# jump_exec

==> jump_exec/metal_stack.png <==
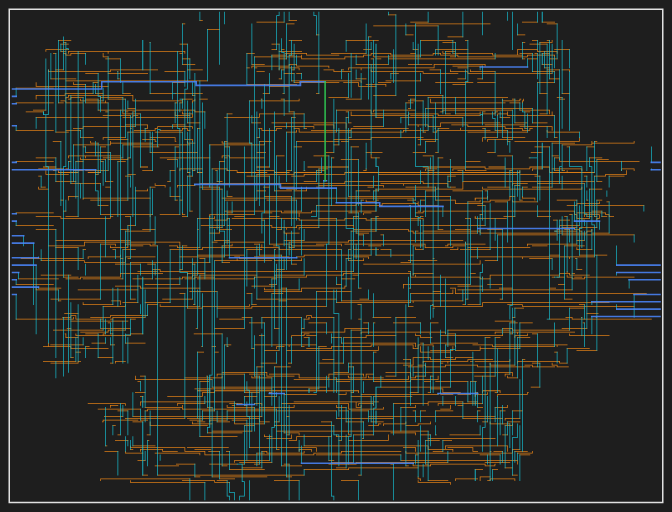
--- src/rtl/jump_exec.sv ---
// Jump executor for the bottle-jump game.
// Takes a charged jump distance on button release, advances the flight one
// STEP per frame tick, resolves the landing against the next platform and
// keeps the score / game-over bookkeeping.
// The button-release pulse is named btn_release because "release" is a
// reserved word in SystemVerilog.
`timescale 1ns/1ps

module jump_exec #(
    parameter int unsigned STEP = 1
) (
    input  logic       clk,
    input  logic       rst,
    input  logic [7:0] jump_dist,
    input  logic       btn_release,
    input  logic       tick,
    input  logic [7:0] target_dist,
    input  logic [3:0] half_width,
    input  logic       restart,
    output logic [7:0] travel,
    output logic [6:0] height,
    output logic       busy,
    output logic       end_of_jump,
    output logic       landed_ok,
    output logic [7:0] score,
    output logic       game_over
);

    typedef enum logic [1:0] {
        IDLE    = 2'd0,
        FLIGHT  = 2'd1,
        RESOLVE = 2'd2,
        OVER    = 2'd3
    } state_t;

    localparam logic [8:0] STEP_9 = 9'(STEP);

    state_t     state;
    state_t     next_state;
    logic [7:0] dist_q;

    logic       at_dist;
    logic [8:0] travel_sum;
    logic [7:0] travel_step;
    logic [8:0] remaining;
    logic [8:0] near_edge;
    logic [8:0] land_diff;
    logic       hit;

    // Flight progress: whether the target distance is reached, and the
    // next travel value after one tick, clamped so it never overshoots dist_q
    // and never wraps past 8 bits.
    always_comb begin
        at_dist    = (travel == dist_q);
        travel_sum = {1'b0, travel} + STEP_9;
        if (travel_sum >= {1'b0, dist_q}) begin
            travel_step = dist_q;
        end else begin
            travel_step = travel_sum[7:0];
        end
    end

    // Bottle height for display: distance to the nearer end of the arc,
    // halved, only shown while in flight.
    always_comb begin
        remaining = {1'b0, dist_q} - {1'b0, travel};
        if ({1'b0, travel} < remaining) begin
            near_edge = {1'b0, travel};
        end else begin
            near_edge = remaining;
        end
        if (state == FLIGHT) begin
            height = 7'(near_edge >> 1);
        end else begin
            height = 7'd0;
        end
    end

    // Landing test: absolute distance between where the bottle lands and the
    // platform centre, compared against the tolerance. Widened to 9 bits so
    // the subtraction can never wrap.
    always_comb begin
        if (dist_q >= target_dist) begin
            land_diff = {1'b0, dist_q} - {1'b0, target_dist};
        end else begin
            land_diff = {1'b0, target_dist} - {1'b0, dist_q};
        end
        hit = (land_diff <= {5'd0, half_width});
    end

    // Next-state logic; inputs not listed for a state are ignored there.
    always_comb begin
        next_state = state;
        case (state)
            IDLE: begin
                if (btn_release) begin
                    next_state = FLIGHT;
                end
            end
            FLIGHT: begin
                if (at_dist) begin
                    next_state = RESOLVE;
                end
            end
            RESOLVE: begin
                if (hit) begin
                    next_state = IDLE;
                end else begin
                    next_state = OVER;
                end
            end
            OVER: begin
                if (restart) begin
                    next_state = IDLE;
                end
            end
            default: begin
                next_state = IDLE;
            end
        endcase
    end

    // State register with synchronous reset.
    always_ff @(posedge clk) begin
        if (rst) begin
            state <= IDLE;
        end else begin
            state <= next_state;
        end
    end

    // Jump datapath: latch the distance, advance travel, record the landing
    // result and maintain the saturating score.
    always_ff @(posedge clk) begin
        if (rst) begin
            dist_q    <= 8'd0;
            travel    <= 8'd0;
            landed_ok <= 1'b0;
            score     <= 8'd0;
        end else begin
            case (state)
                IDLE: begin
                    if (btn_release) begin
                        dist_q <= jump_dist;
                        travel <= 8'd0;
                    end
                end
                FLIGHT: begin
                    if (!at_dist && tick) begin
                        travel <= travel_step;
                    end
                end
                RESOLVE: begin
                    travel    <= 8'd0;
                    landed_ok <= hit;
                    if (hit && (score != 8'hFF)) begin
                        score <= score + 8'd1;
                    end
                end
                OVER: begin
                    if (restart) begin
                        score     <= 8'd0;
                        landed_ok <= 1'b0;
                    end
                end
                default: begin
                    travel <= 8'd0;
                end
            endcase
        end
    end

    // Status outputs decoded straight from the state register.
    always_comb begin
        busy        = (state == FLIGHT) || (state == RESOLVE);
        end_of_jump = (state == RESOLVE);
        game_over   = (state == OVER);
    end

endmodule

--- config.mk ---
export PLATFORM = sky130hd
export DESIGN_NAME = jump_exec
export DESIGN_NICKNAME = d
export VERILOG_FILES = /design/src/rtl/jump_exec.sv
export SDC_FILE = /design/constraint.sdc
export NUM_CORES = 1
export LEC_CHECK = 0
export ABC_AREA = 1
export CELL_PAD_IN_SITES_DETAIL_PLACEMENT = 1
export CELL_PAD_IN_SITES_GLOBAL_PLACEMENT = 2
export CORE_ASPECT_RATIO = 0.75
export CORE_UTILIZATION = 30
export CTS_BUF_LIST = sky130_fd_sc_hd__clkbuf_4 sky130_fd_sc_hd__clkbuf_8
export CTS_CLUSTER_SIZE = 30
export DETAILED_ROUTE_END_ITERATION = 12
export GPL_TIMING_DRIVEN = 0
export HOLD_SLACK_MARGIN = 0.15
export MAX_ROUTING_LAYER = met4
export PLACE_DENSITY = 0.8
export SYNTH_ARGS = -nofsm -noshare
export SYNTH_HDL_FRONTEND = slang
export SYNTH_SLANG_ARGS = --single-unit
export TNS_END_PERCENT = 50
--- constraint.sdc ---
create_clock -name clk -period 4.85 [get_ports clk]
set_input_delay 1.2125 -clock clk [delete_from_list [all_inputs] [get_ports clk]]
set_output_delay 1.2125 -clock clk [all_outputs]
set_load 0.02 [all_outputs]
==> results.py <==
# Metrics from the implementation run
metrics = {
    "layout": {
        "lay_top_cells": "nand2_1, inv_1, a21oi_1, ha_1, clkdlybuf4s50_1",
        "comb_cells": 381,
        "final_core_util_pct": 38.4,
        "seq_area_share_pct": 13.8,
        "nNetsFinal": 630,
        "layout_top_cell": "nand2_1",
        "instances_no_fill": 686,
        "seqCellArea_um2": 544,
        "logic_area_um2": 2360,
    },
    "final_timing": {
        "final.setup.tns_ps": 0,
        "fmax_mhz": 216,
        "hold-worst-slack_ps": 486,
        "maxSlewViolCount": 0,
        "hold_viol_final": 0,
        "clock_skew_ps": 12.5,
    },
    "worst_setup_path": {
        "crit_start": "target_dist[2]",
        "r2r-start": "dist_q[2]",
        "crit_arrival_ps": 4870,
        "critPathRequiredTime_ps": 5080,
        "startpoint_type": "input pin",
    },
    "cts": {
        "cts_setup_buffers": 1,
        "clockBufferDepth": 2,
    },
    "grt": {
        "use_met1_pct": 28.7,
        "grt_busiest_layer": "met2",
    },
    "yosys": {
        "ys_cells": 492,
        "synthArstFlopShare_pct": 0,
        "top_area_cell": "ha_1",
        "topCombFamilyByArea": "simple AND/OR/NAND/NOR gates",
        "yosysSeqAreaShare_pct": 17.0,
        "fa_ha_area_share_pct": 22.0,
        "synth-edff-count": 0,
    },
    "place": {
        "pre_cts_ws_ps": -173,
    },
    "run_status": {
        "status": "complete, no violations",
    },
    "die": {
        "initial_core_util_pct": 30.9,
        "num_io_pins": 52,
    },
    "power_and_ir_drop": {
        "clk-power_uw": 149,
        "top_power_group": "combinational cells",
        "pwr_density_cell_nw_per_um2": 543,
        "pwr-share-seq_pct": 16.3,
    },
    "routing": {
        "dr_wl_met3_um": 290,
    },
    "run": {
        "warnings": 40,
    },
    "worst_hold_path": {
        "hold_path.class": "reg2reg",
    },
}
About jump_exec/metal_stack.png:
Key: met2 = cyan [wire length 4420 µm]; met3 = blue [wire length 291 µm]; met4 = green [wire length 18.4 µm]; met1 = orange [wire length 5600 µm]
Tot GR Track Use: 20.2%
via count: 3362
final WL: 10.3 mm
Routed WL per cell: 15.1 µm


# sr_exc_driver

<file path="src/rtl/sr_exc_pkg.sv">
`default_nettype none
// ============================================================================
// Module   : sr_exc_pkg
// Purpose  : Shared definitions for the SR flip-flop excitation driver:
//            the transfer FSM state encoding and default lane/counter widths.
// Ports    : none (package)
// Config   : none here; SR_EXC_FORCE_EN is consumed by sr_exc_encode.
// Revision : 1.0 - initial release
// ============================================================================
package sr_exc_pkg;

  localparam int SR_EXC_W_DEFAULT     = 8;
  localparam int SR_EXC_ERR_W_DEFAULT = 8;

  typedef enum logic [1:0] {
    ST_IDLE   = 2'd0,
    ST_DRIVE  = 2'd1,
    ST_CHECK  = 2'd2,
    ST_REPORT = 2'd3
  } state_t;

endpackage
`default_nettype wire

</file>
<file path="src/rtl/sr_exc_encode.sv">
`default_nettype none
// ============================================================================
// Module   : sr_exc_encode
// Purpose  : One-lane SR excitation encoder. Given the requested state and
//            the modelled current state, produces S/R inputs that move the
//            flop to the target without ever asserting S and R together.
// Ports    : tgt (in)  requested flop state
//            cur (in)  modelled current flop state
//            s   (out) set excitation
//            r   (out) reset excitation
// Config   : SR_EXC_FORCE_EN defined   -> forced drive (s=tgt, r=~tgt)
//            SR_EXC_FORCE_EN undefined -> minimal drive (only changing lanes)
// Revision : 1.0 - initial release
// ============================================================================
module sr_exc_encode (
  input  logic tgt,
  input  logic cur,
  output logic s,
  output logic r
);

`ifdef SR_EXC_FORCE_EN
  // Every lane is re-asserted so a drifted flop is pulled back; cur is
  // deliberately ignored in this build.
  logic unused_cur;
  assign unused_cur = cur;
  assign s = tgt;
  assign r = ~tgt;
`else
  // Only lanes that change get excited; unchanged lanes hold (s=r=0).
  assign s = tgt & ~cur;
  assign r = ~tgt & cur;
`endif

endmodule
`default_nettype wire

</file>
<file path="src/rtl/sr_exc_driver.sv">
`default_nettype none
// ============================================================================
// Module   : sr_exc_driver
// Purpose  : Excitation-side driver for a bank of W SR flip-flops. Accepts a
//            target vector over valid/ready, drives legal S/R for one cycle,
//            checks the flops' q one cycle later, reports done/err_flag and
//            keeps a saturating count of failed transfers.
// Ports    : clk        (in)  clock, rising edge
//            rst_n      (in)  synchronous active-low reset
//            tgt_valid  (in)  target offered
//            tgt_ready  (out) idle, target can be accepted
//            tgt_data   (in)  requested flop state [W]
//            s, r       (out) set / reset excitation [W]
//            q_fb       (in)  flop bank q feedback [W]
//            done       (out) one-cycle transfer-complete pulse
//            err_flag   (out) mismatch flag, valid with done
//            err_cnt    (out) saturating mismatch counter [ERR_W]
// Config   : SR_EXC_FORCE_EN selects forced excitation (see sr_exc_encode)
// Revision : 1.0 - initial release
// ============================================================================
module sr_exc_driver
  import sr_exc_pkg::*;
#(
  parameter int W     = SR_EXC_W_DEFAULT,
  parameter int ERR_W = SR_EXC_ERR_W_DEFAULT
) (
  input  logic             clk,
  input  logic             rst_n,
  input  logic             tgt_valid,
  output logic             tgt_ready,
  input  logic [W-1:0]     tgt_data,
  output logic [W-1:0]     s,
  output logic [W-1:0]     r,
  input  logic [W-1:0]     q_fb,
  output logic             done,
  output logic             err_flag,
  output logic [ERR_W-1:0] err_cnt
);

  state_t           state_q, state_d;
  logic [W-1:0]     tgt_q;
  logic [W-1:0]     q_model;
  logic [W-1:0]     s_q, r_q;
  logic [W-1:0]     enc_s, enc_r;
  logic             ready_q;
  logic             done_q;
  logic             err_flag_q;
  logic [ERR_W-1:0] err_cnt_q;

  // Excitation is computed from the incoming target against the model of
  // what the flops currently hold, then registered on acceptance.
  for (genvar i = 0; i < W; i++) begin : g_lane
    sr_exc_encode u_enc (
      .tgt (tgt_data[i]),
      .cur (q_model[i]),
      .s   (enc_s[i]),
      .r   (enc_r[i])
    );
  end

  // --------------------------------------------------------------------------
  // FSM
  // --------------------------------------------------------------------------
  always_ff @(posedge clk) begin
    if (!rst_n) state_q <= ST_IDLE;
    else        state_q <= state_d;
  end

  always_comb begin
    state_d = state_q;
    case (state_q)
      ST_IDLE:   if (tgt_valid) state_d = ST_DRIVE;
      ST_DRIVE:  state_d = ST_CHECK;
      ST_CHECK:  state_d = ST_REPORT;
      ST_REPORT: state_d = ST_IDLE;
      default:   state_d = ST_IDLE;
    endcase
  end

  // --------------------------------------------------------------------------
  // Datapath and registered outputs
  // --------------------------------------------------------------------------
  always_ff @(posedge clk) begin
    if (!rst_n) begin
      tgt_q      <= '0;
      q_model    <= '0;
      s_q        <= '0;
      r_q        <= '0;
      ready_q    <= 1'b1;
      done_q     <= 1'b0;
      err_flag_q <= 1'b0;
      err_cnt_q  <= '0;
    end else begin
      // Excitation lives for the DRIVE cycle only; cleared everywhere else.
      s_q        <= '0;
      r_q        <= '0;
      done_q     <= 1'b0;
      err_flag_q <= 1'b0;
      // Ready is registered from the next state so it is high exactly
      // in IDLE cycles without a combinational path from tgt_valid.
      ready_q    <= (state_d == ST_IDLE);
      case (state_q)
        ST_IDLE: begin
          if (tgt_valid) begin
            tgt_q <= tgt_data;
            s_q   <= enc_s;
            r_q   <= enc_r;
          end
        end
        ST_DRIVE: begin
          // Model follows the accepted target, never the observed q.
          q_model <= tgt_q;
        end
        ST_CHECK: begin
          done_q     <= 1'b1;
          err_flag_q <= (q_fb != tgt_q);
        end
        ST_REPORT: begin
          if (err_flag_q && (err_cnt_q != {ERR_W{1'b1}}))
            err_cnt_q <= err_cnt_q + ERR_W'(1);
        end
        default: ;
      endcase
    end
  end

  assign tgt_ready = ready_q;
  assign s         = s_q;
  assign r         = r_q;
  assign done      = done_q;
  assign err_flag  = err_flag_q;
  assign err_cnt   = err_cnt_q;

endmodule
`default_nettype wire

</file>
<file path="config.mk">
export PLATFORM = sky130hd
export DESIGN_NAME = sr_exc_driver
export DESIGN_NICKNAME = d
export VERILOG_FILES = /design/src/rtl/sr_exc_pkg.sv /design/src/rtl/sr_exc_encode.sv /design/src/rtl/sr_exc_driver.sv
export SDC_FILE = /design/constraint.sdc
export NUM_CORES = 1
export LEC_CHECK = 0
export CAP_MARGIN = 20
export CORE_AREA = 3 3 60 76
export CTS_BUF_LIST = sky130_fd_sc_hd__clkbuf_8
export CTS_CLUSTER_DIAMETER = 100
export CTS_CLUSTER_SIZE = 25
export DETAILED_ROUTE_END_ITERATION = 7
export DIE_AREA = 0 0 63 79
export PLACE_DENSITY = 0.76
export SETUP_SLACK_MARGIN = 0.1
export SYNTH_ARGS = -nofsm -noshare
export SYNTH_HDL_FRONTEND = slang
export SYNTH_SLANG_ARGS = --single-unit
export TNS_END_PERCENT = 10
</file>
<file path="constraint.sdc">
create_clock -name clk -period 1.26 [get_ports clk]
set_input_delay 0.252 -clock clk [delete_from_list [all_inputs] [get_ports clk]]
set_output_delay 0.252 -clock clk [all_outputs]
set_load 0.03 [all_outputs]
</file>
==> sr_exc_driver/cell_classes.png <==
Fill, decap, tap and diode cells in grey.
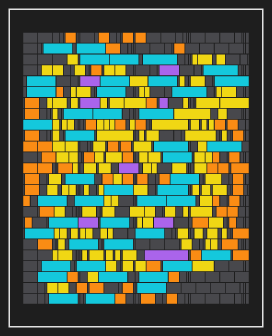
Key: other buffers and delay cells = orange [cells 64, share of their area 21%]; all other logic = yellow [cells 122, share of their area 37%]; clock drivers and dummy loads = purple [cells 8, share of their area 4.8%]; flip-flops = cyan [cells 45, share of their area 37%]
final core occ: 66.6%
fin area: 2560 µm²

==> results.py <==
# Metrics from the implementation run
metrics = {
    "run_status": {
        "status": "finished with violations",
        "failed_checks": "negative setup slack",
    },
    "power_and_ir_drop": {
        "power.leakage_nw": 1.03,
        "pwr-share-seq_pct": 43.7,
        "pwr_density_cell_nw_per_um2": 1520,
    },
    "final_timing": {
        "setup-violations-final": 1,
        "rsz0062_at_grt": "yes",
        "layout_setup_ws_ps": -11.8,
    },
    "die": {
        "rows": 25,
        "fp.dieH_um": 79,
    },
    "cts": {
        "cts_buffers": 5,
    },
    "place": {
        "numPortBuffers": 45,
    },
    "yosys": {
        "topCombFamilyByArea": "simple AND/OR/NAND/NOR gates",
        "yosys_warnings": 0,
        "ys_cells": 173,
        "xor_area_share_pct": 4.03,
        "simple_gate_area_share_pct": 23.3,
    },
    "grt": {
        "grt_use_total_pct": 16.4,
    },
    "worst_setup_path": {
        "worstPathMaxFanout": 4,
        "cp_top_family": "flip-flops",
        "end_kind": "flip-flop",
    },
}

# mac_tx_arbiter_flat

$ cat src/rtl/mac_tx_arbiter_if.sv
// Requester, MAC transmit and status signals of the two-requester MAC TX arbiter.
// slave is the arbiter side; master is the requesters/MAC side.
interface mac_tx_arbiter_if;
   logic [7:0]  req0_data;
   logic        req0_sop;
   logic        req0_eop;
   logic        req0_err;
   logic        req0_valid;
   logic        req0_rdy;
   logic [7:0]  req1_data;
   logic        req1_sop;
   logic        req1_eop;
   logic        req1_err;
   logic        req1_valid;
   logic        req1_rdy;
   logic [7:0]  tx_data;
   logic        tx_sop;
   logic        tx_eop;
   logic        tx_err;
   logic        tx_wren;
   logic        tx_rdy;
   logic [1:0]  grant;
   logic [15:0] frames_sent;
   logic [7:0]  frames_trunc;

   modport slave (
      input  req0_data, req0_sop, req0_eop, req0_err, req0_valid,
      input  req1_data, req1_sop, req1_eop, req1_err, req1_valid,
      output req0_rdy, req1_rdy,
      output tx_data, tx_sop, tx_eop, tx_err, tx_wren,
      input  tx_rdy,
      output grant, frames_sent, frames_trunc
   );

   modport master (
      output req0_data, req0_sop, req0_eop, req0_err, req0_valid,
      output req1_data, req1_sop, req1_eop, req1_err, req1_valid,
      input  req0_rdy, req1_rdy,
      input  tx_data, tx_sop, tx_eop, tx_err, tx_wren,
      output tx_rdy,
      input  grant, frames_sent, frames_trunc
   );
endinterface

$ cat src/rtl/mac_tx_arbiter.sv
// Two-requester frame arbiter feeding a MAC transmit port; whole frames only,
// round-robin on ties, truncation of frames longer than MAX_LEN.
module mac_tx_arbiter #(
   parameter int unsigned MAX_LEN = 1518
) (
   input logic           tx_clk,
   input logic           rst,
   mac_tx_arbiter_if.slave bus
);

   localparam int unsigned CW = ($clog2(MAX_LEN + 1) > 11) ? $clog2(MAX_LEN + 1) : 11;
   localparam logic [CW-1:0] LAST_IDX = CW'(MAX_LEN - 1);

   typedef enum logic [1:0] {IDLE, XFER, DRAIN} state_t;

   state_t        state, state_nxt;
   logic          owner, owner_nxt;
   logic          last_owner, last_owner_nxt;
   logic [CW-1:0] byte_cnt, byte_cnt_nxt;
   logic [15:0]   sent, sent_nxt;
   logic [7:0]    trunc, trunc_nxt;

   logic [7:0] own_data;
   logic       own_sop, own_eop, own_err, own_valid;
   logic       cand0, cand1;

   assign own_data  = owner ? bus.req1_data  : bus.req0_data;
   assign own_sop   = owner ? bus.req1_sop   : bus.req0_sop;
   assign own_eop   = owner ? bus.req1_eop   : bus.req0_eop;
   assign own_err   = owner ? bus.req1_err   : bus.req0_err;
   assign own_valid = owner ? bus.req1_valid : bus.req0_valid;

   assign cand0 = bus.req0_valid & bus.req0_sop;
   assign cand1 = bus.req1_valid & bus.req1_sop;

   assign bus.frames_sent  = sent;
   assign bus.frames_trunc = trunc;

   always_ff @(posedge tx_clk) begin
      if (rst) begin
         state      <= IDLE;
         owner      <= 1'b0;
         last_owner <= 1'b1;
         byte_cnt   <= '0;
         sent       <= '0;
         trunc      <= '0;
      end else begin
         state      <= state_nxt;
         owner      <= owner_nxt;
         last_owner <= last_owner_nxt;
         byte_cnt   <= byte_cnt_nxt;
         sent       <= sent_nxt;
         trunc      <= trunc_nxt;
      end
   end

   // Outputs are gated by rst so nothing is offered or accepted while reset is held.
   always_comb begin
      state_nxt      = state;
      owner_nxt      = owner;
      last_owner_nxt = last_owner;
      byte_cnt_nxt   = byte_cnt;
      sent_nxt       = sent;
      trunc_nxt      = trunc;
      bus.req0_rdy   = 1'b0;
      bus.req1_rdy   = 1'b0;
      bus.tx_data    = '0;
      bus.tx_sop     = 1'b0;
      bus.tx_eop     = 1'b0;
      bus.tx_err     = 1'b0;
      bus.tx_wren    = 1'b0;
      bus.grant      = '0;

      if (!rst) begin
         unique case (state)
            IDLE: begin
               bus.req0_rdy = bus.req0_valid & ~bus.req0_sop;
               bus.req1_rdy = bus.req1_valid & ~bus.req1_sop;
               if (cand0 | cand1) begin
                  owner_nxt    = (cand0 & cand1) ? ~last_owner : cand1;
                  byte_cnt_nxt = '0;
                  state_nxt    = XFER;
               end
            end

            XFER: begin
               bus.grant   = owner ? 2'b10 : 2'b01;
               bus.tx_data = own_data;
               bus.tx_sop  = own_sop;
               bus.tx_eop  = own_eop;
               bus.tx_err  = own_err;
               bus.tx_wren = own_valid & bus.tx_rdy;
               if (owner) bus.req1_rdy = bus.tx_rdy;
               else       bus.req0_rdy = bus.tx_rdy;
               if (own_valid & bus.tx_rdy) begin
                  byte_cnt_nxt = byte_cnt + CW'(1);
                  if (own_eop) begin
                     sent_nxt       = sent + 16'd1;
                     last_owner_nxt = owner;
                     state_nxt      = IDLE;
                  end else if (byte_cnt == LAST_IDX) begin
                     // Close the frame on the MAC side and swallow the rest of it.
                     bus.tx_eop     = 1'b1;
                     bus.tx_err     = 1'b1;
                     trunc_nxt      = (trunc == 8'hFF) ? trunc : trunc + 8'd1;
                     sent_nxt       = sent + 16'd1;
                     last_owner_nxt = owner;
                     state_nxt      = DRAIN;
                  end
               end
            end

            DRAIN: begin
               bus.grant = owner ? 2'b10 : 2'b01;
               if (owner) bus.req1_rdy = 1'b1;
               else       bus.req0_rdy = 1'b1;
               if (own_valid & own_eop) state_nxt = IDLE;
            end

            default: state_nxt = IDLE;
         endcase
      end
   end

endmodule

$ cat src/flat_wrapper.sv
// flat-port wrapper written by rule: the top's interface ports become plain ports
module mac_tx_arbiter_flat 
#(
   parameter int unsigned MAX_LEN = 1518
)
  (tx_clk, rst, bus_req0_data, bus_req0_sop, bus_req0_eop, bus_req0_err, bus_req0_valid, bus_req1_data, bus_req1_sop, bus_req1_eop, bus_req1_err, bus_req1_valid, bus_req0_rdy, bus_req1_rdy, bus_tx_data, bus_tx_sop, bus_tx_eop, bus_tx_err, bus_tx_wren, bus_tx_rdy, bus_grant, bus_frames_sent, bus_frames_trunc);
  mac_tx_arbiter_if bus_i ();
  input logic tx_clk;
  input logic rst;
  input wire logic [$bits(bus_i.req0_data)-1:0] bus_req0_data;
  input wire logic [$bits(bus_i.req0_sop)-1:0] bus_req0_sop;
  input wire logic [$bits(bus_i.req0_eop)-1:0] bus_req0_eop;
  input wire logic [$bits(bus_i.req0_err)-1:0] bus_req0_err;
  input wire logic [$bits(bus_i.req0_valid)-1:0] bus_req0_valid;
  input wire logic [$bits(bus_i.req1_data)-1:0] bus_req1_data;
  input wire logic [$bits(bus_i.req1_sop)-1:0] bus_req1_sop;
  input wire logic [$bits(bus_i.req1_eop)-1:0] bus_req1_eop;
  input wire logic [$bits(bus_i.req1_err)-1:0] bus_req1_err;
  input wire logic [$bits(bus_i.req1_valid)-1:0] bus_req1_valid;
  output wire logic [$bits(bus_i.req0_rdy)-1:0] bus_req0_rdy;
  output wire logic [$bits(bus_i.req1_rdy)-1:0] bus_req1_rdy;
  output wire logic [$bits(bus_i.tx_data)-1:0] bus_tx_data;
  output wire logic [$bits(bus_i.tx_sop)-1:0] bus_tx_sop;
  output wire logic [$bits(bus_i.tx_eop)-1:0] bus_tx_eop;
  output wire logic [$bits(bus_i.tx_err)-1:0] bus_tx_err;
  output wire logic [$bits(bus_i.tx_wren)-1:0] bus_tx_wren;
  input wire logic [$bits(bus_i.tx_rdy)-1:0] bus_tx_rdy;
  output wire logic [$bits(bus_i.grant)-1:0] bus_grant;
  output wire logic [$bits(bus_i.frames_sent)-1:0] bus_frames_sent;
  output wire logic [$bits(bus_i.frames_trunc)-1:0] bus_frames_trunc;
  assign bus_i.req0_data = bus_req0_data;
  assign bus_i.req0_sop = bus_req0_sop;
  assign bus_i.req0_eop = bus_req0_eop;
  assign bus_i.req0_err = bus_req0_err;
  assign bus_i.req0_valid = bus_req0_valid;
  assign bus_i.req1_data = bus_req1_data;
  assign bus_i.req1_sop = bus_req1_sop;
  assign bus_i.req1_eop = bus_req1_eop;
  assign bus_i.req1_err = bus_req1_err;
  assign bus_i.req1_valid = bus_req1_valid;
  assign bus_req0_rdy = bus_i.req0_rdy;
  assign bus_req1_rdy = bus_i.req1_rdy;
  assign bus_tx_data = bus_i.tx_data;
  assign bus_tx_sop = bus_i.tx_sop;
  assign bus_tx_eop = bus_i.tx_eop;
  assign bus_tx_err = bus_i.tx_err;
  assign bus_tx_wren = bus_i.tx_wren;
  assign bus_i.tx_rdy = bus_tx_rdy;
  assign bus_grant = bus_i.grant;
  assign bus_frames_sent = bus_i.frames_sent;
  assign bus_frames_trunc = bus_i.frames_trunc;
  mac_tx_arbiter #(.MAX_LEN(MAX_LEN)) u_core (.tx_clk(tx_clk), .rst(rst), .bus(bus_i));
endmodule
$ cat config.mk
export PLATFORM = sky130hd
export DESIGN_NAME = mac_tx_arbiter_flat
export DESIGN_NICKNAME = d
export VERILOG_FILES = /design/src/rtl/mac_tx_arbiter_if.sv /design/src/rtl/mac_tx_arbiter.sv /design/src/flat_wrapper.sv
export SDC_FILE = /design/constraint.sdc
export NUM_CORES = 1
export LEC_CHECK = 0
export ABC_AREA = 1
export CAP_MARGIN = 20
export CORE_MARGIN = 3
export CORE_UTILIZATION = 52
export DETAILED_ROUTE_END_ITERATION = 10
export PLACE_DENSITY_LB_ADDON = 0.25
export SLEW_MARGIN = 0
export SYNTH_ARGS = -nofsm -noshare
export SYNTH_HDL_FRONTEND = slang
export SYNTH_SLANG_ARGS = --single-unit
$ cat constraint.sdc
create_clock -name tx_clk -period 4.3 [get_ports tx_clk]
set_input_delay 1.29 -clock tx_clk [delete_from_list [all_inputs] [get_ports tx_clk]]
set_output_delay 1.29 -clock tx_clk [all_outputs]
set_load 0.01 [all_outputs]
==> mac_tx_arbiter_flat/final_placement.png <==
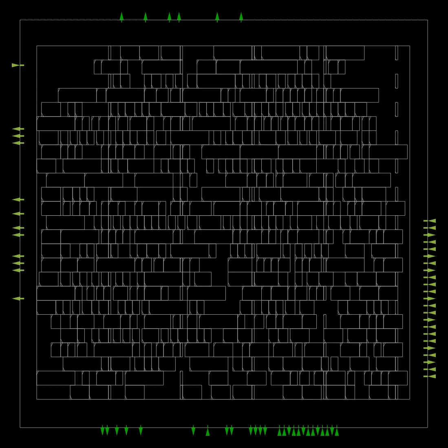
row cnt: 25
flop count: 39
fill count: 407
Seq area share: 21.8%
# Taps: 67

==> results.py <==
# Metrics from the implementation run
metrics = {
    "routing": {
        "wl_per_cell_um": 12.5,
        "drt-initial-drc-count": 218,
        "ant_nets": 0,
    },
    "yosys": {
        "synthCells": 451,
        "ys.flop_type": "dfxtp_1",
        "ys_cells": 451,
        "topCombFamilyByArea": "simple AND/OR/NAND/NOR gates",
    },
    "worst_setup_path": {
        "crit_chain": "clkdlybuf4s50_1 -> nand2_1 -> nand2_2 -> nand2_4 -> buf_4 -> nor2_1 -> clkdlybuf4s50_1",
        "worstPathMaxFanout": 5,
    },
    "power_and_ir_drop": {
        "power.switching_uw": 441,
        "clockPowerShare_pct": 28.6,
    },
    "run_status": {
        "status": "complete, no violations",
    },
    "layout": {
        "comb_cells": 348,
        "num-nonclk-buffers": 73,
        "comb_share_pct": 46.7,
    },
    "final_timing": {
        "layout_setup_ws_ps": 196,
        "slew_headroom_pct": 65.6,
    },
    "place": {
        "pre_cts_ws_ps": 75.0,
        "dp_hpwl_mm": 5.39,
    },
    "worst_hold_path": {
        "whs_endpoint": "u_core.bus.frames_sent[3]",
    },
}
==> mac_tx_arbiter_flat/port_nets.png <==
The bar under the picture is 20 µm long.
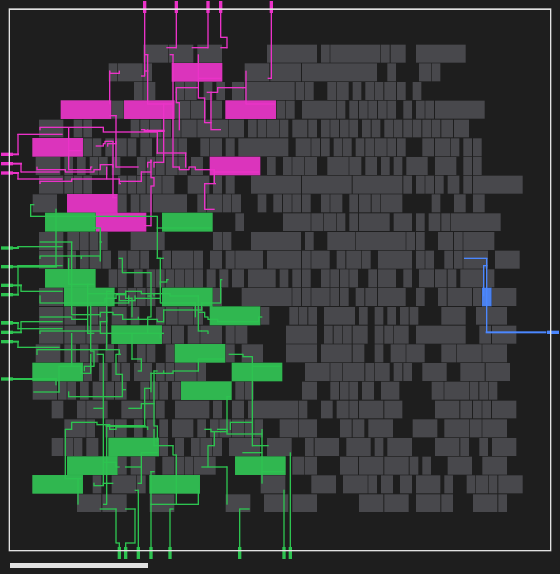
Key: bus_req0_err = blue [bits 1, direction input, edge right, end cells 1, buffers 1, wire 27.3 µm]; bus_frames_trunc = magenta [bits 8, direction output, edge 5 top, 3 left, end cells 8, buffers 8, wire 297 µm]; bus_frames_sent = green [bits 16, direction output, edge 8 bottom, 8 left, end cells 16, buffers 16, wire 678 µm]
I/O Buffers: 66
I/O pin count: 67


# game_round_controller

===== config.mk =====
export PLATFORM = sky130hd
export DESIGN_NAME = game_round_controller
export DESIGN_NICKNAME = d
export VERILOG_FILES = /design/src/rtl/game_pkg.sv /design/src/rtl/grc_hold_counter.sv /design/src/rtl/game_round_controller.sv
export SDC_FILE = /design/constraint.sdc
export NUM_CORES = 1
export LEC_CHECK = 0
export ABC_AREA = 1
export CORE_MARGIN = 2
export CORE_UTILIZATION = 40
export DETAILED_ROUTE_END_ITERATION = 16
export RECOVER_POWER = 50
export SYNTH_ARGS = -nofsm -noshare
export SYNTH_HDL_FRONTEND = slang
export SYNTH_SLANG_ARGS = --single-unit

===== constraint.sdc =====
create_clock -name clk -period 2.9 [get_ports clk]
set_input_delay 0.58 -clock clk [delete_from_list [all_inputs] [get_ports clk]]
set_output_delay 0.58 -clock clk [all_outputs]
set_load 0.01 [all_outputs]

===== src/rtl/game_pkg.sv =====
// Shared encodings and widths for the game round controller.
// State codes are fixed because state_dbg exposes them directly.
package game_pkg;
  localparam int LVL_W   = 3;
  localparam int LIVES_W = 3;
  localparam logic [LVL_W-1:0] LEVEL_MIN = 3'd1;

  localparam logic [2:0] S_IDLE      = 3'd0;
  localparam logic [2:0] S_CONFIG    = 3'd1;
  localparam logic [2:0] S_ARM       = 3'd2;
  localparam logic [2:0] S_RUN       = 3'd3;
  localparam logic [2:0] S_LEVEL_UP  = 3'd4;
  localparam logic [2:0] S_LOSE      = 3'd5;
  localparam logic [2:0] S_GAME_OVER = 3'd6;

  typedef enum logic [2:0] {
    ST_IDLE      = S_IDLE,
    ST_CONFIG    = S_CONFIG,
    ST_ARM       = S_ARM,
    ST_RUN       = S_RUN,
    ST_LEVEL_UP  = S_LEVEL_UP,
    ST_LOSE      = S_LOSE,
    ST_GAME_OVER = S_GAME_OVER
  } state_t;
endpackage


===== src/rtl/grc_hold_counter.sv =====
// Result-hold timer: load sets HOLD-1, dec counts down to zero, done flags zero.
// A state that decrements from entry therefore lasts exactly HOLD cycles.
module grc_hold_counter #(
  parameter int HOLD = 50
) (
  input  logic clk,
  input  logic rst,
  input  logic load,
  input  logic dec,
  output logic done
);
  localparam int W = $clog2(HOLD + 1);

  logic [W-1:0] cnt;

  always_ff @(posedge clk or negedge rst) begin
    if (!rst) begin
      cnt <= '0;
    end else if (load) begin
      cnt <= W'(HOLD - 1);
    end else if (dec && cnt != '0) begin
      cnt <= cnt - 1'b1;
    end
  end

  assign done = (cnt == '0);
endmodule


===== src/rtl/game_round_controller.sv =====
// Round sequencer for a multi-level countdown game: drives timer reload/enable, score, lives.
// Optional pause input enabled by defining GRC_PAUSE_EN.
module game_round_controller
  import game_pkg::*;
#(
  parameter int MAX_LEVEL      = 7,
  parameter int START_LIVES    = 3,
  parameter int HITS_PER_LEVEL = 4,
  parameter int SCORE_W        = 8,
  parameter int RESULT_HOLD    = 50
) (
  input  logic               clk,
  input  logic               rst,
  input  logic               start,
  input  logic               hit,
  input  logic               abort,
  input  logic               timeout,
`ifdef GRC_PAUSE_EN
  input  logic               pause,
`endif
  output logic               timerReconfig,
  output logic               timerEnable,
  output logic [LVL_W-1:0]   gameLevel,
  output logic [SCORE_W-1:0] score,
  output logic [LIVES_W-1:0] lives,
  output logic               game_over,
  output logic               game_won,
  output logic [2:0]         state_dbg
);
  localparam int HC_W = $clog2(HITS_PER_LEVEL + 1);

  state_t           state;
  logic [HC_W-1:0]  hit_cnt;
  logic             last_clear;
  logic             hold_done;
  logic             paused;
  logic [SCORE_W:0] score_sum;
  logic [SCORE_W-1:0] score_next;

`ifdef GRC_PAUSE_EN
  assign paused = pause;
`else
  assign paused = 1'b0;
`endif

  assign score_sum  = {1'b0, score} + (SCORE_W + 1)'(gameLevel);
  assign score_next = score_sum[SCORE_W] ? '1 : score_sum[SCORE_W-1:0];
  assign state_dbg  = state;

  // RUN always precedes LEVEL_UP/LOSE, so reloading there arms the hold on entry.
  grc_hold_counter #(.HOLD(RESULT_HOLD)) u_hold (
    .clk  (clk),
    .rst  (rst),
    .load (state == ST_RUN),
    .dec  (state == ST_LEVEL_UP || state == ST_LOSE),
    .done (hold_done)
  );

  always_ff @(posedge clk or negedge rst) begin
    if (!rst) begin
      state         <= ST_IDLE;
      timerReconfig <= 1'b0;
      timerEnable   <= 1'b0;
      gameLevel     <= LEVEL_MIN;
      score         <= '0;
      lives         <= LIVES_W'(START_LIVES);
      game_over     <= 1'b0;
      game_won      <= 1'b0;
      hit_cnt       <= '0;
      last_clear    <= 1'b0;
    end else begin
      timerReconfig <= 1'b0;
      if (abort) begin
        state       <= ST_IDLE;
        timerEnable <= 1'b0;
        game_over   <= 1'b0;
        game_won    <= 1'b0;
        hit_cnt     <= '0;
      end else begin
        case (state)
          ST_IDLE, ST_GAME_OVER: begin
            if (start) begin
              state         <= ST_CONFIG;
              timerReconfig <= 1'b1;
              gameLevel     <= LEVEL_MIN;
              score         <= '0;
              lives         <= LIVES_W'(START_LIVES);
              hit_cnt       <= '0;
              game_over     <= 1'b0;
              game_won      <= 1'b0;
            end
          end
          ST_CONFIG: state <= ST_ARM;
          ST_ARM: begin
            state       <= ST_RUN;
            timerEnable <= 1'b1;
          end
          ST_RUN: begin
            timerEnable <= !paused;
            if (timeout) begin
              state       <= ST_LOSE;
              timerEnable <= 1'b0;
              lives       <= lives - 3'd1;
              hit_cnt     <= '0;
            end else if (hit && !paused) begin
              score <= score_next;
              if (hit_cnt == HC_W'(HITS_PER_LEVEL - 1)) begin
                state       <= ST_LEVEL_UP;
                timerEnable <= 1'b0;
                hit_cnt     <= '0;
                // Level advances on entry; the top level is remembered so LEVEL_UP can end the game.
                last_clear  <= (gameLevel == LVL_W'(MAX_LEVEL));
                if (gameLevel != LVL_W'(MAX_LEVEL)) gameLevel <= gameLevel + 3'd1;
              end else begin
                hit_cnt <= hit_cnt + 1'b1;
              end
            end
          end
          ST_LEVEL_UP: begin
            if (last_clear) begin
              state     <= ST_GAME_OVER;
              game_over <= 1'b1;
              game_won  <= 1'b1;
            end else if (hold_done) begin
              state         <= ST_CONFIG;
              timerReconfig <= 1'b1;
            end
          end
          ST_LOSE: begin
            if (lives == '0) begin
              state     <= ST_GAME_OVER;
              game_over <= 1'b1;
            end else if (hold_done) begin
              state         <= ST_CONFIG;
              timerReconfig <= 1'b1;
            end
          end
          default: state <= ST_IDLE;
        endcase
      end
    end
  end
endmodule

==> game_round_controller/cell_classes.png <==
Fill, decap, tap and diode cells in grey.
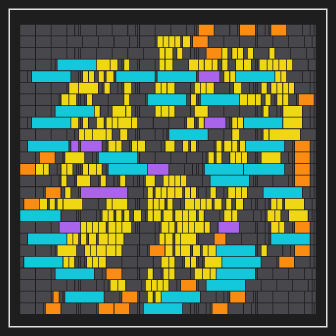
Key: clock drivers and dummy loads = purple [cells 8, share of their area 5.1%]; other buffers and delay cells = orange [cells 28, share of their area 12%]; all other logic = yellow [cells 241, share of their area 50%]; flip-flops = cyan [cells 31, share of their area 34%]
fin area: 2410 µm²
row cnt: 25
final core occ: 50.9%
core area: 4720 µm²
Seq area share: 32.4%

==> results.py <==
# Metrics from the implementation run
metrics = {
    "run_status": {
        "status": "finished with violations",
        "failed_checks": "max-capacitance violations, max-slew violations",
    },
    "final_timing": {
        "fmax_mhz": 464,
        "tightest_slew_ps": 1660,
        "maxSlewViolCount": 32,
        "min_period_ps": 2160,
        "hold-worst-slack_ps": 483,
    },
    "worst_setup_path": {
        "startpoint_type": "input pin",
        "critPathMaxStageDelay_ps": 660,
        "cp_num_buf_inv": 2,
        "worst-setup-path-type": "in2reg",
        "crit_chain": "dlygate4sd3_1 -> a21oi_1 -> nand3_1 -> nor2_1 -> inv_4 -> nand2_1 -> nand2_1",
        "end_kind": "flip-flop",
        "crit_start": "abort",
        "critPathSlowestCell": "dlygate4sd3_1",
    },
    "power_and_ir_drop": {
        "top_power_group": "combinational cells",
        "peakVddDrop_uv": 394,
        "swShare_pct": 41.1,
        "combPwrFrac_pct": 45.4,
    },
    "place": {
        "gp_congestion": 0.875,
        "numPortBuffers": 26,
        "dpl_cell_area_um2": 2310,
    },
    "yosys": {
        "yosysMostFrequentCell": "nand2_1",
        "synthMuxAreaShare_pct": 0,
        "synthCells": 275,
    },
    "routing": {
        "topRoutingLayerUsed": "met4",
        "drt_pass1_iterations": 6,
        "drc": 0,
        "drt-initial-drc-count": 126,
        "ant_nets": 0,
    },
    "cts": {
        "cts_buffers": 5,
        "cts_setup_buffers": 0,
        "hold_buffers": 0,
        "clock.latency.late_pin_ps": 290,
        "clockBufferDepth": 2,
    },
    "layout": {
        "flops": 31,
        "largest_reg_flops": 8,
        "clkCellAreaFrac_pct": 4.89,
        "diodes": 0,
    },
    "grt": {
        "use_met1_pct": 25.5,
        "grt_pass1_wl_mm": 7.33,
    },
    "run": {
        "cap_violations": 1,
    },
    "die": {
        "num_io_pins": 27,
    },
}

# clk_div_bank

File: src/rtl/clk_div_pkg.sv
// Shared types and constants for the clock divider bank.
package clk_div_pkg;

  localparam int DEF_CNT_W = 8;
  localparam int MAX_CH    = 8;
  localparam int RATIO_OFF = 0;

  typedef logic [DEF_CNT_W-1:0] ratio_t;

endpackage

File: src/rtl/clk_div_channel.sv
// One divider channel: counter, active/shadow ratio, pending flag, registered clk_out and tick.
// Optional phase alignment input sync_start when CLK_DIV_PHASE_ALIGN_EN is defined.
module clk_div_channel
  import clk_div_pkg::*;
#(
  parameter int CNT_W       = 8,
  parameter int DEFAULT_DIV = 2
) (
  input  logic             clk_in,
  input  logic             rst_n,
  input  logic             en,
`ifdef CLK_DIV_PHASE_ALIGN_EN
  input  logic             sync_start,
`endif
  input  logic             load,
  input  logic [CNT_W-1:0] load_ratio,
  output logic             pending,
  output logic             clk_out,
  output logic             tick
);

  localparam logic [CNT_W-1:0] DEF_R = CNT_W'(DEFAULT_DIV);
  localparam logic [CNT_W-1:0] OFF   = CNT_W'(RATIO_OFF);

  logic [CNT_W-1:0] ratio, cnt, shadow;
  logic [CNT_W-1:0] ratio_next, cnt_next;
  logic [CNT_W:0]   half;
  logic             sync, boundary, apply, clk_out_next, tick_next;

  // NOTE: every always_comb output gets a default first so no latch can be inferred.
  always_comb begin
    sync = 1'b0;
`ifdef CLK_DIV_PHASE_ALIGN_EN
    sync = sync_start;
`endif
    // A stopped channel (R=0) is always at a boundary so a new ratio loads at once.
    boundary   = (ratio == OFF) || (cnt == ratio - 1'b1);
    apply      = en && pending && (sync || boundary);
    ratio_next = apply ? shadow : ratio;

    if (sync || apply || ratio_next == OFF)
      cnt_next = '0;
    else if (cnt == ratio_next - 1'b1)
      cnt_next = '0;
    else
      cnt_next = cnt + 1'b1;

    // (R+1)/2 carries an extra bit so a full-scale ratio does not wrap.
    half         = ({1'b0, ratio_next} + 1'b1) >> 1;
    clk_out_next = (ratio_next != OFF) && ({1'b0, cnt_next} < half);
    tick_next    = (ratio_next != OFF) && (cnt_next == ratio_next - 1'b1);
  end

  // NOTE: state uses non-blocking assignments; the reset is synchronous, so it is
  // simply the first branch inside the clocked block rather than in the sensitivity list.
  always_ff @(posedge clk_in) begin
    if (!rst_n) begin
      ratio   <= DEF_R;
      shadow  <= DEF_R;
      cnt     <= '0;
      pending <= 1'b0;
      clk_out <= 1'b0;
      tick    <= 1'b0;
    end else begin
      if (en) begin
        ratio   <= ratio_next;
        cnt     <= cnt_next;
        clk_out <= clk_out_next;
        tick    <= tick_next;
        if (apply) pending <= 1'b0;
      end else begin
        tick <= 1'b0;
      end
      // Loads only happen while nothing is pending, so this never races an apply.
      if (load) begin
        shadow  <= load_ratio;
        pending <= 1'b1;
      end
    end
  end

endmodule

File: src/rtl/clk_div_bank.sv
// Bank of NUM_CH clock dividers sharing one div_cfg handshake.
// Define CLK_DIV_PHASE_ALIGN_EN to add the sync_start phase-alignment input.
module clk_div_bank
  import clk_div_pkg::*;
#(
  parameter int NUM_CH      = 2,
  parameter int CNT_W       = 8,
  parameter int DEFAULT_DIV = 2
) (
  input  logic                    clk_in,
  input  logic                    rst_n,
  input  logic                    en,
`ifdef CLK_DIV_PHASE_ALIGN_EN
  input  logic                    sync_start,
`endif
  input  logic [NUM_CH*CNT_W-1:0] div_cfg,
  input  logic                    cfg_valid,
  output logic                    cfg_ready,
  output logic [NUM_CH-1:0]       clk_out,
  output logic [NUM_CH-1:0]       tick
);

  logic [NUM_CH-1:0] pending;
  logic              accept;

  // Ready rises the cycle after the last channel clears its pending flag.
  assign cfg_ready = ~|pending;
  assign accept    = cfg_valid && cfg_ready;

  for (genvar i = 0; i < NUM_CH; i++) begin : g_ch
    clk_div_channel #(
      .CNT_W      (CNT_W),
      .DEFAULT_DIV(DEFAULT_DIV)
    ) u_ch (
      .clk_in     (clk_in),
      .rst_n      (rst_n),
      .en         (en),
`ifdef CLK_DIV_PHASE_ALIGN_EN
      .sync_start (sync_start),
`endif
      .load       (accept),
      .load_ratio (div_cfg[i*CNT_W +: CNT_W]),
      .pending    (pending[i]),
      .clk_out    (clk_out[i]),
      .tick       (tick[i])
    );
  end

endmodule
File: config.mk
export PLATFORM = sky130hd
export DESIGN_NAME = clk_div_bank
export DESIGN_NICKNAME = d
export VERILOG_FILES = /design/src/rtl/clk_div_pkg.sv /design/src/rtl/clk_div_channel.sv /design/src/rtl/clk_div_bank.sv
export SDC_FILE = /design/constraint.sdc
export NUM_CORES = 1
export LEC_CHECK = 0
export ABC_CLOCK_PERIOD_IN_PS = 9900
export CAP_MARGIN = 25
export CORE_MARGIN = 2
export CORE_UTILIZATION = 60
export DETAILED_ROUTE_END_ITERATION = 16
export PLACE_DENSITY = 0.8
export SYNTH_ARGS = -nofsm -noshare
export SYNTH_HDL_FRONTEND = slang
export SYNTH_SLANG_ARGS = --single-unit
export TNS_END_PERCENT = 5
File: constraint.sdc
create_clock -name clk_in -period 9.9 [get_ports clk_in]
set_input_delay 1.485 -clock clk_in [delete_from_list [all_inputs] [get_ports clk_in]]
set_output_delay 1.485 -clock clk_in [all_outputs]
set_load 0.1 [all_outputs]
==> clk_div_bank/metal_stack.png <==
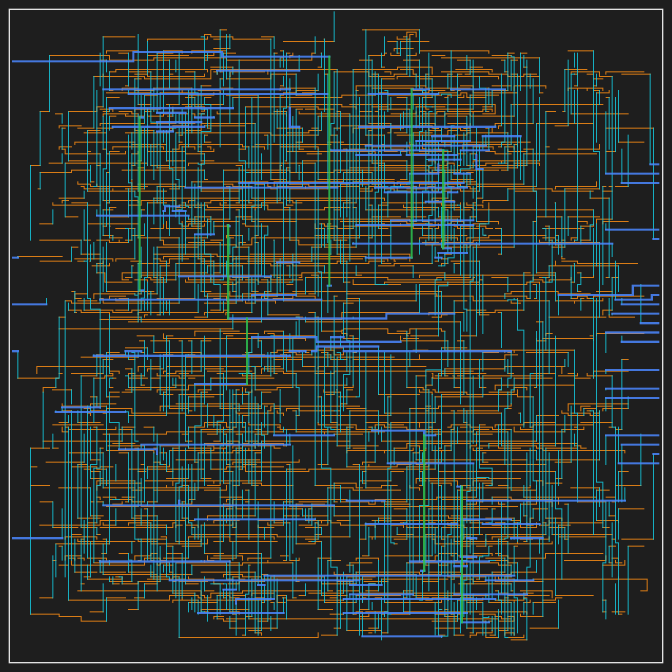
Key: met1 = orange [wire length 6240 µm]; met2 = cyan [wire length 5980 µm]; met3 = blue [wire length 1190 µm]; met4 = green [wire length 160 µm]
final WL: 13.6 mm
Tot GR Track Use: 31.2%

==> results.py <==
# Metrics from the implementation run
metrics = {
    "run_status": {
        "status": "complete, no violations",
    },
    "place": {
        "placed_cells": 748,
        "pre_cts_ws_ps": 2610,
    },
    "layout": {
        "logic_area_um2": 3590,
        "comb_share_pct": 68.5,
    },
    "cts": {
        "cts_setup_buffers": 0,
        "clkTransAtPathRegs_ps": 90,
        "cts_tree": "yes",
    },
    "grt": {
        "use_met2_pct": 49.2,
        "grt_pass1_vias": 4486,
    },
    "worst_setup_path": {
        "crit_chain": "clkdlybuf4s50_1 -> buf_4 -> nand2_1 -> nor2_1 -> a31oi_4 -> mux2i_2 -> ha_1 -> inv_1 -> or3_1 -> nor3_1 -> a21oi_1 -> a31oi_1 -> o21ai_0 -> a21oi_1 -> or3b_4 -> o21ai_4 -> nor2_1 -> ha_1 -> a21o_1 -> a21o_1 -> a21oi_1 -> nand2_1 -> a2111oi_0 -> a21o_1",
        "worstPathMaxFanout": 23,
        "path_depth": 24,
    },
    "final_timing": {
        "hold_viol_final": 0,
        "fin_crit_sh_pct": 72.0,
    },
    "routing": {
        "wl_met2_mm": 5.98,
    },
    "yosys": {
        "ys_seq_elements": 54,
        "netlist.area_leader.share_pct": 21.8,
        "yosys-top-cells-count": "nand2_1, dfxtp_1, nor2_1",
    },
    "power_and_ir_drop": {
        "combPwrFrac_pct": 27.0,
    },
}
==> clk_div_bank/final_placement.png <==
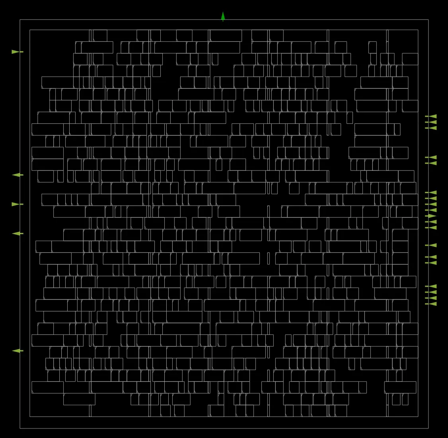
core area: 8090 µm²
# Taps: 105


# four_bit_sync_counter

[src/rtl/four_bit_sync_counter_pkg.sv]
`default_nettype none
// ============================================================================
// Module   : four_bit_sync_counter_pkg
// Purpose  : Shared width, limit and reset constants and the count type for
//            the four-bit synchronous counter slice.
// Revision : 1.0 - initial release
// ============================================================================
package four_bit_sync_counter_pkg;

   localparam int CNT_W = 4;

   typedef logic [CNT_W-1:0] cnt_t;

   localparam cnt_t CNT_MAX = 4'hF;
   localparam cnt_t CNT_RST = 4'h0;

endpackage : four_bit_sync_counter_pkg
`default_nettype wire

[src/rtl/four_bit_sync_counter_tff.sv]
`default_nettype none
// ============================================================================
// Module   : sync_counter_tff
// Purpose  : One toggle flip-flop stage of the counter. Toggles on the rising
//            clock edge while t is high; cleared asynchronously by rstn.
// Revision : 1.0 - initial release
// ============================================================================
module sync_counter_tff (
   input  wire logic clk,
   input  wire logic rstn,
   input  wire logic t,
   output logic      q
);

   logic q_q;
   logic q_d;

   // Next state: invert the stored bit when the stage enable is high
   always_comb begin
      q_d = q_q ^ t;
   end

   // State register with asynchronous active-low clear
   always_ff @(posedge clk or negedge rstn) begin
      if (!rstn) begin
         q_q <= 1'b0;
      end else begin
         q_q <= q_d;
      end
   end

   assign q = q_q;

endmodule : sync_counter_tff
`default_nettype wire

[src/rtl/four_bit_sync_counter.sv]
`default_nettype none
// ============================================================================
// Module   : four_bit_sync_counter
// Purpose  : Four-bit synchronous binary up-counter with count enable and a
//            combinational ripple-carry output for cascading slices.
//            Every bit is a toggle stage on the shared clock; stage i toggles
//            when cnt_en and all lower bits are high (74x161 style).
// Config   : FOUR_BIT_SYNC_COUNTER_SVA_EN - compiles in concurrent assertions
//            on counting, holding, carry, reset and X-freedom. Logic is the
//            same whether or not it is defined.
// Revision : 1.0 - initial release
// ============================================================================
module four_bit_sync_counter
   import four_bit_sync_counter_pkg::*;
(
   input  wire logic rstn,
   input  wire logic clk,
   input  wire logic cnt_en,
   output cnt_t      count,
   output logic      carry
);

   // w_en[i] is the toggle enable of stage i; w_en[CNT_W] is the enable a
   // fifth stage would see, i.e. cnt_en with every count bit high.
   logic [CNT_W:0] w_en;

   assign w_en[0] = cnt_en;

   generate
      for (genvar gi = 0; gi < CNT_W; gi++) begin : g_stage
         sync_counter_tff u_tff (
            .clk  (clk),
            .rstn (rstn),
            .t    (w_en[gi]),
            .q    (count[gi])
         );

         assign w_en[gi+1] = w_en[gi] & count[gi];
      end
   endgenerate

   // Terminal-count carry: end of the enable chain, purely combinational so
   // it drops with cnt_en and lets the next slice count on the wrap edge.
   assign carry = w_en[CNT_W];

`ifdef FOUR_BIT_SYNC_COUNTER_SVA_EN
   // Reset release is expected to be synchronised to clk upstream.
   a_count_inc : assert property (@(posedge clk) disable iff (!rstn)
      cnt_en |=> (count == cnt_t'($past(count) + 1'b1)));

   a_count_hold : assert property (@(posedge clk) disable iff (!rstn)
      !cnt_en |=> $stable(count));

   a_carry : assert property (@(posedge clk)
      carry == (cnt_en && (count == CNT_MAX)));

   a_reset_val : assert property (@(posedge clk)
      !rstn |-> (count == CNT_RST));

   a_no_x : assert property (@(posedge clk) disable iff (!rstn)
      !$isunknown({count, carry}));
`endif

endmodule : four_bit_sync_counter
`default_nettype wire

[config.mk]
export PLATFORM = sky130hd
export DESIGN_NAME = four_bit_sync_counter
export DESIGN_NICKNAME = d
export VERILOG_FILES = /design/src/rtl/four_bit_sync_counter_pkg.sv /design/src/rtl/four_bit_sync_counter_tff.sv /design/src/rtl/four_bit_sync_counter.sv
export SDC_FILE = /design/constraint.sdc
export NUM_CORES = 1
export LEC_CHECK = 0
export CAP_MARGIN = 0
export CORE_AREA = 2 2 39 41
export CTS_CLUSTER_DIAMETER = 60
export CTS_CLUSTER_SIZE = 12
export DETAILED_ROUTE_END_ITERATION = 12
export DIE_AREA = 0 0 41 43
export PLACE_DENSITY_LB_ADDON = 0.25
export SYNTH_ARGS = -nofsm -noshare
export SYNTH_HDL_FRONTEND = slang
export SYNTH_HIERARCHICAL = 1
export SYNTH_SLANG_ARGS = --single-unit
[constraint.sdc]
create_clock -name clk -period 1.05 [get_ports clk]
set_clock_uncertainty 0.05 [all_clocks]
set_input_delay 0.21 -clock clk [delete_from_list [all_inputs] [get_ports clk]]
set_output_delay 0.21 -clock clk [all_outputs]
set_load 0.005 [all_outputs]
==> four_bit_sync_counter/cell_classes.png <==
Fill, decap, tap and diode cells in grey.
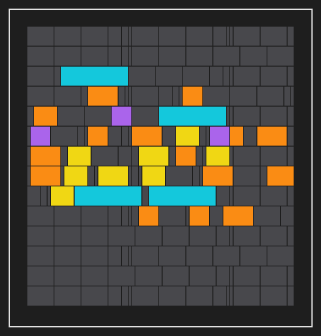
Key: all other logic = yellow [cells 8, share of their area 22%]; cells driving clock nets = purple [cells 3, share of their area 6.7%]; other buffers and delay cells = orange [cells 15, share of their area 41%]; flip-flops = cyan [cells 4, share of their area 30%]
Seq area share: 28.0%
fin area: 358 µm²
core area: 1380 µm²

==> results.py <==
# Metrics from the implementation run
metrics = {
    "place": {
        "numPortBuffers": 7,
        "placed_cells": 40,
        "dp_hpwl_um": 247,
        "dpl_cell_area_um2": 293,
    },
    "layout": {
        "seqCellArea_um2": 100,
        "buf_share_pct": 39.2,
        "diodes": 0,
        "lay_top_cells": "buf_6, buf_4, xor2_1, dfrtp_1, clkbuf_4",
        "instances_no_fill": 46,
        "clkCellAreaFrac_pct": 6.29,
        "num-nonclk-buffers": 15,
    },
    "cts": {
        "clockBufferDepth": 2,
    },
    "yosys": {
        "synthArstFlopShare_pct": 100,
        "netlist.area_leader.share_pct": 60.6,
        "ys.flop_type": "dfrtp_1",
        "simple_gate_area_share_pct": 18.2,
        "fp_nets": 15,
    },
    "worst_setup_path": {
        "end_kind": "output port",
        "cp-endpoint": "carry",
        "crit_chain": "and4_4 -> and2_4 -> buf_6",
        "r2r-end": "g_stage[2].u_tff/q",
        "rr_worst_depth": 4,
        "worst-setup-path-type": "reg2out",
        "rrSetupSlack_ps": 0,
        "critPathMaxStageDelay_ps": 380,
    },
    "final_timing": {
        "layout_setup_ws_ps": -248,
        "fin_crit_sh_pct": 124,
        "setup-violations-final": 4,
        "maxSlewViolCount": 0,
    },
    "power_and_ir_drop": {
        "power.leakage_nw": 0.180,
        "powerComb_uw": 610,
    },
    "grt": {
        "grt_use_total_pct": 6.24,
        "antenna_found_initial": 0,
        "grt_max_degree": 5,
    },
    "run_status": {
        "failed_checks": "negative setup slack",
        "status": "finished with violations",
    },
    "die": {
        "dieArea_um2": 1760,
        "num_io_pins": 8,
        "initial_core_util_pct": 11.9,
        "tap_cells": 16,
    },
    "routing": {
        "drt-initial-drc-count": 6,
    },
}
==> four_bit_sync_counter/metal_stack.png <==
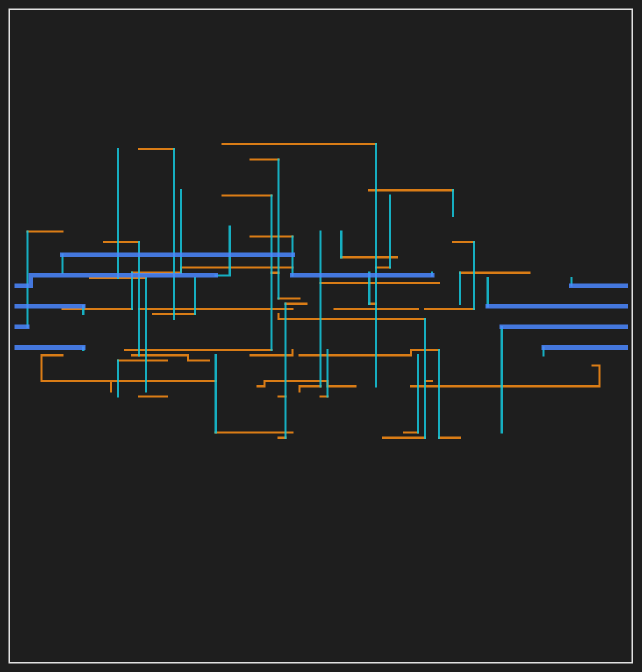
Key: met1 = orange [wire length 186 µm]; met2 = cyan [wire length 170 µm]; met3 = blue [wire length 73.8 µm]
via count: 155
Routed WL per cell: 9.35 µm


# uart_rx

## src/rtl/uart_pkg.sv

```systemverilog
// Shared UART definitions: receiver state encoding, oversampling ratio and baud divider helper.
package uart_pkg;

    localparam int unsigned OVERSAMPLE = 16;

    typedef logic [2:0] rx_state_t;

    localparam rx_state_t ST_IDLE   = 3'd0;
    localparam rx_state_t ST_START  = 3'd1;
    localparam rx_state_t ST_DATA   = 3'd2;
    localparam rx_state_t ST_PARITY = 3'd3;
    localparam rx_state_t ST_STOP   = 3'd4;

    // Clocks per oversample tick; shared with the transmitter.
    function automatic int unsigned div_calc(input int unsigned clk_hz, input int unsigned baud);
        return clk_hz / (baud * OVERSAMPLE);
    endfunction

endpackage

```

## src/rtl/sync_fifo.sv

```systemverilog
// Single-clock first-word-fall-through FIFO with a registered head output.
module sync_fifo #(
    parameter int unsigned FIFO_AW = 3,
    parameter int unsigned WIDTH   = 8
) (
    input  logic             clk_i,
    input  logic             rst_ni,
    input  logic             push_i,
    input  logic [WIDTH-1:0] wdata_i,
    input  logic             pop_i,
    output logic [WIDTH-1:0] rdata_o,
    output logic             empty_o,
    output logic             full_o
);

    localparam int unsigned DEPTH = 1 << FIFO_AW;

    logic [WIDTH-1:0] mem_q [DEPTH];
    logic [FIFO_AW:0] wptr_q, wptr_d;
    logic [FIFO_AW:0] rptr_q, rptr_d;
    logic [WIDTH-1:0] rdata_q, rdata_d;
    logic             empty, full;
    logic             push_eff, pop_eff;

    assign empty = (wptr_q == rptr_q);
    assign full  = (wptr_q[FIFO_AW] != rptr_q[FIFO_AW]) &&
                   (wptr_q[FIFO_AW-1:0] == rptr_q[FIFO_AW-1:0]);

    // A pop frees a slot in the same cycle, so a full FIFO still accepts push+pop.
    assign pop_eff  = pop_i & ~empty;
    assign push_eff = push_i & (~full | pop_i);

    always_comb begin
        wptr_d = push_eff ? wptr_q + 1'b1 : wptr_q;
        rptr_d = pop_eff ? rptr_q + 1'b1 : rptr_q;
        // Head register: bypass the write data when the new head is the slot being written.
        if (rptr_d == wptr_d) begin
            rdata_d = '0;
        end else if (push_eff && (rptr_d == wptr_q)) begin
            rdata_d = wdata_i;
        end else begin
            rdata_d = mem_q[rptr_d[FIFO_AW-1:0]];
        end
    end

    always_ff @(posedge clk_i or negedge rst_ni) begin
        if (!rst_ni) begin
            wptr_q  <= '0;
            rptr_q  <= '0;
            rdata_q <= '0;
        end else begin
            wptr_q  <= wptr_d;
            rptr_q  <= rptr_d;
            rdata_q <= rdata_d;
        end
    end

    always_ff @(posedge clk_i) begin
        if (push_eff) begin
            mem_q[wptr_q[FIFO_AW-1:0]] <= wdata_i;
        end
    end

    assign rdata_o = rdata_q;
    assign empty_o = empty;
    assign full_o  = full;

endmodule

```

## src/rtl/uart_rx.sv

```systemverilog
// 16x-oversampling UART receiver: synchronizer, tick generator, deframing FSM and receive FIFO.
module uart_rx
    import uart_pkg::*;
#(
    parameter int unsigned SYS_CLK_FREQ = 100000000,
    parameter int unsigned BAUD_RATE    = 115200,
    parameter int unsigned DATA_BITS    = 8,
    parameter int unsigned PARITY_EN    = 0,
    parameter int unsigned PARITY_ODD   = 0,
    parameter int unsigned FIFO_AW      = 3
) (
    input  logic       clk,
    input  logic       rst_n,
    input  logic       rx,
    input  logic       rd_en,
    output logic [7:0] rd_data,
    output logic       rx_empty,
    output logic       rx_full,
    output logic       frame_err,
    output logic       parity_err,
    output logic       overrun
);

    localparam int unsigned DIV   = div_calc(SYS_CLK_FREQ, BAUD_RATE);
    localparam int unsigned DIV_W = (DIV > 1) ? $clog2(DIV) : 1;

    logic             sync1_q, rx_s_q, rx_prev_q;
    logic             fall;
    logic [DIV_W-1:0] div_cnt_q, div_cnt_d;
    logic             tick, restart;

    rx_state_t        state_q, state_d;
    logic [3:0]       tc_q, tc_d;
    logic [2:0]       bc_q, bc_d;
    logic [7:0]       shift_q, shift_d;
    logic             par_q, par_d;
    logic             frame_err_q, frame_err_d;
    logic             parity_err_q, parity_err_d;
    logic             overrun_q, overrun_d;

    logic [7:0]       data_al;
    logic             parity_exp, par_bad;
    logic             push;
    logic             fifo_full;

    assign fall = rx_prev_q & ~rx_s_q;
    assign tick = (div_cnt_q == DIV_W'(DIV - 1));

    // Bits arrive LSB first into the top of the shifter; align short characters to bit 0.
    assign data_al    = shift_q >> (8 - DATA_BITS);
    assign parity_exp = (^data_al) ^ (PARITY_ODD != 0);
    assign par_bad    = (PARITY_EN != 0) && (par_q != parity_exp);

    always_comb begin
        if (restart || tick) begin
            div_cnt_d = '0;
        end else begin
            div_cnt_d = div_cnt_q + 1'b1;
        end
    end

    always_comb begin
        state_d      = state_q;
        tc_d         = tc_q;
        bc_d         = bc_q;
        shift_d      = shift_q;
        par_d        = par_q;
        frame_err_d  = 1'b0;
        parity_err_d = 1'b0;
        overrun_d    = 1'b0;
        push         = 1'b0;
        restart      = 1'b0;

        case (state_q)
            ST_IDLE: begin
                if (fall) begin
                    state_d = ST_START;
                    tc_d    = 4'd0;
                    restart = 1'b1;
                end
            end
            ST_START: begin
                if (tick) begin
                    if (tc_q == 4'd7) begin
                        // A line back high at mid-start is a glitch, not a character.
                        if (rx_s_q) begin
                            state_d = ST_IDLE;
                        end else begin
                            state_d = ST_DATA;
                            tc_d    = 4'd0;
                            bc_d    = 3'd0;
                        end
                    end else begin
                        tc_d = tc_q + 4'd1;
                    end
                end
            end
            ST_DATA: begin
                if (tick) begin
                    tc_d = tc_q + 4'd1;
                    if (tc_q == 4'd15) begin
                        shift_d = {rx_s_q, shift_q[7:1]};
                        if (bc_q == 3'(DATA_BITS - 1)) begin
                            state_d = (PARITY_EN != 0) ? ST_PARITY : ST_STOP;
                        end else begin
                            bc_d = bc_q + 3'd1;
                        end
                    end
                end
            end
            ST_PARITY: begin
                if (tick) begin
                    tc_d = tc_q + 4'd1;
                    if (tc_q == 4'd15) begin
                        par_d   = rx_s_q;
                        state_d = ST_STOP;
                    end
                end
            end
            ST_STOP: begin
                if (tick) begin
                    tc_d = tc_q + 4'd1;
                    if (tc_q == 4'd15) begin
                        state_d = ST_IDLE;
                        if (!rx_s_q) begin
                            frame_err_d = 1'b1;
                        end else if (par_bad) begin
                            parity_err_d = 1'b1;
                        end else if (fifo_full && !rd_en) begin
                            overrun_d = 1'b1;
                        end else begin
                            push = 1'b1;
                        end
                    end
                end
            end
            default: begin
                state_d = ST_IDLE;
            end
        endcase
    end

    always_ff @(posedge clk or negedge rst_n) begin
        if (!rst_n) begin
            sync1_q      <= 1'b1;
            rx_s_q       <= 1'b1;
            rx_prev_q    <= 1'b1;
            div_cnt_q    <= '0;
            state_q      <= ST_IDLE;
            tc_q         <= 4'd0;
            bc_q         <= 3'd0;
            shift_q      <= 8'd0;
            par_q        <= 1'b0;
            frame_err_q  <= 1'b0;
            parity_err_q <= 1'b0;
            overrun_q    <= 1'b0;
        end else begin
            sync1_q      <= rx;
            rx_s_q       <= sync1_q;
            rx_prev_q    <= rx_s_q;
            div_cnt_q    <= div_cnt_d;
            state_q      <= state_d;
            tc_q         <= tc_d;
            bc_q         <= bc_d;
            shift_q      <= shift_d;
            par_q        <= par_d;
            frame_err_q  <= frame_err_d;
            parity_err_q <= parity_err_d;
            overrun_q    <= overrun_d;
        end
    end

    sync_fifo #(
        .FIFO_AW (FIFO_AW),
        .WIDTH   (8)
    ) u_fifo (
        .clk_i   (clk),
        .rst_ni  (rst_n),
        .push_i  (push),
        .wdata_i (data_al),
        .pop_i   (rd_en),
        .rdata_o (rd_data),
        .empty_o (rx_empty),
        .full_o  (fifo_full)
    );

    assign rx_full    = fifo_full;
    assign frame_err  = frame_err_q;
    assign parity_err = parity_err_q;
    assign overrun    = overrun_q;

endmodule
```

## config.mk

```make
export PLATFORM = sky130hd
export DESIGN_NAME = uart_rx
export DESIGN_NICKNAME = d
export VERILOG_FILES = /design/src/rtl/uart_pkg.sv /design/src/rtl/sync_fifo.sv /design/src/rtl/uart_rx.sv
export SDC_FILE = /design/constraint.sdc
export NUM_CORES = 1
export LEC_CHECK = 0
export ABC_AREA = 1
export CAP_MARGIN = 5
export CORE_MARGIN = 4
export CORE_UTILIZATION = 30
export DETAILED_ROUTE_END_ITERATION = 6
export SKIP_CTS_REPAIR_TIMING = 1
export SLEW_MARGIN = 20
export SYNTH_ARGS = -nofsm -noshare
export SYNTH_HDL_FRONTEND = slang
export SYNTH_SLANG_ARGS = --single-unit
```

## constraint.sdc

```tcl
create_clock -name clk -period 2.54 [get_ports clk]
set_input_delay 0.254 -clock clk [delete_from_list [all_inputs] [get_ports clk]]
set_output_delay 0.254 -clock clk [all_outputs]
set_load 0.005 [all_outputs]
```

==> results.py <==
# Metrics from the implementation run
metrics = {
    "run_status": {
        "status": "complete, no violations",
    },
    "place": {
        "pre_cts_ws_ps": 195,
        "dpl_cell_area_um2": 5590,
    },
    "worst_setup_path": {
        "critPathMaxStageDelay_ps": 400,
        "cp_top_family": "simple AND/OR/NAND/NOR gates",
        "rrSetupSlack_ps": 260,
        "rr_worst_depth": 14,
        "path_depth": 14,
        "startpoint_type": "flip-flop",
        "worst-setup-path-type": "reg2reg",
        "crit_chain": "inv_1 -> ha_1 -> nand3_1 -> nor2_4 -> nand2_2 -> nor2_4 -> nand2_1 -> inv_1 -> nand2_1 -> nor2_1 -> nand3_2 -> nand2_1 -> nor2_1 -> nor2_1",
    },
    "grt": {
        "use_met1_pct": 15.1,
        "use_met2_pct": 20.0,
    },
    "final_timing": {
        "min_period_ps": 2280,
        "fmax_mhz": 438,
        "hold_viol_final": 0,
        "maxSlewViolCount": 0,
        "tightest_slew_ps": 565,
        "slew_headroom_pct": 62.0,
        "setup-violations-final": 0,
    },
    "layout": {
        "seqCellArea_um2": 3050,
        "largest_reg_flops": 64,
        "clkCellAreaFrac_pct": 4.69,
        "clockBufferCount": 10,
        "layout_top_cell": "nand2_1",
        "flops": 109,
        "syn_to_final_growth_pct": 13.8,
        "nNonClkInverters": 47,
        "num-fill-cells": 1702,
    },
    "die": {
        "initial_core_util_pct": 30.9,
    },
    "routing": {
        "vias": 3753,
        "wl_mm": 11.1,
        "wl_met2_mm": 5.48,
    },
    "cts": {
        "clock.latency.late_pin_ps": 350,
    },
    "power_and_ir_drop": {
        "clk-power_mw": 1.33,
        "top_power_group": "combinational cells",
        "swShare_pct": 39.3,
        "clockPowerShare_pct": 22.9,
        "power.switching_mw": 2.28,
    },
    "yosys": {
        "yosysSeqAreaShare_pct": 59.1,
        "yosys-top-cells-count": "nand2_1, nand3_1, edfxtp_1",
        "avgSynthCellArea_um2": 9.54,
        "fp_nets": 552,
    },
    "run": {
        "cap_violations": 0,
    },
}
==> uart_rx/port_nets.png <==
The bar under the picture is 50 µm long.
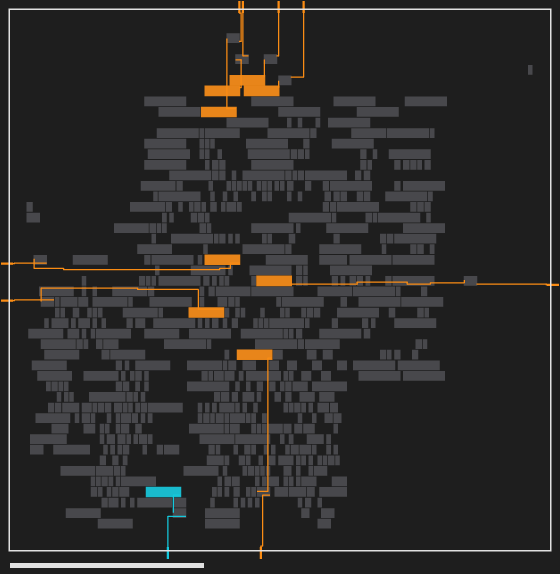
Key: rd_data = orange [bits 8, direction output, edge 4 top, 2 left, 1 bottom, 1 right, end cells 8, buffers 8, wire 342 µm]; frame_err = cyan [bits 1, direction output, edge bottom, end cells 1, buffers 1, wire 19.2 µm]
I/O pin count: 17
I/O Buffers: 15

==> uart_rx/drive_strength.png <==
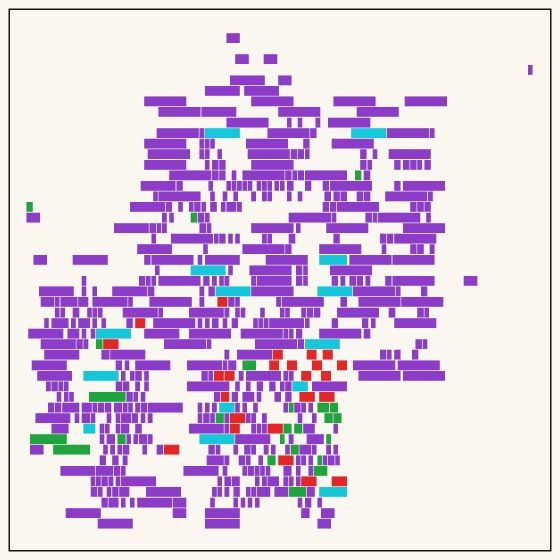
Key: drive 1 or less = purple [cells 511]; drive 3 to 4 = red [cells 24]; drive 2 = green [cells 24]; drive 6 and up = cyan [cells 14]
fin area: 5870 µm²
Non-clock buffers: 31


# pc_alu_datapath

==> pc_alu_datapath/cell_classes.png <==
Fill, decap, tap and diode cells in grey.
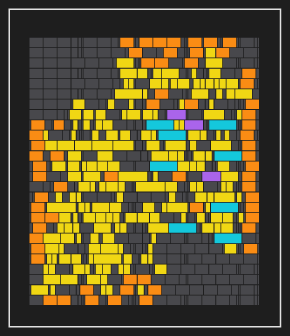
==> pc_alu_datapath/final_placement.png <==
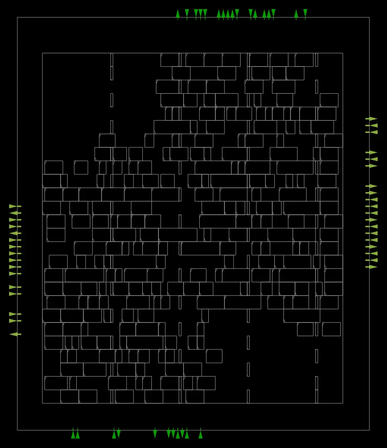
==> pc_alu_datapath/drive_strength.png <==
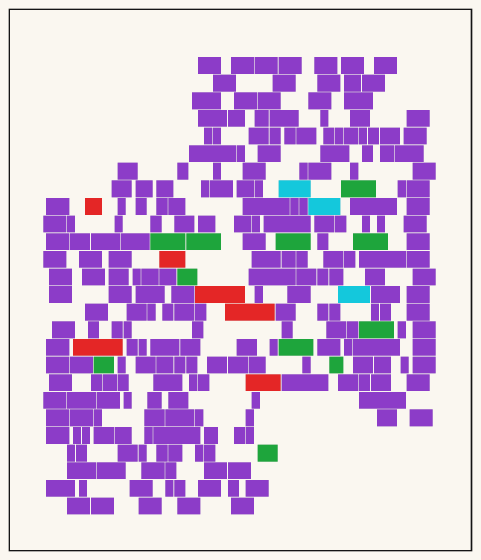
$ cat src/rtl/pc_alu_datapath_pkg.sv
// Shared definitions for the PC/ALU datapath: default width and ALU opcodes.
package pc_alu_datapath_pkg;

  localparam int WIDTH_DEF = 8;

  typedef enum logic [1:0] {
    ALU_ADD = 2'b00,
    ALU_SUB = 2'b01,
    ALU_AND = 2'b10,
    ALU_OR  = 2'b11
  } alu_op_e;

endpackage

$ cat src/rtl/pc_alu_unit.sv
// Combinational 2-bit-controlled ALU with a zero flag on the truncated result.
module pc_alu_unit
  import pc_alu_datapath_pkg::*;
#(
  parameter int WIDTH = WIDTH_DEF
) (
  input  logic [1:0]       c_alu,
  input  logic [WIDTH-1:0] a,
  input  logic [WIDTH-1:0] b,
  output logic [WIDTH-1:0] d_alu,
  output logic             zero
);

  always_comb begin
    d_alu = '0;
    case (alu_op_e'(c_alu))
      ALU_ADD: d_alu = a + b;
      ALU_SUB: d_alu = a - b;
      ALU_AND: d_alu = a & b;
      ALU_OR:  d_alu = a | b;
      default: d_alu = '0;
    endcase
  end

  assign zero = (d_alu == '0);

endmodule

$ cat src/rtl/pc_alu_datapath.sv
// Sequencing core: program counter, PC-relative jump adder and ALU whose
// zero flag gates conditional branches.
module pc_alu_datapath
  import pc_alu_datapath_pkg::*;
#(
  parameter int WIDTH = WIDTH_DEF
) (
  input  logic             clk,
  input  logic             reset,
  input  logic [1:0]       c_alu,
  input  logic [WIDTH-1:0] a,
  input  logic [WIDTH-1:0] b,
  output logic [WIDTH-1:0] d_alu,
  output logic             zero,
  input  logic [WIDTH-1:0] j_offset,
  input  logic             branch_en,
  input  logic             ret_en,
  input  logic [WIDTH-1:0] ret_addr,
  output logic [WIDTH-1:0] pc_jump,
  output logic [WIDTH-1:0] pc_count
);

  logic             load;
  logic [WIDTH-1:0] load_val;

  pc_alu_unit #(.WIDTH(WIDTH)) u_alu (
    .c_alu (c_alu),
    .a     (a),
    .b     (b),
    .d_alu (d_alu),
    .zero  (zero)
  );

  // Offset is relative to the current PC, not PC+1.
  assign pc_jump  = pc_count + j_offset;

  // A stack return wins over a taken branch.
  assign load     = ret_en | (branch_en & zero);
  assign load_val = ret_en ? ret_addr : pc_jump;

  always_ff @(posedge clk) begin
    if (reset)     pc_count <= '0;
    else if (load) pc_count <= load_val;
    else           pc_count <= pc_count + WIDTH'(1);
  end

endmodule

$ cat config.mk
export PLATFORM = sky130hd
export DESIGN_NAME = pc_alu_datapath
export DESIGN_NICKNAME = d
export VERILOG_FILES = /design/src/rtl/pc_alu_datapath_pkg.sv /design/src/rtl/pc_alu_unit.sv /design/src/rtl/pc_alu_datapath.sv
export SDC_FILE = /design/constraint.sdc
export NUM_CORES = 1
export LEC_CHECK = 0
export CAP_MARGIN = 20
export CORE_ASPECT_RATIO = 1.2
export CORE_MARGIN = 5
export CORE_UTILIZATION = 35
export DETAILED_ROUTE_END_ITERATION = 16
export PLACE_DENSITY = 0.67
export SYNTH_ARGS = -nofsm -noshare
export SYNTH_HDL_FRONTEND = slang
export SYNTH_SLANG_ARGS = --single-unit
$ cat constraint.sdc
create_clock -name clk -period 7.7 [get_ports clk]
set_clock_uncertainty 0.1 [all_clocks]
set_input_delay 1.155 -clock clk [delete_from_list [all_inputs] [get_ports clk]]
set_output_delay 1.155 -clock clk [all_outputs]
set_load 0.01 [all_outputs]
==> results.py <==
# Metrics from the implementation run
metrics = {
    "grt": {
        "use_met2_pct": 28.4,
        "antenna_found_initial": 0,
        "use_met1_pct": 15.1,
    },
    "yosys": {
        "top_area_cell": "ha_1",
        "xor_area_share_pct": 13.9,
        "yosysMostFrequentCell": "xnor2_1",
        "ys_area_um2": 1570,
        "area_leaders": "ha_1, xnor2_1, dfxtp_1, o221ai_2, a21oi_1",
        "ys_sh_aoi_pct": 22.8,
    },
    "worst_setup_path": {
        "startpoint_type": "input pin",
        "crit_chain": "clkdlybuf4s50_1 -> nor2b_1 -> mux2i_1 -> ha_1 -> nand2b_1 -> a21oi_1 -> a311oi_2 -> xnor2_1 -> a22oi_1 -> nand2_1 -> nor3b_1 -> clkdlybuf4s50_1",
        "cp_top_family": "buffers and inverters",
        "r2r-start": "pc_count[0]",
    },
    "power_and_ir_drop": {
        "pg_seq_uw": 49.0,
        "pwr-share-seq_pct": 17.4,
        "swShare_pct": 38.1,
    },
    "run_status": {
        "status": "complete, no violations",
    },
    "die": {
        "fp.dieH_um": 83.4,
        "num_io_pins": 63,
    },
    "layout": {
        "lay_top_cells": "clkdlybuf4s50_1, xnor2_1, nand2_1, ha_1, inv_1",
    },
    "place": {
        "dpl_cell_area_um2": 2220,
    },
    "final_timing": {
        "fin_crit_sh_pct": 81.8,
        "setup-violations-final": 0,
    },
}
## Picture notes: pc_alu_datapath/cell_classes.png
Key: all other logic = yellow [cells 182, share of their area 62%]; cells driving clock nets = purple [cells 3, share of their area 1.9%]; other buffers and delay cells = orange [cells 63, share of their area 29%]; flip-flops = cyan [cells 8, share of their area 7.3%]
row cnt: 26
final core occ: 52.7%
core area: 4290 µm²

## Picture notes: pc_alu_datapath/final_placement.png
Seq area share: 7.08%
Non-Filler Instances: 312
fill count: 422

## Picture notes: pc_alu_datapath/drive_strength.png
Key: drive 3 to 4 = red [cells 6]; drive 6 and up = cyan [cells 3]; drive 1 or less = purple [cells 236]; drive 2 = green [cells 11]
area added between synthesis and finish: 44.1%
fin area: 2260 µm²
Non-clock buffers: 63
final setup margin: 1400 ps


# iob_eth_init_seq

==> iob_eth_init_seq/final_placement.png <==
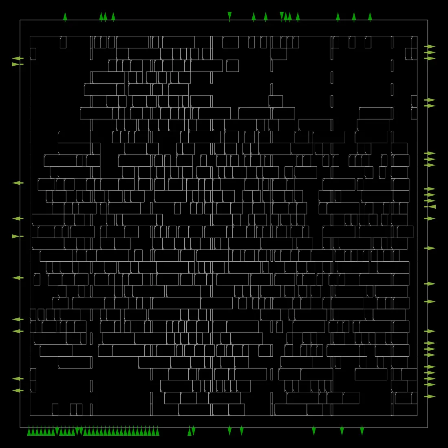
==> iob_eth_init_seq/metal_stack.png <==
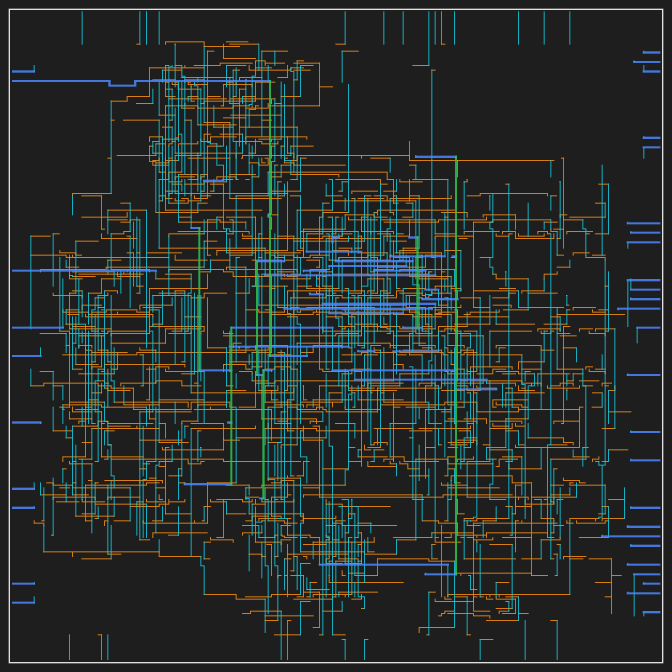
File: src/rtl/iob_eth_init_seq_pkg.sv
// Shared definitions for the ethmac boot sequencer.
// Holds register byte offsets, bit positions and FSM state encodings.
package iob_eth_init_seq_pkg;

    // ethmac register byte offsets
    localparam int REG_MODER      = 'h00;
    localparam int REG_INT_MASK   = 'h08;
    localparam int REG_TX_BD_NUM  = 'h20;
    localparam int REG_MIIMODER   = 'h28;
    localparam int REG_MIICOMMAND = 'h2C;
    localparam int REG_MIIADDRESS = 'h30;
    localparam int REG_MIIRX_DATA = 'h38;
    localparam int REG_MIISTATUS  = 'h3C;
    localparam int REG_MAC_ADDR0  = 'h40;
    localparam int REG_MAC_ADDR1  = 'h44;

    // Bit positions inside those registers
    localparam int MIISTATUS_BUSY = 1;
    localparam int MIICMD_RSTAT   = 1;
    localparam int BMSR_LINK      = 2;

    // PHY register number of BMSR
    localparam int BMSR_REGAD     = 1;

    // Index of the last entry in the static configuration table
    localparam int CFG_LAST       = 4;

    typedef enum logic [3:0] {
        S_IDLE  = 4'd0,
        S_CFG   = 4'd1,
        S_MADDR = 4'd2,
        S_MCMD  = 4'd3,
        S_MSTAT = 4'd4,
        S_MRX   = 4'd5,
        S_GAP   = 4'd6,
        S_EN    = 4'd7,
        S_DONE  = 4'd8,
        S_ERR   = 4'd9
    } state_t;

endpackage

File: src/rtl/iob_eth_init_seq_access.sv
// Single-access IOb master engine.
// Launches one request, holds address/data/strobe stable until m_ready,
// and gives up after ACK_TIMEOUT cycles without a response.
module iob_eth_init_seq_access
    import iob_eth_init_seq_pkg::*;
#(
    parameter int         ADDR_W      = 12,
    parameter int         DATA_W      = 32,
    parameter logic [7:0] ACK_TIMEOUT = 8'd255
) (
    input  logic                clk,
    input  logic                rst,
    // request side (from the sequencer)
    input  logic                req_i,
    input  logic                we_i,
    input  logic [ADDR_W-1:0]   addr_i,
    input  logic [DATA_W-1:0]   wdata_i,
    output logic                active_o,
    output logic                ack_o,
    output logic                timeout_o,
    output logic [DATA_W-1:0]   rdata_o,
    // IOb master side
    output logic                m_valid_o,
    output logic [ADDR_W-1:0]   m_address_o,
    output logic [DATA_W-1:0]   m_wdata_o,
    output logic [DATA_W/8-1:0] m_wstrb_o,
    input  logic [DATA_W-1:0]   m_rdata_i,
    input  logic                m_ready_i
);

    localparam int STRB_W = DATA_W / 8;

    logic                m_valid_q;
    logic [ADDR_W-1:0]   m_address_q;
    logic [DATA_W-1:0]   m_wdata_q;
    logic [STRB_W-1:0]   m_wstrb_q;
    logic [7:0]          tmo_q;

    // Completion and timeout are reported in the cycle they happen so the
    // sequencer can queue the next request on the same edge m_valid drops.
    assign ack_o       = m_valid_q & m_ready_i;
    assign timeout_o   = m_valid_q & ~m_ready_i & (tmo_q == ACK_TIMEOUT - 8'd1);
    assign rdata_o     = m_rdata_i;
    assign active_o    = m_valid_q;

    assign m_valid_o   = m_valid_q;
    assign m_address_o = m_address_q;
    assign m_wdata_o   = m_wdata_q;
    assign m_wstrb_o   = m_wstrb_q;

    // Launch, hold until ready, drop on ready or timeout
    always_ff @(posedge clk) begin
        if (rst) begin
            m_valid_q   <= 1'b0;
            m_address_q <= '0;
            m_wdata_q   <= '0;
            m_wstrb_q   <= '0;
            tmo_q       <= 8'd0;
        end else if (!m_valid_q) begin
            if (req_i) begin
                m_valid_q   <= 1'b1;
                m_address_q <= addr_i;
                m_wdata_q   <= wdata_i;
                m_wstrb_q   <= we_i ? {STRB_W{1'b1}} : {STRB_W{1'b0}};
                tmo_q       <= 8'd0;
            end
        end else if (m_ready_i || timeout_o) begin
            m_valid_q <= 1'b0;
        end else begin
            tmo_q <= tmo_q + 8'd1;
        end
    end

endmodule

File: src/rtl/iob_eth_init_seq.sv
// Boot-time configuration sequencer for the ethmac core.
// Programs static registers, polls PHY link through MIIM, then enables MODER.
module iob_eth_init_seq
    import iob_eth_init_seq_pkg::*;
#(
    parameter int          ADDR_W      = 12,
    parameter int          DATA_W      = 32,
    parameter logic [47:0] MAC_ADDR    = 48'h0200_0000_0001,
    parameter logic [4:0]  PHY_ADDR    = 5'd0,
    parameter logic [7:0]  MII_CLKDIV  = 8'd10,
    parameter logic [7:0]  TX_BD_NUM   = 8'h40,
    parameter logic [31:0] INT_MASK    = 32'h0000_007F,
    parameter logic [31:0] MODER_VAL   = 32'h0000_A403,
    parameter logic [15:0] POLL_GAP    = 16'd1000,
    parameter logic [7:0]  MAX_POLL    = 8'd16,
    parameter logic [7:0]  ACK_TIMEOUT = 8'd255
) (
    input  logic                clk,
    input  logic                rst,
    input  logic                start,
    output logic                busy,
    output logic                done,
    output logic                err,
    output logic                link_up,
    output logic                m_valid,
    output logic [ADDR_W-1:0]   m_address,
    output logic [DATA_W-1:0]   m_wdata,
    output logic [DATA_W/8-1:0] m_wstrb,
    input  logic [DATA_W-1:0]   m_rdata,
    input  logic                m_ready
);

    typedef struct packed {
        logic              we;
        logic [ADDR_W-1:0] addr;
        logic [DATA_W-1:0] wdata;
    } acc_t;

    // Register access issued on entry to a given state (and table index for CFG)
    function automatic acc_t acc_for(input state_t s, input logic [2:0] idx);
        acc_t a;
        a.we    = 1'b1;
        a.addr  = '0;
        a.wdata = '0;
        case (s)
            S_CFG: begin
                case (idx)
                    3'd0: begin a.addr = ADDR_W'(REG_MIIMODER);  a.wdata = DATA_W'(MII_CLKDIV);       end
                    3'd1: begin a.addr = ADDR_W'(REG_MAC_ADDR0); a.wdata = DATA_W'(MAC_ADDR[31:0]);   end
                    3'd2: begin a.addr = ADDR_W'(REG_MAC_ADDR1); a.wdata = DATA_W'(MAC_ADDR[47:32]);  end
                    3'd3: begin a.addr = ADDR_W'(REG_TX_BD_NUM); a.wdata = DATA_W'(TX_BD_NUM);        end
                    default: begin a.addr = ADDR_W'(REG_INT_MASK); a.wdata = DATA_W'(INT_MASK);       end
                endcase
            end
            S_MADDR: begin
                a.addr  = ADDR_W'(REG_MIIADDRESS);
                a.wdata = DATA_W'({5'(BMSR_REGAD), 3'b000, PHY_ADDR});
            end
            S_MCMD: begin
                a.addr  = ADDR_W'(REG_MIICOMMAND);
                a.wdata = DATA_W'(32'd1 << MIICMD_RSTAT);
            end
            S_MSTAT: begin
                a.we   = 1'b0;
                a.addr = ADDR_W'(REG_MIISTATUS);
            end
            S_MRX: begin
                a.we   = 1'b0;
                a.addr = ADDR_W'(REG_MIIRX_DATA);
            end
            S_EN: begin
                a.addr  = ADDR_W'(REG_MODER);
                a.wdata = DATA_W'(MODER_VAL);
            end
            default: a.we = 1'b0;
        endcase
        return a;
    endfunction

    state_t       state_q;
    logic [2:0]   cfg_idx_q;
    logic [7:0]   poll_q;
    logic [15:0]  gap_q;
    logic         busy_q;
    logic         done_q;
    logic         err_q;
    logic         link_up_q;
    logic         req_valid_q;
    acc_t         req_q;

    logic              acc_active;
    logic              acc_ack;
    logic              acc_timeout;
    logic [DATA_W-1:0] acc_rdata;

    assign busy    = busy_q;
    assign done    = done_q;
    assign err     = err_q;
    assign link_up = link_up_q;

    iob_eth_init_seq_access #(
        .ADDR_W      (ADDR_W),
        .DATA_W      (DATA_W),
        .ACK_TIMEOUT (ACK_TIMEOUT)
    ) u_access (
        .clk         (clk),
        .rst         (rst),
        .req_i       (req_valid_q),
        .we_i        (req_q.we),
        .addr_i      (req_q.addr),
        .wdata_i     (req_q.wdata),
        .active_o    (acc_active),
        .ack_o       (acc_ack),
        .timeout_o   (acc_timeout),
        .rdata_o     (acc_rdata),
        .m_valid_o   (m_valid),
        .m_address_o (m_address),
        .m_wdata_o   (m_wdata),
        .m_wstrb_o   (m_wstrb),
        .m_rdata_i   (m_rdata),
        .m_ready_i   (m_ready)
    );

    // Sequencer: queue one request per state, advance on completion
    always_ff @(posedge clk) begin
        if (rst) begin
            state_q     <= S_IDLE;
            cfg_idx_q   <= 3'd0;
            poll_q      <= 8'd0;
            gap_q       <= 16'd0;
            busy_q      <= 1'b0;
            done_q      <= 1'b0;
            err_q       <= 1'b0;
            link_up_q   <= 1'b0;
            req_valid_q <= 1'b0;
            req_q       <= '0;
        end else if (!busy_q) begin
            if (start) begin
                state_q     <= S_CFG;
                cfg_idx_q   <= 3'd0;
                poll_q      <= 8'd0;
                busy_q      <= 1'b1;
                done_q      <= 1'b0;
                err_q       <= 1'b0;
                link_up_q   <= 1'b0;
                req_valid_q <= 1'b1;
                req_q       <= acc_for(S_CFG, 3'd0);
            end
        end else begin
            // The engine takes the request on the edge it sees it while idle
            if (req_valid_q && !acc_active) begin
                req_valid_q <= 1'b0;
            end

            if (acc_timeout) begin
                state_q     <= S_ERR;
                busy_q      <= 1'b0;
                err_q       <= 1'b1;
                req_valid_q <= 1'b0;
            end else if (acc_ack) begin
                case (state_q)
                    S_CFG: begin
                        if (cfg_idx_q == 3'(CFG_LAST)) begin
                            state_q     <= S_MADDR;
                            req_valid_q <= 1'b1;
                            req_q       <= acc_for(S_MADDR, 3'd0);
                        end else begin
                            cfg_idx_q   <= cfg_idx_q + 3'd1;
                            req_valid_q <= 1'b1;
                            req_q       <= acc_for(S_CFG, cfg_idx_q + 3'd1);
                        end
                    end
                    S_MADDR: begin
                        state_q     <= S_MCMD;
                        req_valid_q <= 1'b1;
                        req_q       <= acc_for(S_MCMD, 3'd0);
                    end
                    S_MCMD: begin
                        state_q     <= S_MSTAT;
                        req_valid_q <= 1'b1;
                        req_q       <= acc_for(S_MSTAT, 3'd0);
                    end
                    S_MSTAT: begin
                        // MIIM still busy: read status again, not counted as a poll
                        if (acc_rdata[MIISTATUS_BUSY]) begin
                            req_valid_q <= 1'b1;
                            req_q       <= acc_for(S_MSTAT, 3'd0);
                        end else begin
                            state_q     <= S_MRX;
                            req_valid_q <= 1'b1;
                            req_q       <= acc_for(S_MRX, 3'd0);
                        end
                    end
                    S_MRX: begin
                        link_up_q <= acc_rdata[BMSR_LINK];
                        if (acc_rdata[BMSR_LINK]) begin
                            state_q     <= S_EN;
                            req_valid_q <= 1'b1;
                            req_q       <= acc_for(S_EN, 3'd0);
                        end else if (poll_q + 8'd1 == MAX_POLL) begin
                            poll_q  <= poll_q + 8'd1;
                            state_q <= S_ERR;
                            busy_q  <= 1'b0;
                            err_q   <= 1'b1;
                        end else begin
                            poll_q  <= poll_q + 8'd1;
                            gap_q   <= 16'd0;
                            state_q <= S_GAP;
                        end
                    end
                    S_EN: begin
                        state_q <= S_DONE;
                        busy_q  <= 1'b0;
                        done_q  <= 1'b1;
                    end
                    default: state_q <= state_q;
                endcase
            end else if (state_q == S_GAP) begin
                if (gap_q == POLL_GAP - 16'd1) begin
                    state_q     <= S_MADDR;
                    req_valid_q <= 1'b1;
                    req_q       <= acc_for(S_MADDR, 3'd0);
                end else begin
                    gap_q <= gap_q + 16'd1;
                end
            end
        end
    end

endmodule
File: config.mk
export PLATFORM = sky130hd
export DESIGN_NAME = iob_eth_init_seq
export DESIGN_NICKNAME = d
export VERILOG_FILES = /design/src/rtl/iob_eth_init_seq_pkg.sv /design/src/rtl/iob_eth_init_seq_access.sv /design/src/rtl/iob_eth_init_seq.sv
export SDC_FILE = /design/constraint.sdc
export NUM_CORES = 1
export LEC_CHECK = 0
export CAP_MARGIN = 30
export CORE_MARGIN = 2
export CORE_UTILIZATION = 50
export DETAILED_ROUTE_END_ITERATION = 10
export PLACE_DENSITY = 0.77
export SLEW_MARGIN = 10
export SYNTH_ARGS = -nofsm -noshare
export SYNTH_HDL_FRONTEND = slang
export SYNTH_SLANG_ARGS = --single-unit
File: constraint.sdc
create_clock -name clk -period 3.85 [get_ports clk]
set_clock_uncertainty 0.1 [all_clocks]
set_input_delay 0.385 -clock clk [delete_from_list [all_inputs] [get_ports clk]]
set_output_delay 0.385 -clock clk [all_outputs]
set_load 0.01 [all_outputs]
==> results.py <==
# Metrics from the implementation run
metrics = {
    "run_status": {
        "status": "complete, no violations",
    },
    "worst_hold_path": {
        "hold_depth": 2,
        "min_from": "u_access.m_address_o[4]",
    },
    "cts": {
        "hold_buffers": 0,
        "clockBufferDepth": 2,
    },
    "final_timing": {
        "slew_headroom_pct": 50.6,
        "final.setup.tns_ps": 0,
        "setup-violations-final": 0,
        "fin_crit_sh_pct": 77.5,
    },
    "layout": {
        "drive_above_1_share_pct": 6.84,
        "logic_area_um2": 2240,
        "biggestRegsByFlops": "gap_q: 16 flops, req_q: 14 flops",
        "clockBufferCount": 9,
    },
    "grt": {
        "antenna_found_initial": 0,
    },
    "die": {
        "fp.dieW_um": 93.5,
        "rows": 32,
        "initial_core_util_pct": 51.8,
    },
    "yosys": {
        "synth_cell_types": 62,
        "avgSynthCellArea_um2": 7.97,
        "yosys_warnings": 0,
    },
    "place": {
        "dpl_cell_area_um2": 4220,
    },
    "power_and_ir_drop": {
        "pg_seq_uw": 786,
    },
    "worst_setup_path": {
        "end_kind": "flip-flop",
        "r2r-start": "gap_q[0]",
        "rrSetupSlack_ps": 870,
        "crit_start": "gap_q[0]",
        "rr_worst_depth": 8,
    },
    "run": {
        "warnings": 61,
    },
    "routing": {
        "wl_met1_mm": 3.71,
    },
}
Notes on iob_eth_init_seq/final_placement.png above:
# Taps: 102
flop count: 73
core area: 7730 µm²
Seq area share: 33.0%
Non-Filler Instances: 628

Notes on iob_eth_init_seq/metal_stack.png above:
Key: met2 = cyan [wire length 3930 µm]; met1 = orange [wire length 3710 µm]; met4 = green [wire length 190 µm]; met3 = blue [wire length 459 µm]
via count: 3462
Tot GR Track Use: 19.9%


# ppu_stream_flat

## src/rtl/ppu_pkg.sv

```systemverilog
// ppu_pkg: pixel mode codes and the modulus helper shared by the grid modes
package ppu_pkg;
  localparam logic [2:0] MODE_PASS   = 3'd0;
  localparam logic [2:0] MODE_LINE   = 3'd1;
  localparam logic [2:0] MODE_MASK   = 3'd2;
  localparam logic [2:0] MODE_XOR    = 3'd3;
  localparam logic [2:0] MODE_GRID   = 3'd4;
  localparam logic [2:0] MODE_AGRID  = 3'd5;
  localparam logic [2:0] MODE_SCROLL = 3'd6;
  localparam logic [2:0] MODE_BLANK  = 3'd7;
  function automatic logic [31:0] pix_mod(input logic [31:0] value, input int k);
    return value % 32'(k);
  endfunction
endpackage

```

## src/rtl/ppu_stream_if.sv

```systemverilog
// ppu_stream_if: input byte stream, output pixel stream and control inputs of the pixel unit
interface ppu_stream_if #(parameter int PIX_W = 8, parameter int FRAME_W = 8);
  logic               sync;
  logic [2:0]         mode;
  logic [PIX_W-1:0]   data_i;
  logic               stb_i;
  logic               ack_i;
  logic [PIX_W-1:0]   data_o;
  logic               stb_o;
  logic               ack_o;
  logic               sof_o;
  logic [FRAME_W-1:0] frame_o;
  modport master (output sync, mode, data_i, stb_i, ack_o, input ack_i, data_o, stb_o, sof_o, frame_o);
  modport slave  (input sync, mode, data_i, stb_i, ack_o, output ack_i, data_o, stb_o, sof_o, frame_o);
endinterface

```

## src/rtl/ppu_line_buffer.sv

```systemverilog
// ppu_line_buffer: 1W1R ring of DEPTH entries, cleared on reset, combinational read returns pre-write data
module ppu_line_buffer #(
  parameter int W     = 8,
  parameter int DEPTH = 32,
  parameter int AW    = $clog2(DEPTH)
) (
  input  logic          clk,
  input  logic          rst,
  input  logic          i_we,
  input  logic [W-1:0]  i_wdata,
  input  logic [AW-1:0] i_raddr,
  output logic [W-1:0]  o_rdata
);
  logic [W-1:0]  r_mem [DEPTH];
  logic [AW-1:0] r_wr_ptr;
  assign o_rdata = r_mem[i_raddr];
  always_ff @(posedge clk) begin
    if (rst) begin
      r_mem    <= '{default: '0};
      r_wr_ptr <= '0;
    end else if (i_we) begin
      r_mem[r_wr_ptr] <= i_wdata;
      r_wr_ptr        <= (r_wr_ptr == AW'(DEPTH - 1)) ? '0 : r_wr_ptr + 1'b1;
    end
  end
endmodule

```

## src/rtl/ppu_stream.sv

```systemverilog
// ppu_stream: frame-scanning pixel generator with a ring line buffer, output backpressure and frame resync
module ppu_stream
  import ppu_pkg::*;
#(
  parameter int PIX_W      = 8,
  parameter int H_PIX      = 32,
  parameter int V_PIX      = 32,
  parameter int LINE_DEPTH = 32,
  parameter int FRAME_W    = 8,
  parameter int MOD_K      = 7
) (
  input logic         clk,
  input logic         rst,
  ppu_stream_if.slave bus
);
  localparam int HW = $clog2(H_PIX);
  localparam int VW = $clog2(V_PIX);
  localparam int AW = $clog2(LINE_DEPTH);
  logic [HW-1:0]      r_h, w_nh;
  logic [VW-1:0]      r_v, w_nv;
  logic [FRAME_W-1:0] r_f, w_nf;
  logic [PIX_W-1:0]   r_data, r_last, w_pix, w_line, w_p;
  logic               r_stb, r_sof, r_ack, r_sync_q, r_resync;
  logic               w_xfer, w_sedge, w_load, w_restart, w_adv, w_hwrap, w_vwrap;
  logic [AW-1:0]      w_raddr;
  logic [31:0]        w_sum;
  assign w_xfer    = r_stb & bus.ack_o;
  assign w_sedge   = bus.sync & ~r_sync_q;
  assign w_load    = ~r_stb | w_xfer;
  // r_h/r_v are the coordinates of the pending beat; a resync seen while stalled is deferred to the next transfer
  assign w_restart = w_xfer & (w_sedge | r_resync);
  assign w_adv     = w_xfer & ~w_restart;
  assign w_hwrap   = r_h == HW'(H_PIX - 1);
  assign w_vwrap   = r_v == VW'(V_PIX - 1);
  assign w_nh      = w_restart ? '0 : w_adv ? (w_hwrap ? '0 : r_h + 1'b1) : r_h;
  assign w_nv      = w_restart ? '0 : (w_adv && w_hwrap) ? (w_vwrap ? '0 : r_v + 1'b1) : r_v;
  assign w_nf      = r_f + FRAME_W'(w_adv && w_hwrap && w_vwrap);
  assign w_sum     = 32'(w_nh) + ((bus.mode == MODE_SCROLL) ? 32'(w_nf) : 32'd0);
  assign w_raddr   = AW'(w_sum % 32'(LINE_DEPTH));
  assign w_p       = PIX_W'(32'(w_nh) ^ 32'(w_nv));
  ppu_line_buffer #(.W(PIX_W), .DEPTH(LINE_DEPTH), .AW(AW)) u_line (
    .clk     (clk),
    .rst     (rst),
    .i_we    (bus.stb_i),
    .i_wdata (bus.data_i),
    .i_raddr (w_raddr),
    .o_rdata (w_line)
  );
  always_comb begin
    w_pix = '0;
    case (bus.mode)
      MODE_PASS:               w_pix = r_last;
      MODE_LINE, MODE_SCROLL:  w_pix = w_line;
      MODE_MASK:               w_pix = (w_p != '0) ? w_line : '0;
      MODE_XOR:                w_pix = w_p;
      MODE_GRID:               w_pix = (pix_mod(32'(w_p), MOD_K) == 32'd0) ? '1 : '0;
      MODE_AGRID:              w_pix = (pix_mod((32'(w_nv) + 32'(w_nf)) ^ 32'(w_nh), MOD_K) == 32'd0) ? '1 : '0;
      default:                 w_pix = '0;
    endcase
  end
  always_ff @(posedge clk) begin
    if (rst) begin
      r_h      <= '0;
      r_v      <= '0;
      r_f      <= '0;
      r_data   <= '0;
      r_last   <= '0;
      r_stb    <= 1'b0;
      r_sof    <= 1'b0;
      r_ack    <= 1'b0;
      r_sync_q <= 1'b0;
      r_resync <= 1'b0;
    end else begin
      r_sync_q <= bus.sync;
      r_ack    <= bus.stb_i;
      r_last   <= bus.stb_i ? bus.data_i : r_last;
      r_resync <= w_load ? 1'b0 : (r_resync | w_sedge);
      if (w_load) begin
        r_stb  <= 1'b1;
        r_data <= w_pix;
        r_sof  <= (w_nh == '0) && (w_nv == '0);
        r_h    <= w_nh;
        r_v    <= w_nv;
        r_f    <= w_nf;
      end
    end
  end
  assign bus.ack_i   = r_ack;
  assign bus.data_o  = r_data;
  assign bus.stb_o   = r_stb;
  assign bus.sof_o   = r_sof;
  assign bus.frame_o = r_f;
endmodule

```

## src/flat_wrapper.sv

```systemverilog
// flat-port wrapper written by rule: the top's interface ports become plain ports
module ppu_stream_flat import ppu_pkg::*;
#(
  parameter int PIX_W      = 8,
  parameter int H_PIX      = 32,
  parameter int V_PIX      = 32,
  parameter int LINE_DEPTH = 32,
  parameter int FRAME_W    = 8,
  parameter int MOD_K      = 7
)
  (clk, rst, bus_sync, bus_mode, bus_data_i, bus_stb_i, bus_ack_o, bus_ack_i, bus_data_o, bus_stb_o, bus_sof_o, bus_frame_o);
  ppu_stream_if #(.PIX_W(PIX_W), .FRAME_W(FRAME_W)) bus_i ();
  input logic clk;
  input logic rst;
  input wire logic [$bits(bus_i.sync)-1:0] bus_sync;
  input wire logic [$bits(bus_i.mode)-1:0] bus_mode;
  input wire logic [$bits(bus_i.data_i)-1:0] bus_data_i;
  input wire logic [$bits(bus_i.stb_i)-1:0] bus_stb_i;
  input wire logic [$bits(bus_i.ack_o)-1:0] bus_ack_o;
  output wire logic [$bits(bus_i.ack_i)-1:0] bus_ack_i;
  output wire logic [$bits(bus_i.data_o)-1:0] bus_data_o;
  output wire logic [$bits(bus_i.stb_o)-1:0] bus_stb_o;
  output wire logic [$bits(bus_i.sof_o)-1:0] bus_sof_o;
  output wire logic [$bits(bus_i.frame_o)-1:0] bus_frame_o;
  assign bus_i.sync = bus_sync;
  assign bus_i.mode = bus_mode;
  assign bus_i.data_i = bus_data_i;
  assign bus_i.stb_i = bus_stb_i;
  assign bus_i.ack_o = bus_ack_o;
  assign bus_ack_i = bus_i.ack_i;
  assign bus_data_o = bus_i.data_o;
  assign bus_stb_o = bus_i.stb_o;
  assign bus_sof_o = bus_i.sof_o;
  assign bus_frame_o = bus_i.frame_o;
  ppu_stream #(.PIX_W(PIX_W), .H_PIX(H_PIX), .V_PIX(V_PIX), .LINE_DEPTH(LINE_DEPTH), .FRAME_W(FRAME_W), .MOD_K(MOD_K)) u_core (.clk(clk), .rst(rst), .bus(bus_i));
endmodule
```

## config.mk

```make
export PLATFORM = sky130hd
export DESIGN_NAME = ppu_stream_flat
export DESIGN_NICKNAME = d
export VERILOG_FILES = /design/src/rtl/ppu_pkg.sv /design/src/rtl/ppu_stream_if.sv /design/src/rtl/ppu_line_buffer.sv /design/src/rtl/ppu_stream.sv /design/src/flat_wrapper.sv
export SDC_FILE = /design/constraint.sdc
export NUM_CORES = 1
export LEC_CHECK = 0
export CORE_MARGIN = 2
export CORE_UTILIZATION = 40
export CTS_BUF_LIST = sky130_fd_sc_hd__clkbuf_16
export CTS_CLUSTER_DIAMETER = 50
export DETAILED_ROUTE_END_ITERATION = 16
export GPL_ROUTABILITY_DRIVEN = 0
export PLACE_DENSITY_LB_ADDON = 0.08
export SYNTH_ARGS = -nofsm -noshare
export SYNTH_HDL_FRONTEND = slang
export SYNTH_SLANG_ARGS = --single-unit
```

## constraint.sdc

```tcl
create_clock -name clk -period 8.4 [get_ports clk]
set_input_delay 2.52 -clock clk [delete_from_list [all_inputs] [get_ports clk]]
set_output_delay 2.52 -clock clk [all_outputs]
set_load 0.005 [all_outputs]
```

==> ppu_stream_flat/port_nets.png <==
The bar under the picture is 50 µm long.
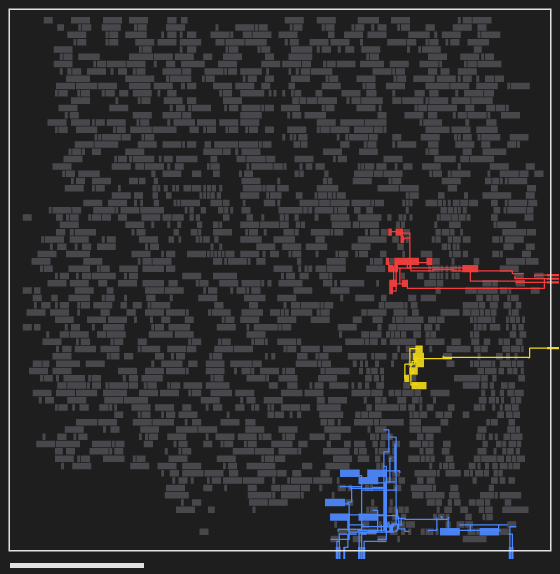
Key: bus_frame_o = blue [bits 8, direction output, edge bottom, end cells 8, buffers 8, wire 530 µm]; bus_mode = red [bits 3, direction input, edge right, end cells 18, buffers 3, wire 280 µm]; bus_ack_o = yellow [bits 1, direction input, edge right, end cells 7, buffers 2, wire 96.3 µm]
I/O Buffers: 34
I/O pin count: 35

==> ppu_stream_flat/cell_classes.png <==
Fill, decap, tap and diode cells in grey.
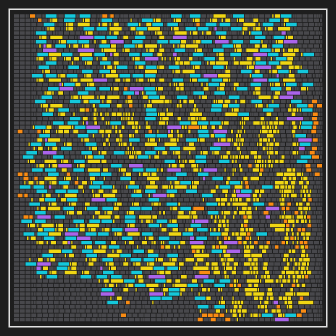
Key: flip-flops = cyan [cells 300, share of their area 35%]; clock drivers and dummy loads = purple [cells 68, share of their area 7.6%]; all other logic = yellow [cells 1175, share of their area 53%]; other buffers and delay cells = orange [cells 93, share of their area 4.8%]
core area: 38500 µm²
fin area: 17900 µm²

==> results.py <==
# Metrics from the implementation run
metrics = {
    "yosys": {
        "synth-edff-count": 0,
        "synthMuxAreaShare_pct": 29.1,
        "synth_cell_types": 97,
        "ys.flop_type": "dfxtp_1",
        "ys_cells": 1587,
    },
    "cts": {
        "clock.latency.late_pin_ps": 550,
        "cts_tree": "yes",
        "clockRootBuffer": "clkbuf_16",
        "clkTransAtPathRegs_ps": 50,
    },
    "layout": {
        "seq_area_share_pct": 33.5,
        "largest_register": "u_core.u_line.r_mem",
        "num-fill-cells": 3686,
        "clkCellAreaFrac_pct": 7.32,
        "comb_cells": 1152,
        "logic_area_um2": 9050,
        "flops": 300,
        "comb_share_pct": 50.5,
        "largestClassByArea": "combinational gates",
    },
    "worst_setup_path": {
        "end_kind": "flip-flop",
        "worstPathMaxFanout": 8,
        "cp_num_buf_inv": 4,
        "rrSetupSlack_ps": 2040,
        "cp_common_cell": "ha_1",
        "crit_arrival_ps": 8220,
    },
    "final_timing": {
        "final.setup.tns_ps": 0,
        "hold-worst-slack_ps": 486,
        "fmax_mhz": 128,
        "tightest_slew_ps": 1230,
        "min_period_ps": 7800,
    },
    "grt": {
        "use_met3_pct": 2.97,
        "antenna_found_initial": 0,
    },
    "die": {
        "rows": 72,
    },
    "place": {
        "dpl_cell_area_um2": 16600,
    },
    "run_status": {
        "status": "complete, no violations",
    },
    "power_and_ir_drop": {
        "pg_seq_mw": 1.45,
        "power.leakage_nw": 7.27,
        "power.switching_uw": 788,
    },
    "routing": {
        "ant_nets": 0,
        "drc": 0,
        "wl_met2_mm": 18.2,
        "wl_met1_mm": 19.5,
    },
    "worst_hold_path": {
        "whs_endpoint": "u_core.bus.data_o[2]",
    },
}

# mem_stage

==> mem_stage/final_placement.png <==
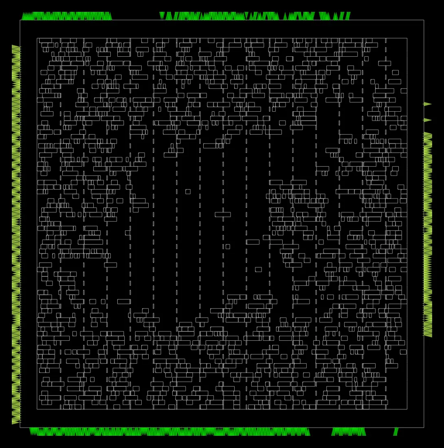
==> mem_stage/cell_classes.png <==
Fill, decap, tap and diode cells in grey.
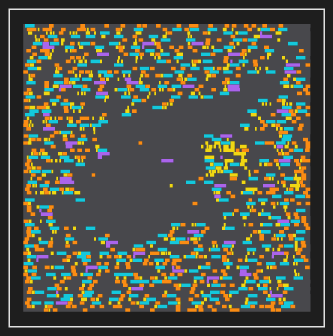
==> src/rtl/mem_stage.sv <==
`default_nettype none
// ============================================================================
// mem_stage : pipeline memory-access stage with req/ack data-memory port,
//             timeout abort, branch resolve and MEM/WB register.
// Optional:   MEM_MISALIGN_TRAP_EN traps accesses with addr[2:0] != 0.
// Revision:   1.0
// ============================================================================
module mem_stage #(
  parameter int MAX_WAIT = 15
) (
  input  logic        clk,
  input  logic        rst,
  input  logic        ex_valid,
  input  logic [63:0] pc_in,
  input  logic        zero_in,
  input  logic        branch_in,
  input  logic        memread_in,
  input  logic        memwrite_in,
  input  logic        memtoreg_in,
  input  logic        regwrite_in,
  input  logic [63:0] alu_result_in,
  input  logic [63:0] read_data2_in,
  input  logic [4:0]  write_reg_in,
  output logic        stall,
  output logic        pcsrc,
  output logic [63:0] branch_target,
  output logic        dmem_req,
  output logic        dmem_we,
  output logic [63:0] dmem_addr,
  output logic [63:0] dmem_wdata,
  input  logic        dmem_ack,
  input  logic [63:0] dmem_rdata,
  output logic        wb_valid,
  output logic [63:0] wb_read_data,
  output logic [63:0] wb_alu_result,
  output logic [4:0]  wb_write_reg,
  output logic        wb_memtoreg,
  output logic        wb_regwrite,
  output logic        bus_err,
  output logic        misalign
);

  typedef enum logic [0:0] {IDLE = 1'b0, BUSY = 1'b1} state_t;

  localparam logic [7:0] WAIT_LIMIT = 8'(MAX_WAIT);

  state_t      state_q, state_d;
  logic [7:0]  cnt_q, cnt_d;
  logic        req_q, req_d;
  logic        we_q, we_d;
  logic [63:0] addr_q, addr_d;
  logic [63:0] wdata_q, wdata_d;
  logic        wb_valid_q, wb_valid_d;
  logic [63:0] wb_read_data_q, wb_read_data_d;
  logic [63:0] wb_alu_result_q, wb_alu_result_d;
  logic [4:0]  wb_write_reg_q, wb_write_reg_d;
  logic        wb_memtoreg_q, wb_memtoreg_d;
  logic        wb_regwrite_q, wb_regwrite_d;
  logic        bus_err_q, bus_err_d;
  logic        misalign_q, misalign_d;

  logic memop;
  logic misaligned;
  logic issue;
  logic wait_more;

  assign memop = ex_valid & (memread_in | memwrite_in);

`ifdef MEM_MISALIGN_TRAP_EN
  assign misaligned = memop & (alu_result_in[2:0] != 3'b000);
`else
  assign misaligned = 1'b0;
`endif

  assign issue     = (state_q == IDLE) & memop & ~misaligned;
  assign wait_more = (state_q == BUSY) & ~dmem_ack & (cnt_q != WAIT_LIMIT);

  assign stall         = issue | wait_more;
  assign pcsrc         = ex_valid & branch_in & zero_in & ~stall;
  assign branch_target = pc_in;

  always_comb begin
    state_d         = state_q;
    cnt_d           = cnt_q;
    req_d           = req_q;
    we_d            = we_q;
    addr_d          = addr_q;
    wdata_d         = wdata_q;
    bus_err_d       = 1'b0;
    misalign_d      = 1'b0;
    // MEM/WB defaults to a bubble unless an instruction retires this cycle
    wb_valid_d      = 1'b0;
    wb_read_data_d  = 64'd0;
    wb_alu_result_d = 64'd0;
    wb_write_reg_d  = 5'd0;
    wb_memtoreg_d   = 1'b0;
    wb_regwrite_d   = 1'b0;

    case (state_q)
      IDLE: begin
        if (issue) begin
          state_d = BUSY;
          cnt_d   = 8'd0;
          req_d   = 1'b1;
          we_d    = memwrite_in;
          addr_d  = alu_result_in;
          wdata_d = read_data2_in;
        end else if (misaligned) begin
          misalign_d      = 1'b1;
          wb_valid_d      = 1'b1;
          wb_alu_result_d = alu_result_in;
          wb_write_reg_d  = write_reg_in;
          wb_memtoreg_d   = memtoreg_in;
        end else if (ex_valid & ~memop) begin
          wb_valid_d      = 1'b1;
          wb_alu_result_d = alu_result_in;
          wb_write_reg_d  = write_reg_in;
          wb_memtoreg_d   = memtoreg_in;
          wb_regwrite_d   = regwrite_in;
        end
      end
      BUSY: begin
        // EX/MEM is held by stall, so its fields are still the access's own
        if (dmem_ack) begin
          state_d         = IDLE;
          req_d           = 1'b0;
          wb_valid_d      = 1'b1;
          wb_read_data_d  = we_q ? 64'd0 : dmem_rdata;
          wb_alu_result_d = alu_result_in;
          wb_write_reg_d  = write_reg_in;
          wb_memtoreg_d   = memtoreg_in;
          wb_regwrite_d   = regwrite_in;
        end else if (cnt_q == WAIT_LIMIT) begin
          state_d         = IDLE;
          req_d           = 1'b0;
          bus_err_d       = 1'b1;
          wb_valid_d      = 1'b1;
          wb_alu_result_d = alu_result_in;
          wb_write_reg_d  = write_reg_in;
          wb_memtoreg_d   = memtoreg_in;
        end else begin
          cnt_d = cnt_q + 8'd1;
        end
      end
      default: begin
        state_d = IDLE;
        req_d   = 1'b0;
      end
    endcase
  end

  always_ff @(posedge clk) begin
    if (rst) begin
      state_q         <= IDLE;
      cnt_q           <= 8'd0;
      req_q           <= 1'b0;
      we_q            <= 1'b0;
      addr_q          <= 64'd0;
      wdata_q         <= 64'd0;
      wb_valid_q      <= 1'b0;
      wb_read_data_q  <= 64'd0;
      wb_alu_result_q <= 64'd0;
      wb_write_reg_q  <= 5'd0;
      wb_memtoreg_q   <= 1'b0;
      wb_regwrite_q   <= 1'b0;
      bus_err_q       <= 1'b0;
      misalign_q      <= 1'b0;
    end else begin
      state_q         <= state_d;
      cnt_q           <= cnt_d;
      req_q           <= req_d;
      we_q            <= we_d;
      addr_q          <= addr_d;
      wdata_q         <= wdata_d;
      wb_valid_q      <= wb_valid_d;
      wb_read_data_q  <= wb_read_data_d;
      wb_alu_result_q <= wb_alu_result_d;
      wb_write_reg_q  <= wb_write_reg_d;
      wb_memtoreg_q   <= wb_memtoreg_d;
      wb_regwrite_q   <= wb_regwrite_d;
      bus_err_q       <= bus_err_d;
      misalign_q      <= misalign_d;
    end
  end

  assign dmem_req      = req_q;
  assign dmem_we       = we_q;
  assign dmem_addr     = addr_q;
  assign dmem_wdata    = wdata_q;
  assign wb_valid      = wb_valid_q;
  assign wb_read_data  = wb_read_data_q;
  assign wb_alu_result = wb_alu_result_q;
  assign wb_write_reg  = wb_write_reg_q;
  assign wb_memtoreg   = wb_memtoreg_q;
  assign wb_regwrite   = wb_regwrite_q;
  assign bus_err       = bus_err_q;
  assign misalign      = misalign_q;

endmodule
`default_nettype wire

==> config.mk <==
export PLATFORM = sky130hd
export DESIGN_NAME = mem_stage
export DESIGN_NICKNAME = d
export VERILOG_FILES = /design/src/rtl/mem_stage.sv
export SDC_FILE = /design/constraint.sdc
export NUM_CORES = 1
export LEC_CHECK = 0
export CAP_MARGIN = 20
export CORE_AREA = 10 10 230 232
export DETAILED_ROUTE_END_ITERATION = 12
export DIE_AREA = 0 0 240 242
export PLACE_DENSITY_LB_ADDON = 0.1
export SLEW_MARGIN = 0
export SYNTH_ARGS = -nofsm -noshare
export SYNTH_HDL_FRONTEND = slang
export SYNTH_SLANG_ARGS = --single-unit
==> constraint.sdc <==
create_clock -name clk -period 3.4 [get_ports clk]
set_input_delay 0.85 -clock clk [delete_from_list [all_inputs] [get_ports clk]]
set_output_delay 0.85 -clock clk [all_outputs]
set_load 0.005 [all_outputs]
==> results.py <==
# Metrics from the implementation run
metrics = {
    "run_status": {
        "status": "complete, no violations",
    },
    "grt": {
        "grt_max_degree": 133,
        "grt_busiest_layer": "met2",
        "grt_use_total_pct": 13.3,
        "use_met3_pct": 6.54,
        "grt_overflow": 0,
    },
    "yosys": {
        "ys_seq_elements": 276,
        "avgSynthCellArea_um2": 9.27,
        "fp_nets": 1256,
        "synthMuxAreaShare_pct": 0,
        "top_area_cell": "dfxtp_1",
        "netlist.area_leader.share_pct": 60.6,
        "syn_area_um2": 9120,
        "synthArstFlopShare_pct": 0,
    },
    "worst_setup_path": {
        "rr_worst_depth": 6,
        "cp_top_family": "buffers and inverters",
        "critPathMaxStageDelay_ps": 530,
        "path_depth": 5,
    },
    "cts": {
        "h-tree-depth": 2,
        "clockBufferDepth": 3,
    },
    "routing": {
        "topRoutingLayerUsed": "met5",
        "avgViaCountPerCell": 3.85,
        "drt-initial-drc-count": 263,
    },
    "power_and_ir_drop": {
        "swShare_pct": 23.4,
        "combPwrFrac_pct": 10.9,
        "powerComb_uw": 901,
        "clk-power_mw": 3.90,
    },
    "die": {
        "fp.dieH_um": 242,
        "rows": 81,
    },
    "layout": {
        "nNetsFinal": 1659,
        "diodes": 1,
        "num-nonclk-buffers": 489,
    },
    "final_timing": {
        "hold-worst-slack_ps": 449,
        "final.setup.tns_ps": 0,
    },
    "worst_hold_path": {
        "hold_depth": 2,
        "min_from": "dmem_wdata[5]",
    },
    "place": {
        "dpl_cell_area_um2": 14100,
        "numPortBuffers": 475,
    },
}
Notes on mem_stage/final_placement.png above:
# Taps: 622
core area: 48400 µm²
flop count: 276
fill count: 5090

Notes on mem_stage/cell_classes.png above:
Key: all other logic = yellow [cells 583, share of their area 20%]; flip-flops = cyan [cells 276, share of their area 38%]; other buffers and delay cells = orange [cells 489, share of their area 34%]; clock drivers and dummy loads = purple [cells 65, share of their area 8.3%]
Seq area share: 36.1%
fin area: 15300 µm²
final core occ: 31.6%


# axis_dwidth_downsizer_keep

==> axis_dwidth_downsizer_keep/cell_classes.png <==
Fill, decap, tap and diode cells in grey.
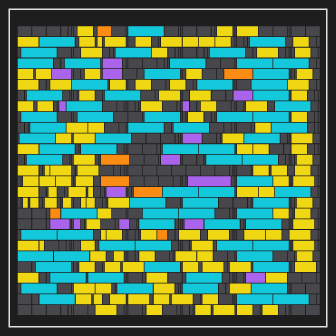
==> axis_dwidth_downsizer_keep/port_nets.png <==
The bar under the picture is 20 µm long.
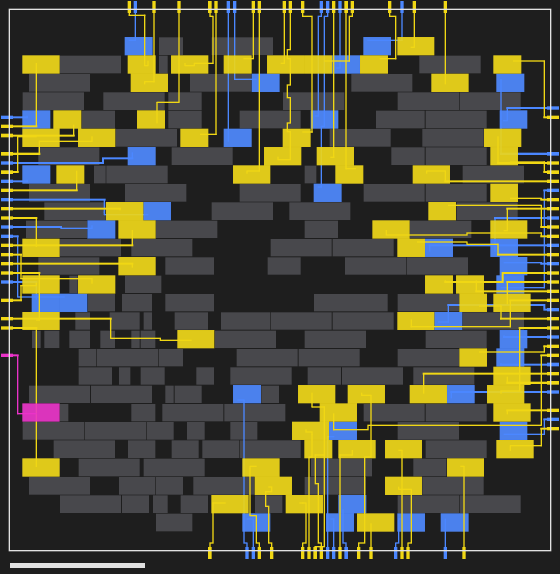
[src/rtl/axis_pkg.sv]
// Shared AXI4-Stream helpers: byte-enable width rule and hold-register occupancy states.
package axis_pkg;

   localparam logic [0:0] ST_EMPTY = 1'b0;
   localparam logic [0:0] ST_BUSY  = 1'b1;

   // One tkeep bit per data byte.
   function automatic int keep_w(input int width);
      return width / 8;
   endfunction

endpackage

[src/rtl/axis_lane_prio_enc.sv]
// Lowest-set-bit index of a lane mask, plus a flag telling whether exactly one bit is set.
module axis_lane_prio_enc #(
   parameter  int N  = 2,
   localparam int IW = (N > 1) ? $clog2(N) : 1
) (
   input  logic [N-1:0]  pending,
   output logic [IW-1:0] idx,
   output logic          onehot
);

   always_comb begin
      idx = '0;
      for (int i = N - 1; i >= 0; i--) begin
         if (pending[i]) idx = IW'(i);
      end
   end

   assign onehot = (pending != '0) && ((pending & (pending - N'(1))) == '0);

endmodule

[src/rtl/axis_dwidth_downsizer_keep.sv]
// AXI4-Stream downsizer: one wide beat becomes up to RATIO narrow beats, lane 0 first,
// null lanes optionally skipped, tlast on the last emitted lane.
module axis_dwidth_downsizer_keep
   import axis_pkg::*;
#(
   parameter int M_WIDTH   = 32,
   parameter int RATIO     = 2,
   parameter bit SKIP_NULL = 1'b1
) (
   input  logic                                 aclk,
   input  logic                                 areset,
   input  logic                                 s_axis_tvalid,
   output logic                                 s_axis_tready,
   input  logic [RATIO*M_WIDTH-1:0]             s_axis_tdata,
   input  logic [keep_w(RATIO*M_WIDTH)-1:0]     s_axis_tkeep,
   input  logic                                 s_axis_tlast,
   output logic                                 m_axis_tvalid,
   input  logic                                 m_axis_tready,
   output logic [M_WIDTH-1:0]                   m_axis_tdata,
   output logic [keep_w(M_WIDTH)-1:0]           m_axis_tkeep,
   output logic                                 m_axis_tlast
);

   localparam int KEEP_M  = keep_w(M_WIDTH);
   localparam int S_WIDTH = RATIO * M_WIDTH;
   localparam int KEEP_S  = keep_w(S_WIDTH);
   localparam int IW      = (RATIO > 1) ? $clog2(RATIO) : 1;

   logic [S_WIDTH-1:0] data_reg;
   logic [KEEP_S-1:0]  keep_reg;
   logic               last_reg;
   logic [RATIO-1:0]   pending_reg;
   logic [RATIO-1:0]   pending_next;
   logic               run_reg;

   logic [RATIO-1:0]   raw_mask;
   logic [RATIO-1:0]   word_mask;
   logic [IW-1:0]      lane_idx;
   logic               last_lane;
   logic [0:0]         state;
   logic               s_fire;
   logic               m_fire;

   logic [M_WIDTH-1:0] lane_data [RATIO];
   logic [KEEP_M-1:0]  lane_keep [RATIO];

   axis_lane_prio_enc #(.N(RATIO)) u_enc (
      .pending (pending_reg),
      .idx     (lane_idx),
      .onehot  (last_lane)
   );

   generate
      for (genvar gi = 0; gi < RATIO; gi++) begin : g_lane
         assign raw_mask[gi]  = SKIP_NULL ? (|s_axis_tkeep[gi*KEEP_M +: KEEP_M]) : 1'b1;
         assign lane_data[gi] = data_reg[gi*M_WIDTH +: M_WIDTH];
         assign lane_keep[gi] = keep_reg[gi*KEEP_M +: KEEP_M];
      end
   endgenerate

   // An all-null word still emits lane 0 so its tlast reaches the master side.
   assign word_mask = (raw_mask == '0) ? RATIO'(1) : raw_mask;

   assign state         = (pending_reg != '0) ? ST_BUSY : ST_EMPTY;
   assign m_axis_tvalid = (state == ST_BUSY);
   assign m_axis_tdata  = lane_data[lane_idx];
   assign m_axis_tkeep  = lane_keep[lane_idx];
   assign m_axis_tlast  = last_reg & last_lane;

   // Accept a new word while the final lane of the current one is leaving.
   assign s_axis_tready = run_reg & ((state == ST_EMPTY) | (m_axis_tready & last_lane));
   assign s_fire        = s_axis_tvalid & s_axis_tready;
   assign m_fire        = m_axis_tvalid & m_axis_tready;

   always_comb begin
      pending_next = pending_reg;
      if (s_fire) begin
         pending_next = word_mask;
      end else if (m_fire) begin
         pending_next = pending_reg & (pending_reg - RATIO'(1));
      end
   end

   always_ff @(posedge aclk or posedge areset) begin
      if (areset) begin
         data_reg    <= '0;
         keep_reg    <= '0;
         last_reg    <= 1'b0;
         pending_reg <= '0;
         run_reg     <= 1'b0;
      end else begin
         run_reg     <= 1'b1;
         pending_reg <= pending_next;
         if (s_fire) begin
            data_reg <= s_axis_tdata;
            keep_reg <= s_axis_tkeep;
            last_reg <= s_axis_tlast;
         end
      end
   end

endmodule

[config.mk]
export PLATFORM = sky130hd
export DESIGN_NAME = axis_dwidth_downsizer_keep
export DESIGN_NICKNAME = d
export VERILOG_FILES = /design/src/rtl/axis_pkg.sv /design/src/rtl/axis_lane_prio_enc.sv /design/src/rtl/axis_dwidth_downsizer_keep.sv
export SDC_FILE = /design/constraint.sdc
export NUM_CORES = 1
export LEC_CHECK = 0
export CAP_MARGIN = 10
export CORE_MARGIN = 1.5
export CORE_UTILIZATION = 60
export DETAILED_ROUTE_END_ITERATION = 12
export DONT_BUFFER_PORTS = 1
export PLACE_DENSITY = 0.86
export SLEW_MARGIN = 30
export SYNTH_ARGS = -nofsm -noshare
export SYNTH_HDL_FRONTEND = slang
export SYNTH_SLANG_ARGS = --single-unit
[constraint.sdc]
create_clock -name aclk -period 2.37 [get_ports aclk]
set_input_delay 0.237 -clock aclk [delete_from_list [all_inputs] [get_ports aclk]]
set_output_delay 0.237 -clock aclk [all_outputs]
set_load 0.01 [all_outputs]
==> results.py <==
# Metrics from the implementation run
metrics = {
    "run_status": {
        "status": "complete, no violations",
    },
    "cts": {
        "clock.latency.late_pin_ps": 340,
        "cts_resized": 0,
        "clkTransAtPathRegs_ps": 70,
    },
    "worst_setup_path": {
        "critPathSlowestCell": "ha_2",
    },
    "layout": {
        "comb_cells": 126,
        "num-fill-cells": 415,
        "largestClassByArea": "flip-flops and latches",
    },
    "die": {
        "dieArea_um2": 6430,
        "fp.dieH_um": 80.2,
    },
    "yosys": {
        "fa_ha_area_share_pct": 1.05,
        "xor_area_share_pct": 0,
        "synthArstFlopShare_pct": 100,
    },
    "grt": {
        "use_met3_pct": 8.98,
        "use_met2_pct": 31.7,
    },
    "power_and_ir_drop": {
        "peakVddDrop_uv": 977,
        "pwr-share-seq_pct": 40.9,
    },
    "final_timing": {
        "final.setup.tns_ps": 0,
        "fin_crit_sh_pct": 91.2,
    },
    "place": {
        "dpl_cell_area_um2": 3650,
    },
}
## Picture notes: axis_dwidth_downsizer_keep/cell_classes.png
Key: all other logic = yellow [cells 130, share of their area 42%]; clock drivers and dummy loads = purple [cells 15, share of their area 5.1%]; other buffers and delay cells = orange [cells 7, share of their area 2.8%]; flip-flops = cyan [cells 76, share of their area 51%]
fin area: 3850 µm²
row cnt: 27

## Picture notes: axis_dwidth_downsizer_keep/port_nets.png
Key: s_axis_tdata = yellow [bits 64, direction input, edge 21 right, 16 top, 14 left, 13 bottom, end cells 64, buffers 0, wire 965 µm]; m_axis_tdata = blue [bits 32, direction output, edge 11 right, 7 bottom, 7 left, 7 top, end cells 32, buffers 0, wire 386 µm]; s_axis_tlast = magenta [bits 1, direction input, edge left, end cells 1, buffers 0, wire 12.1 µm]
I/O pin count: 116
I/O Buffers: 0



==> gallery <==
Cell outlines without signal wires.
panel A
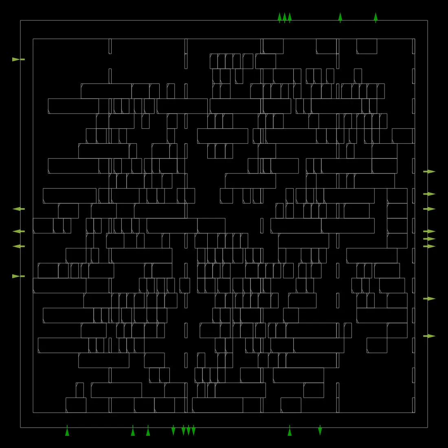
panel B
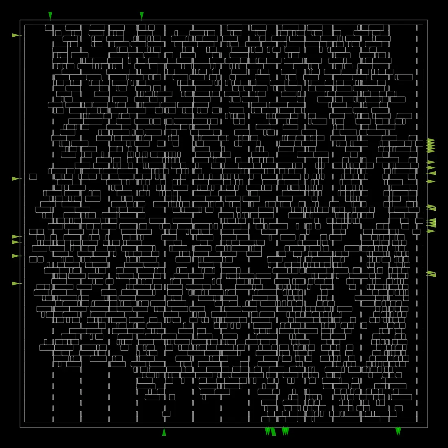
panel C
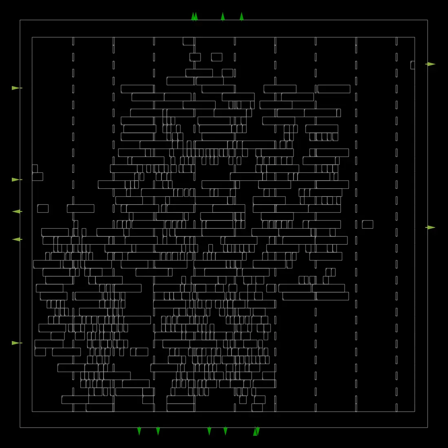
panel D
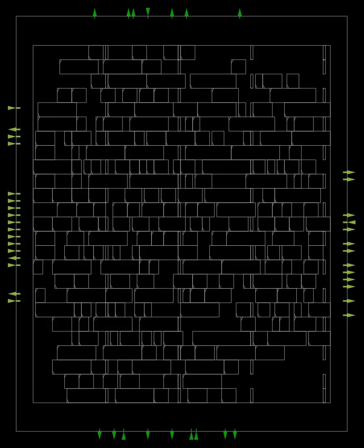
panel E
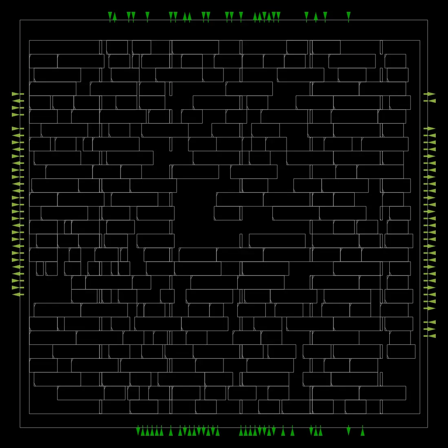
panel F
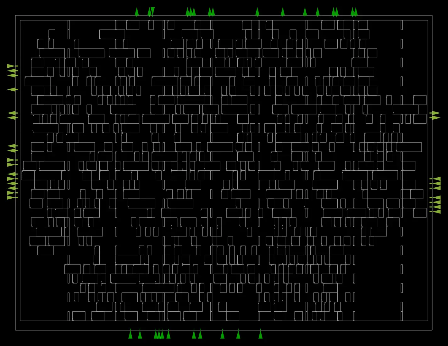
| picture | from |
|---|---|
| panel E | axis_dwidth_downsizer_keep |
| panel F | jump_exec |
| panel C | uart_rx |
| panel A | game_round_controller |
| panel D | sr_exc_driver |
| panel B | ppu_stream_flat |


## Gallery

Signal wires by layer.
image #1
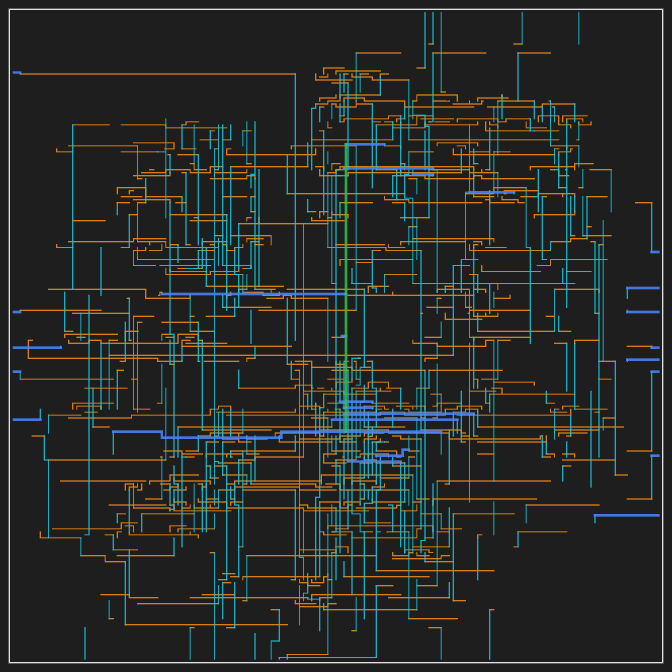
image #2
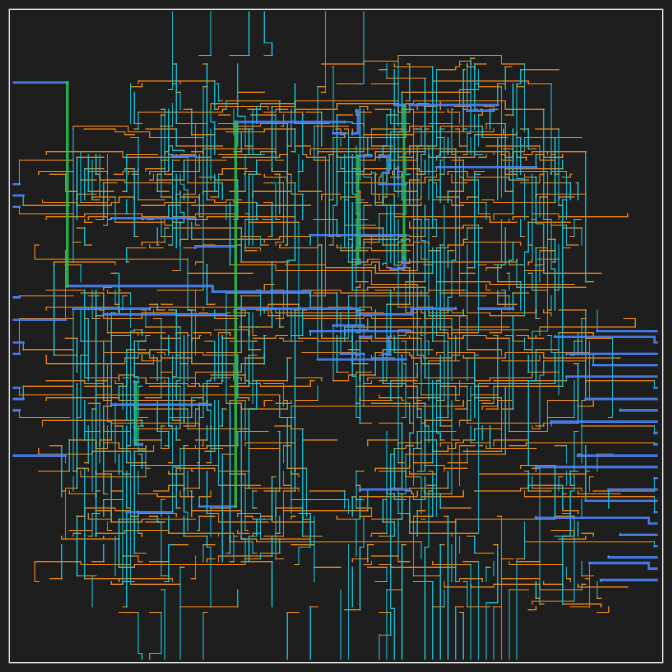
image #3
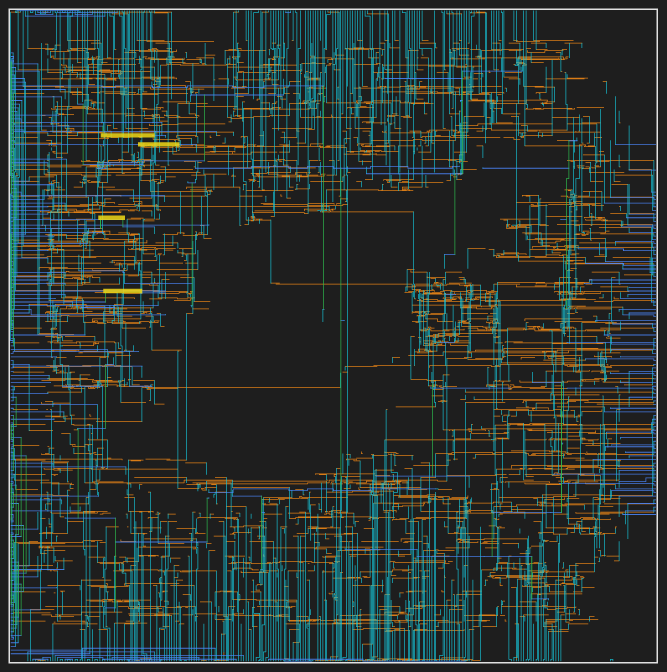
image #4
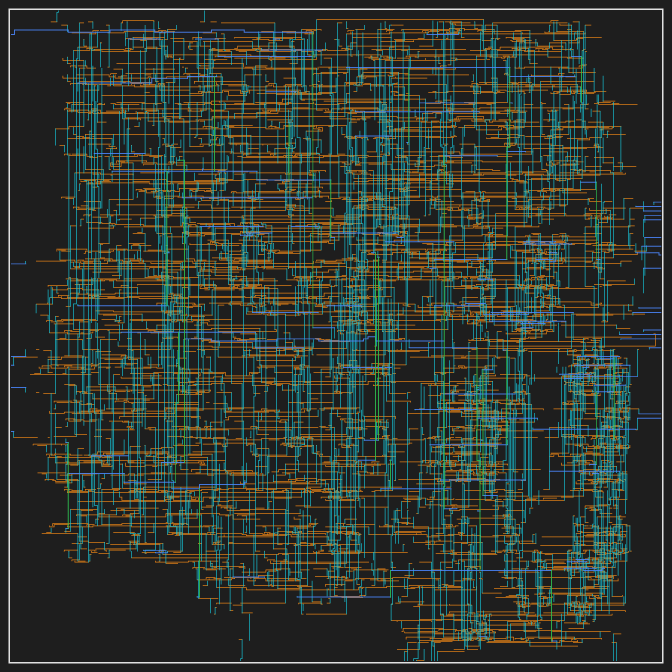
Image #2 is mac_tx_arbiter_flat.
Image #4 is ppu_stream_flat.
Image #1 is game_round_controller.
Image #3 is mem_stage.
The one with the least wire is image #1.

Key to image #1:
Key: met4 = green [wire length 32.6 µm]; met1 = orange [wire length 2170 µm]; met3 = blue [wire length 159 µm]; met2 = cyan [wire length 1890 µm]

Power and IR drop assume default switching activity.
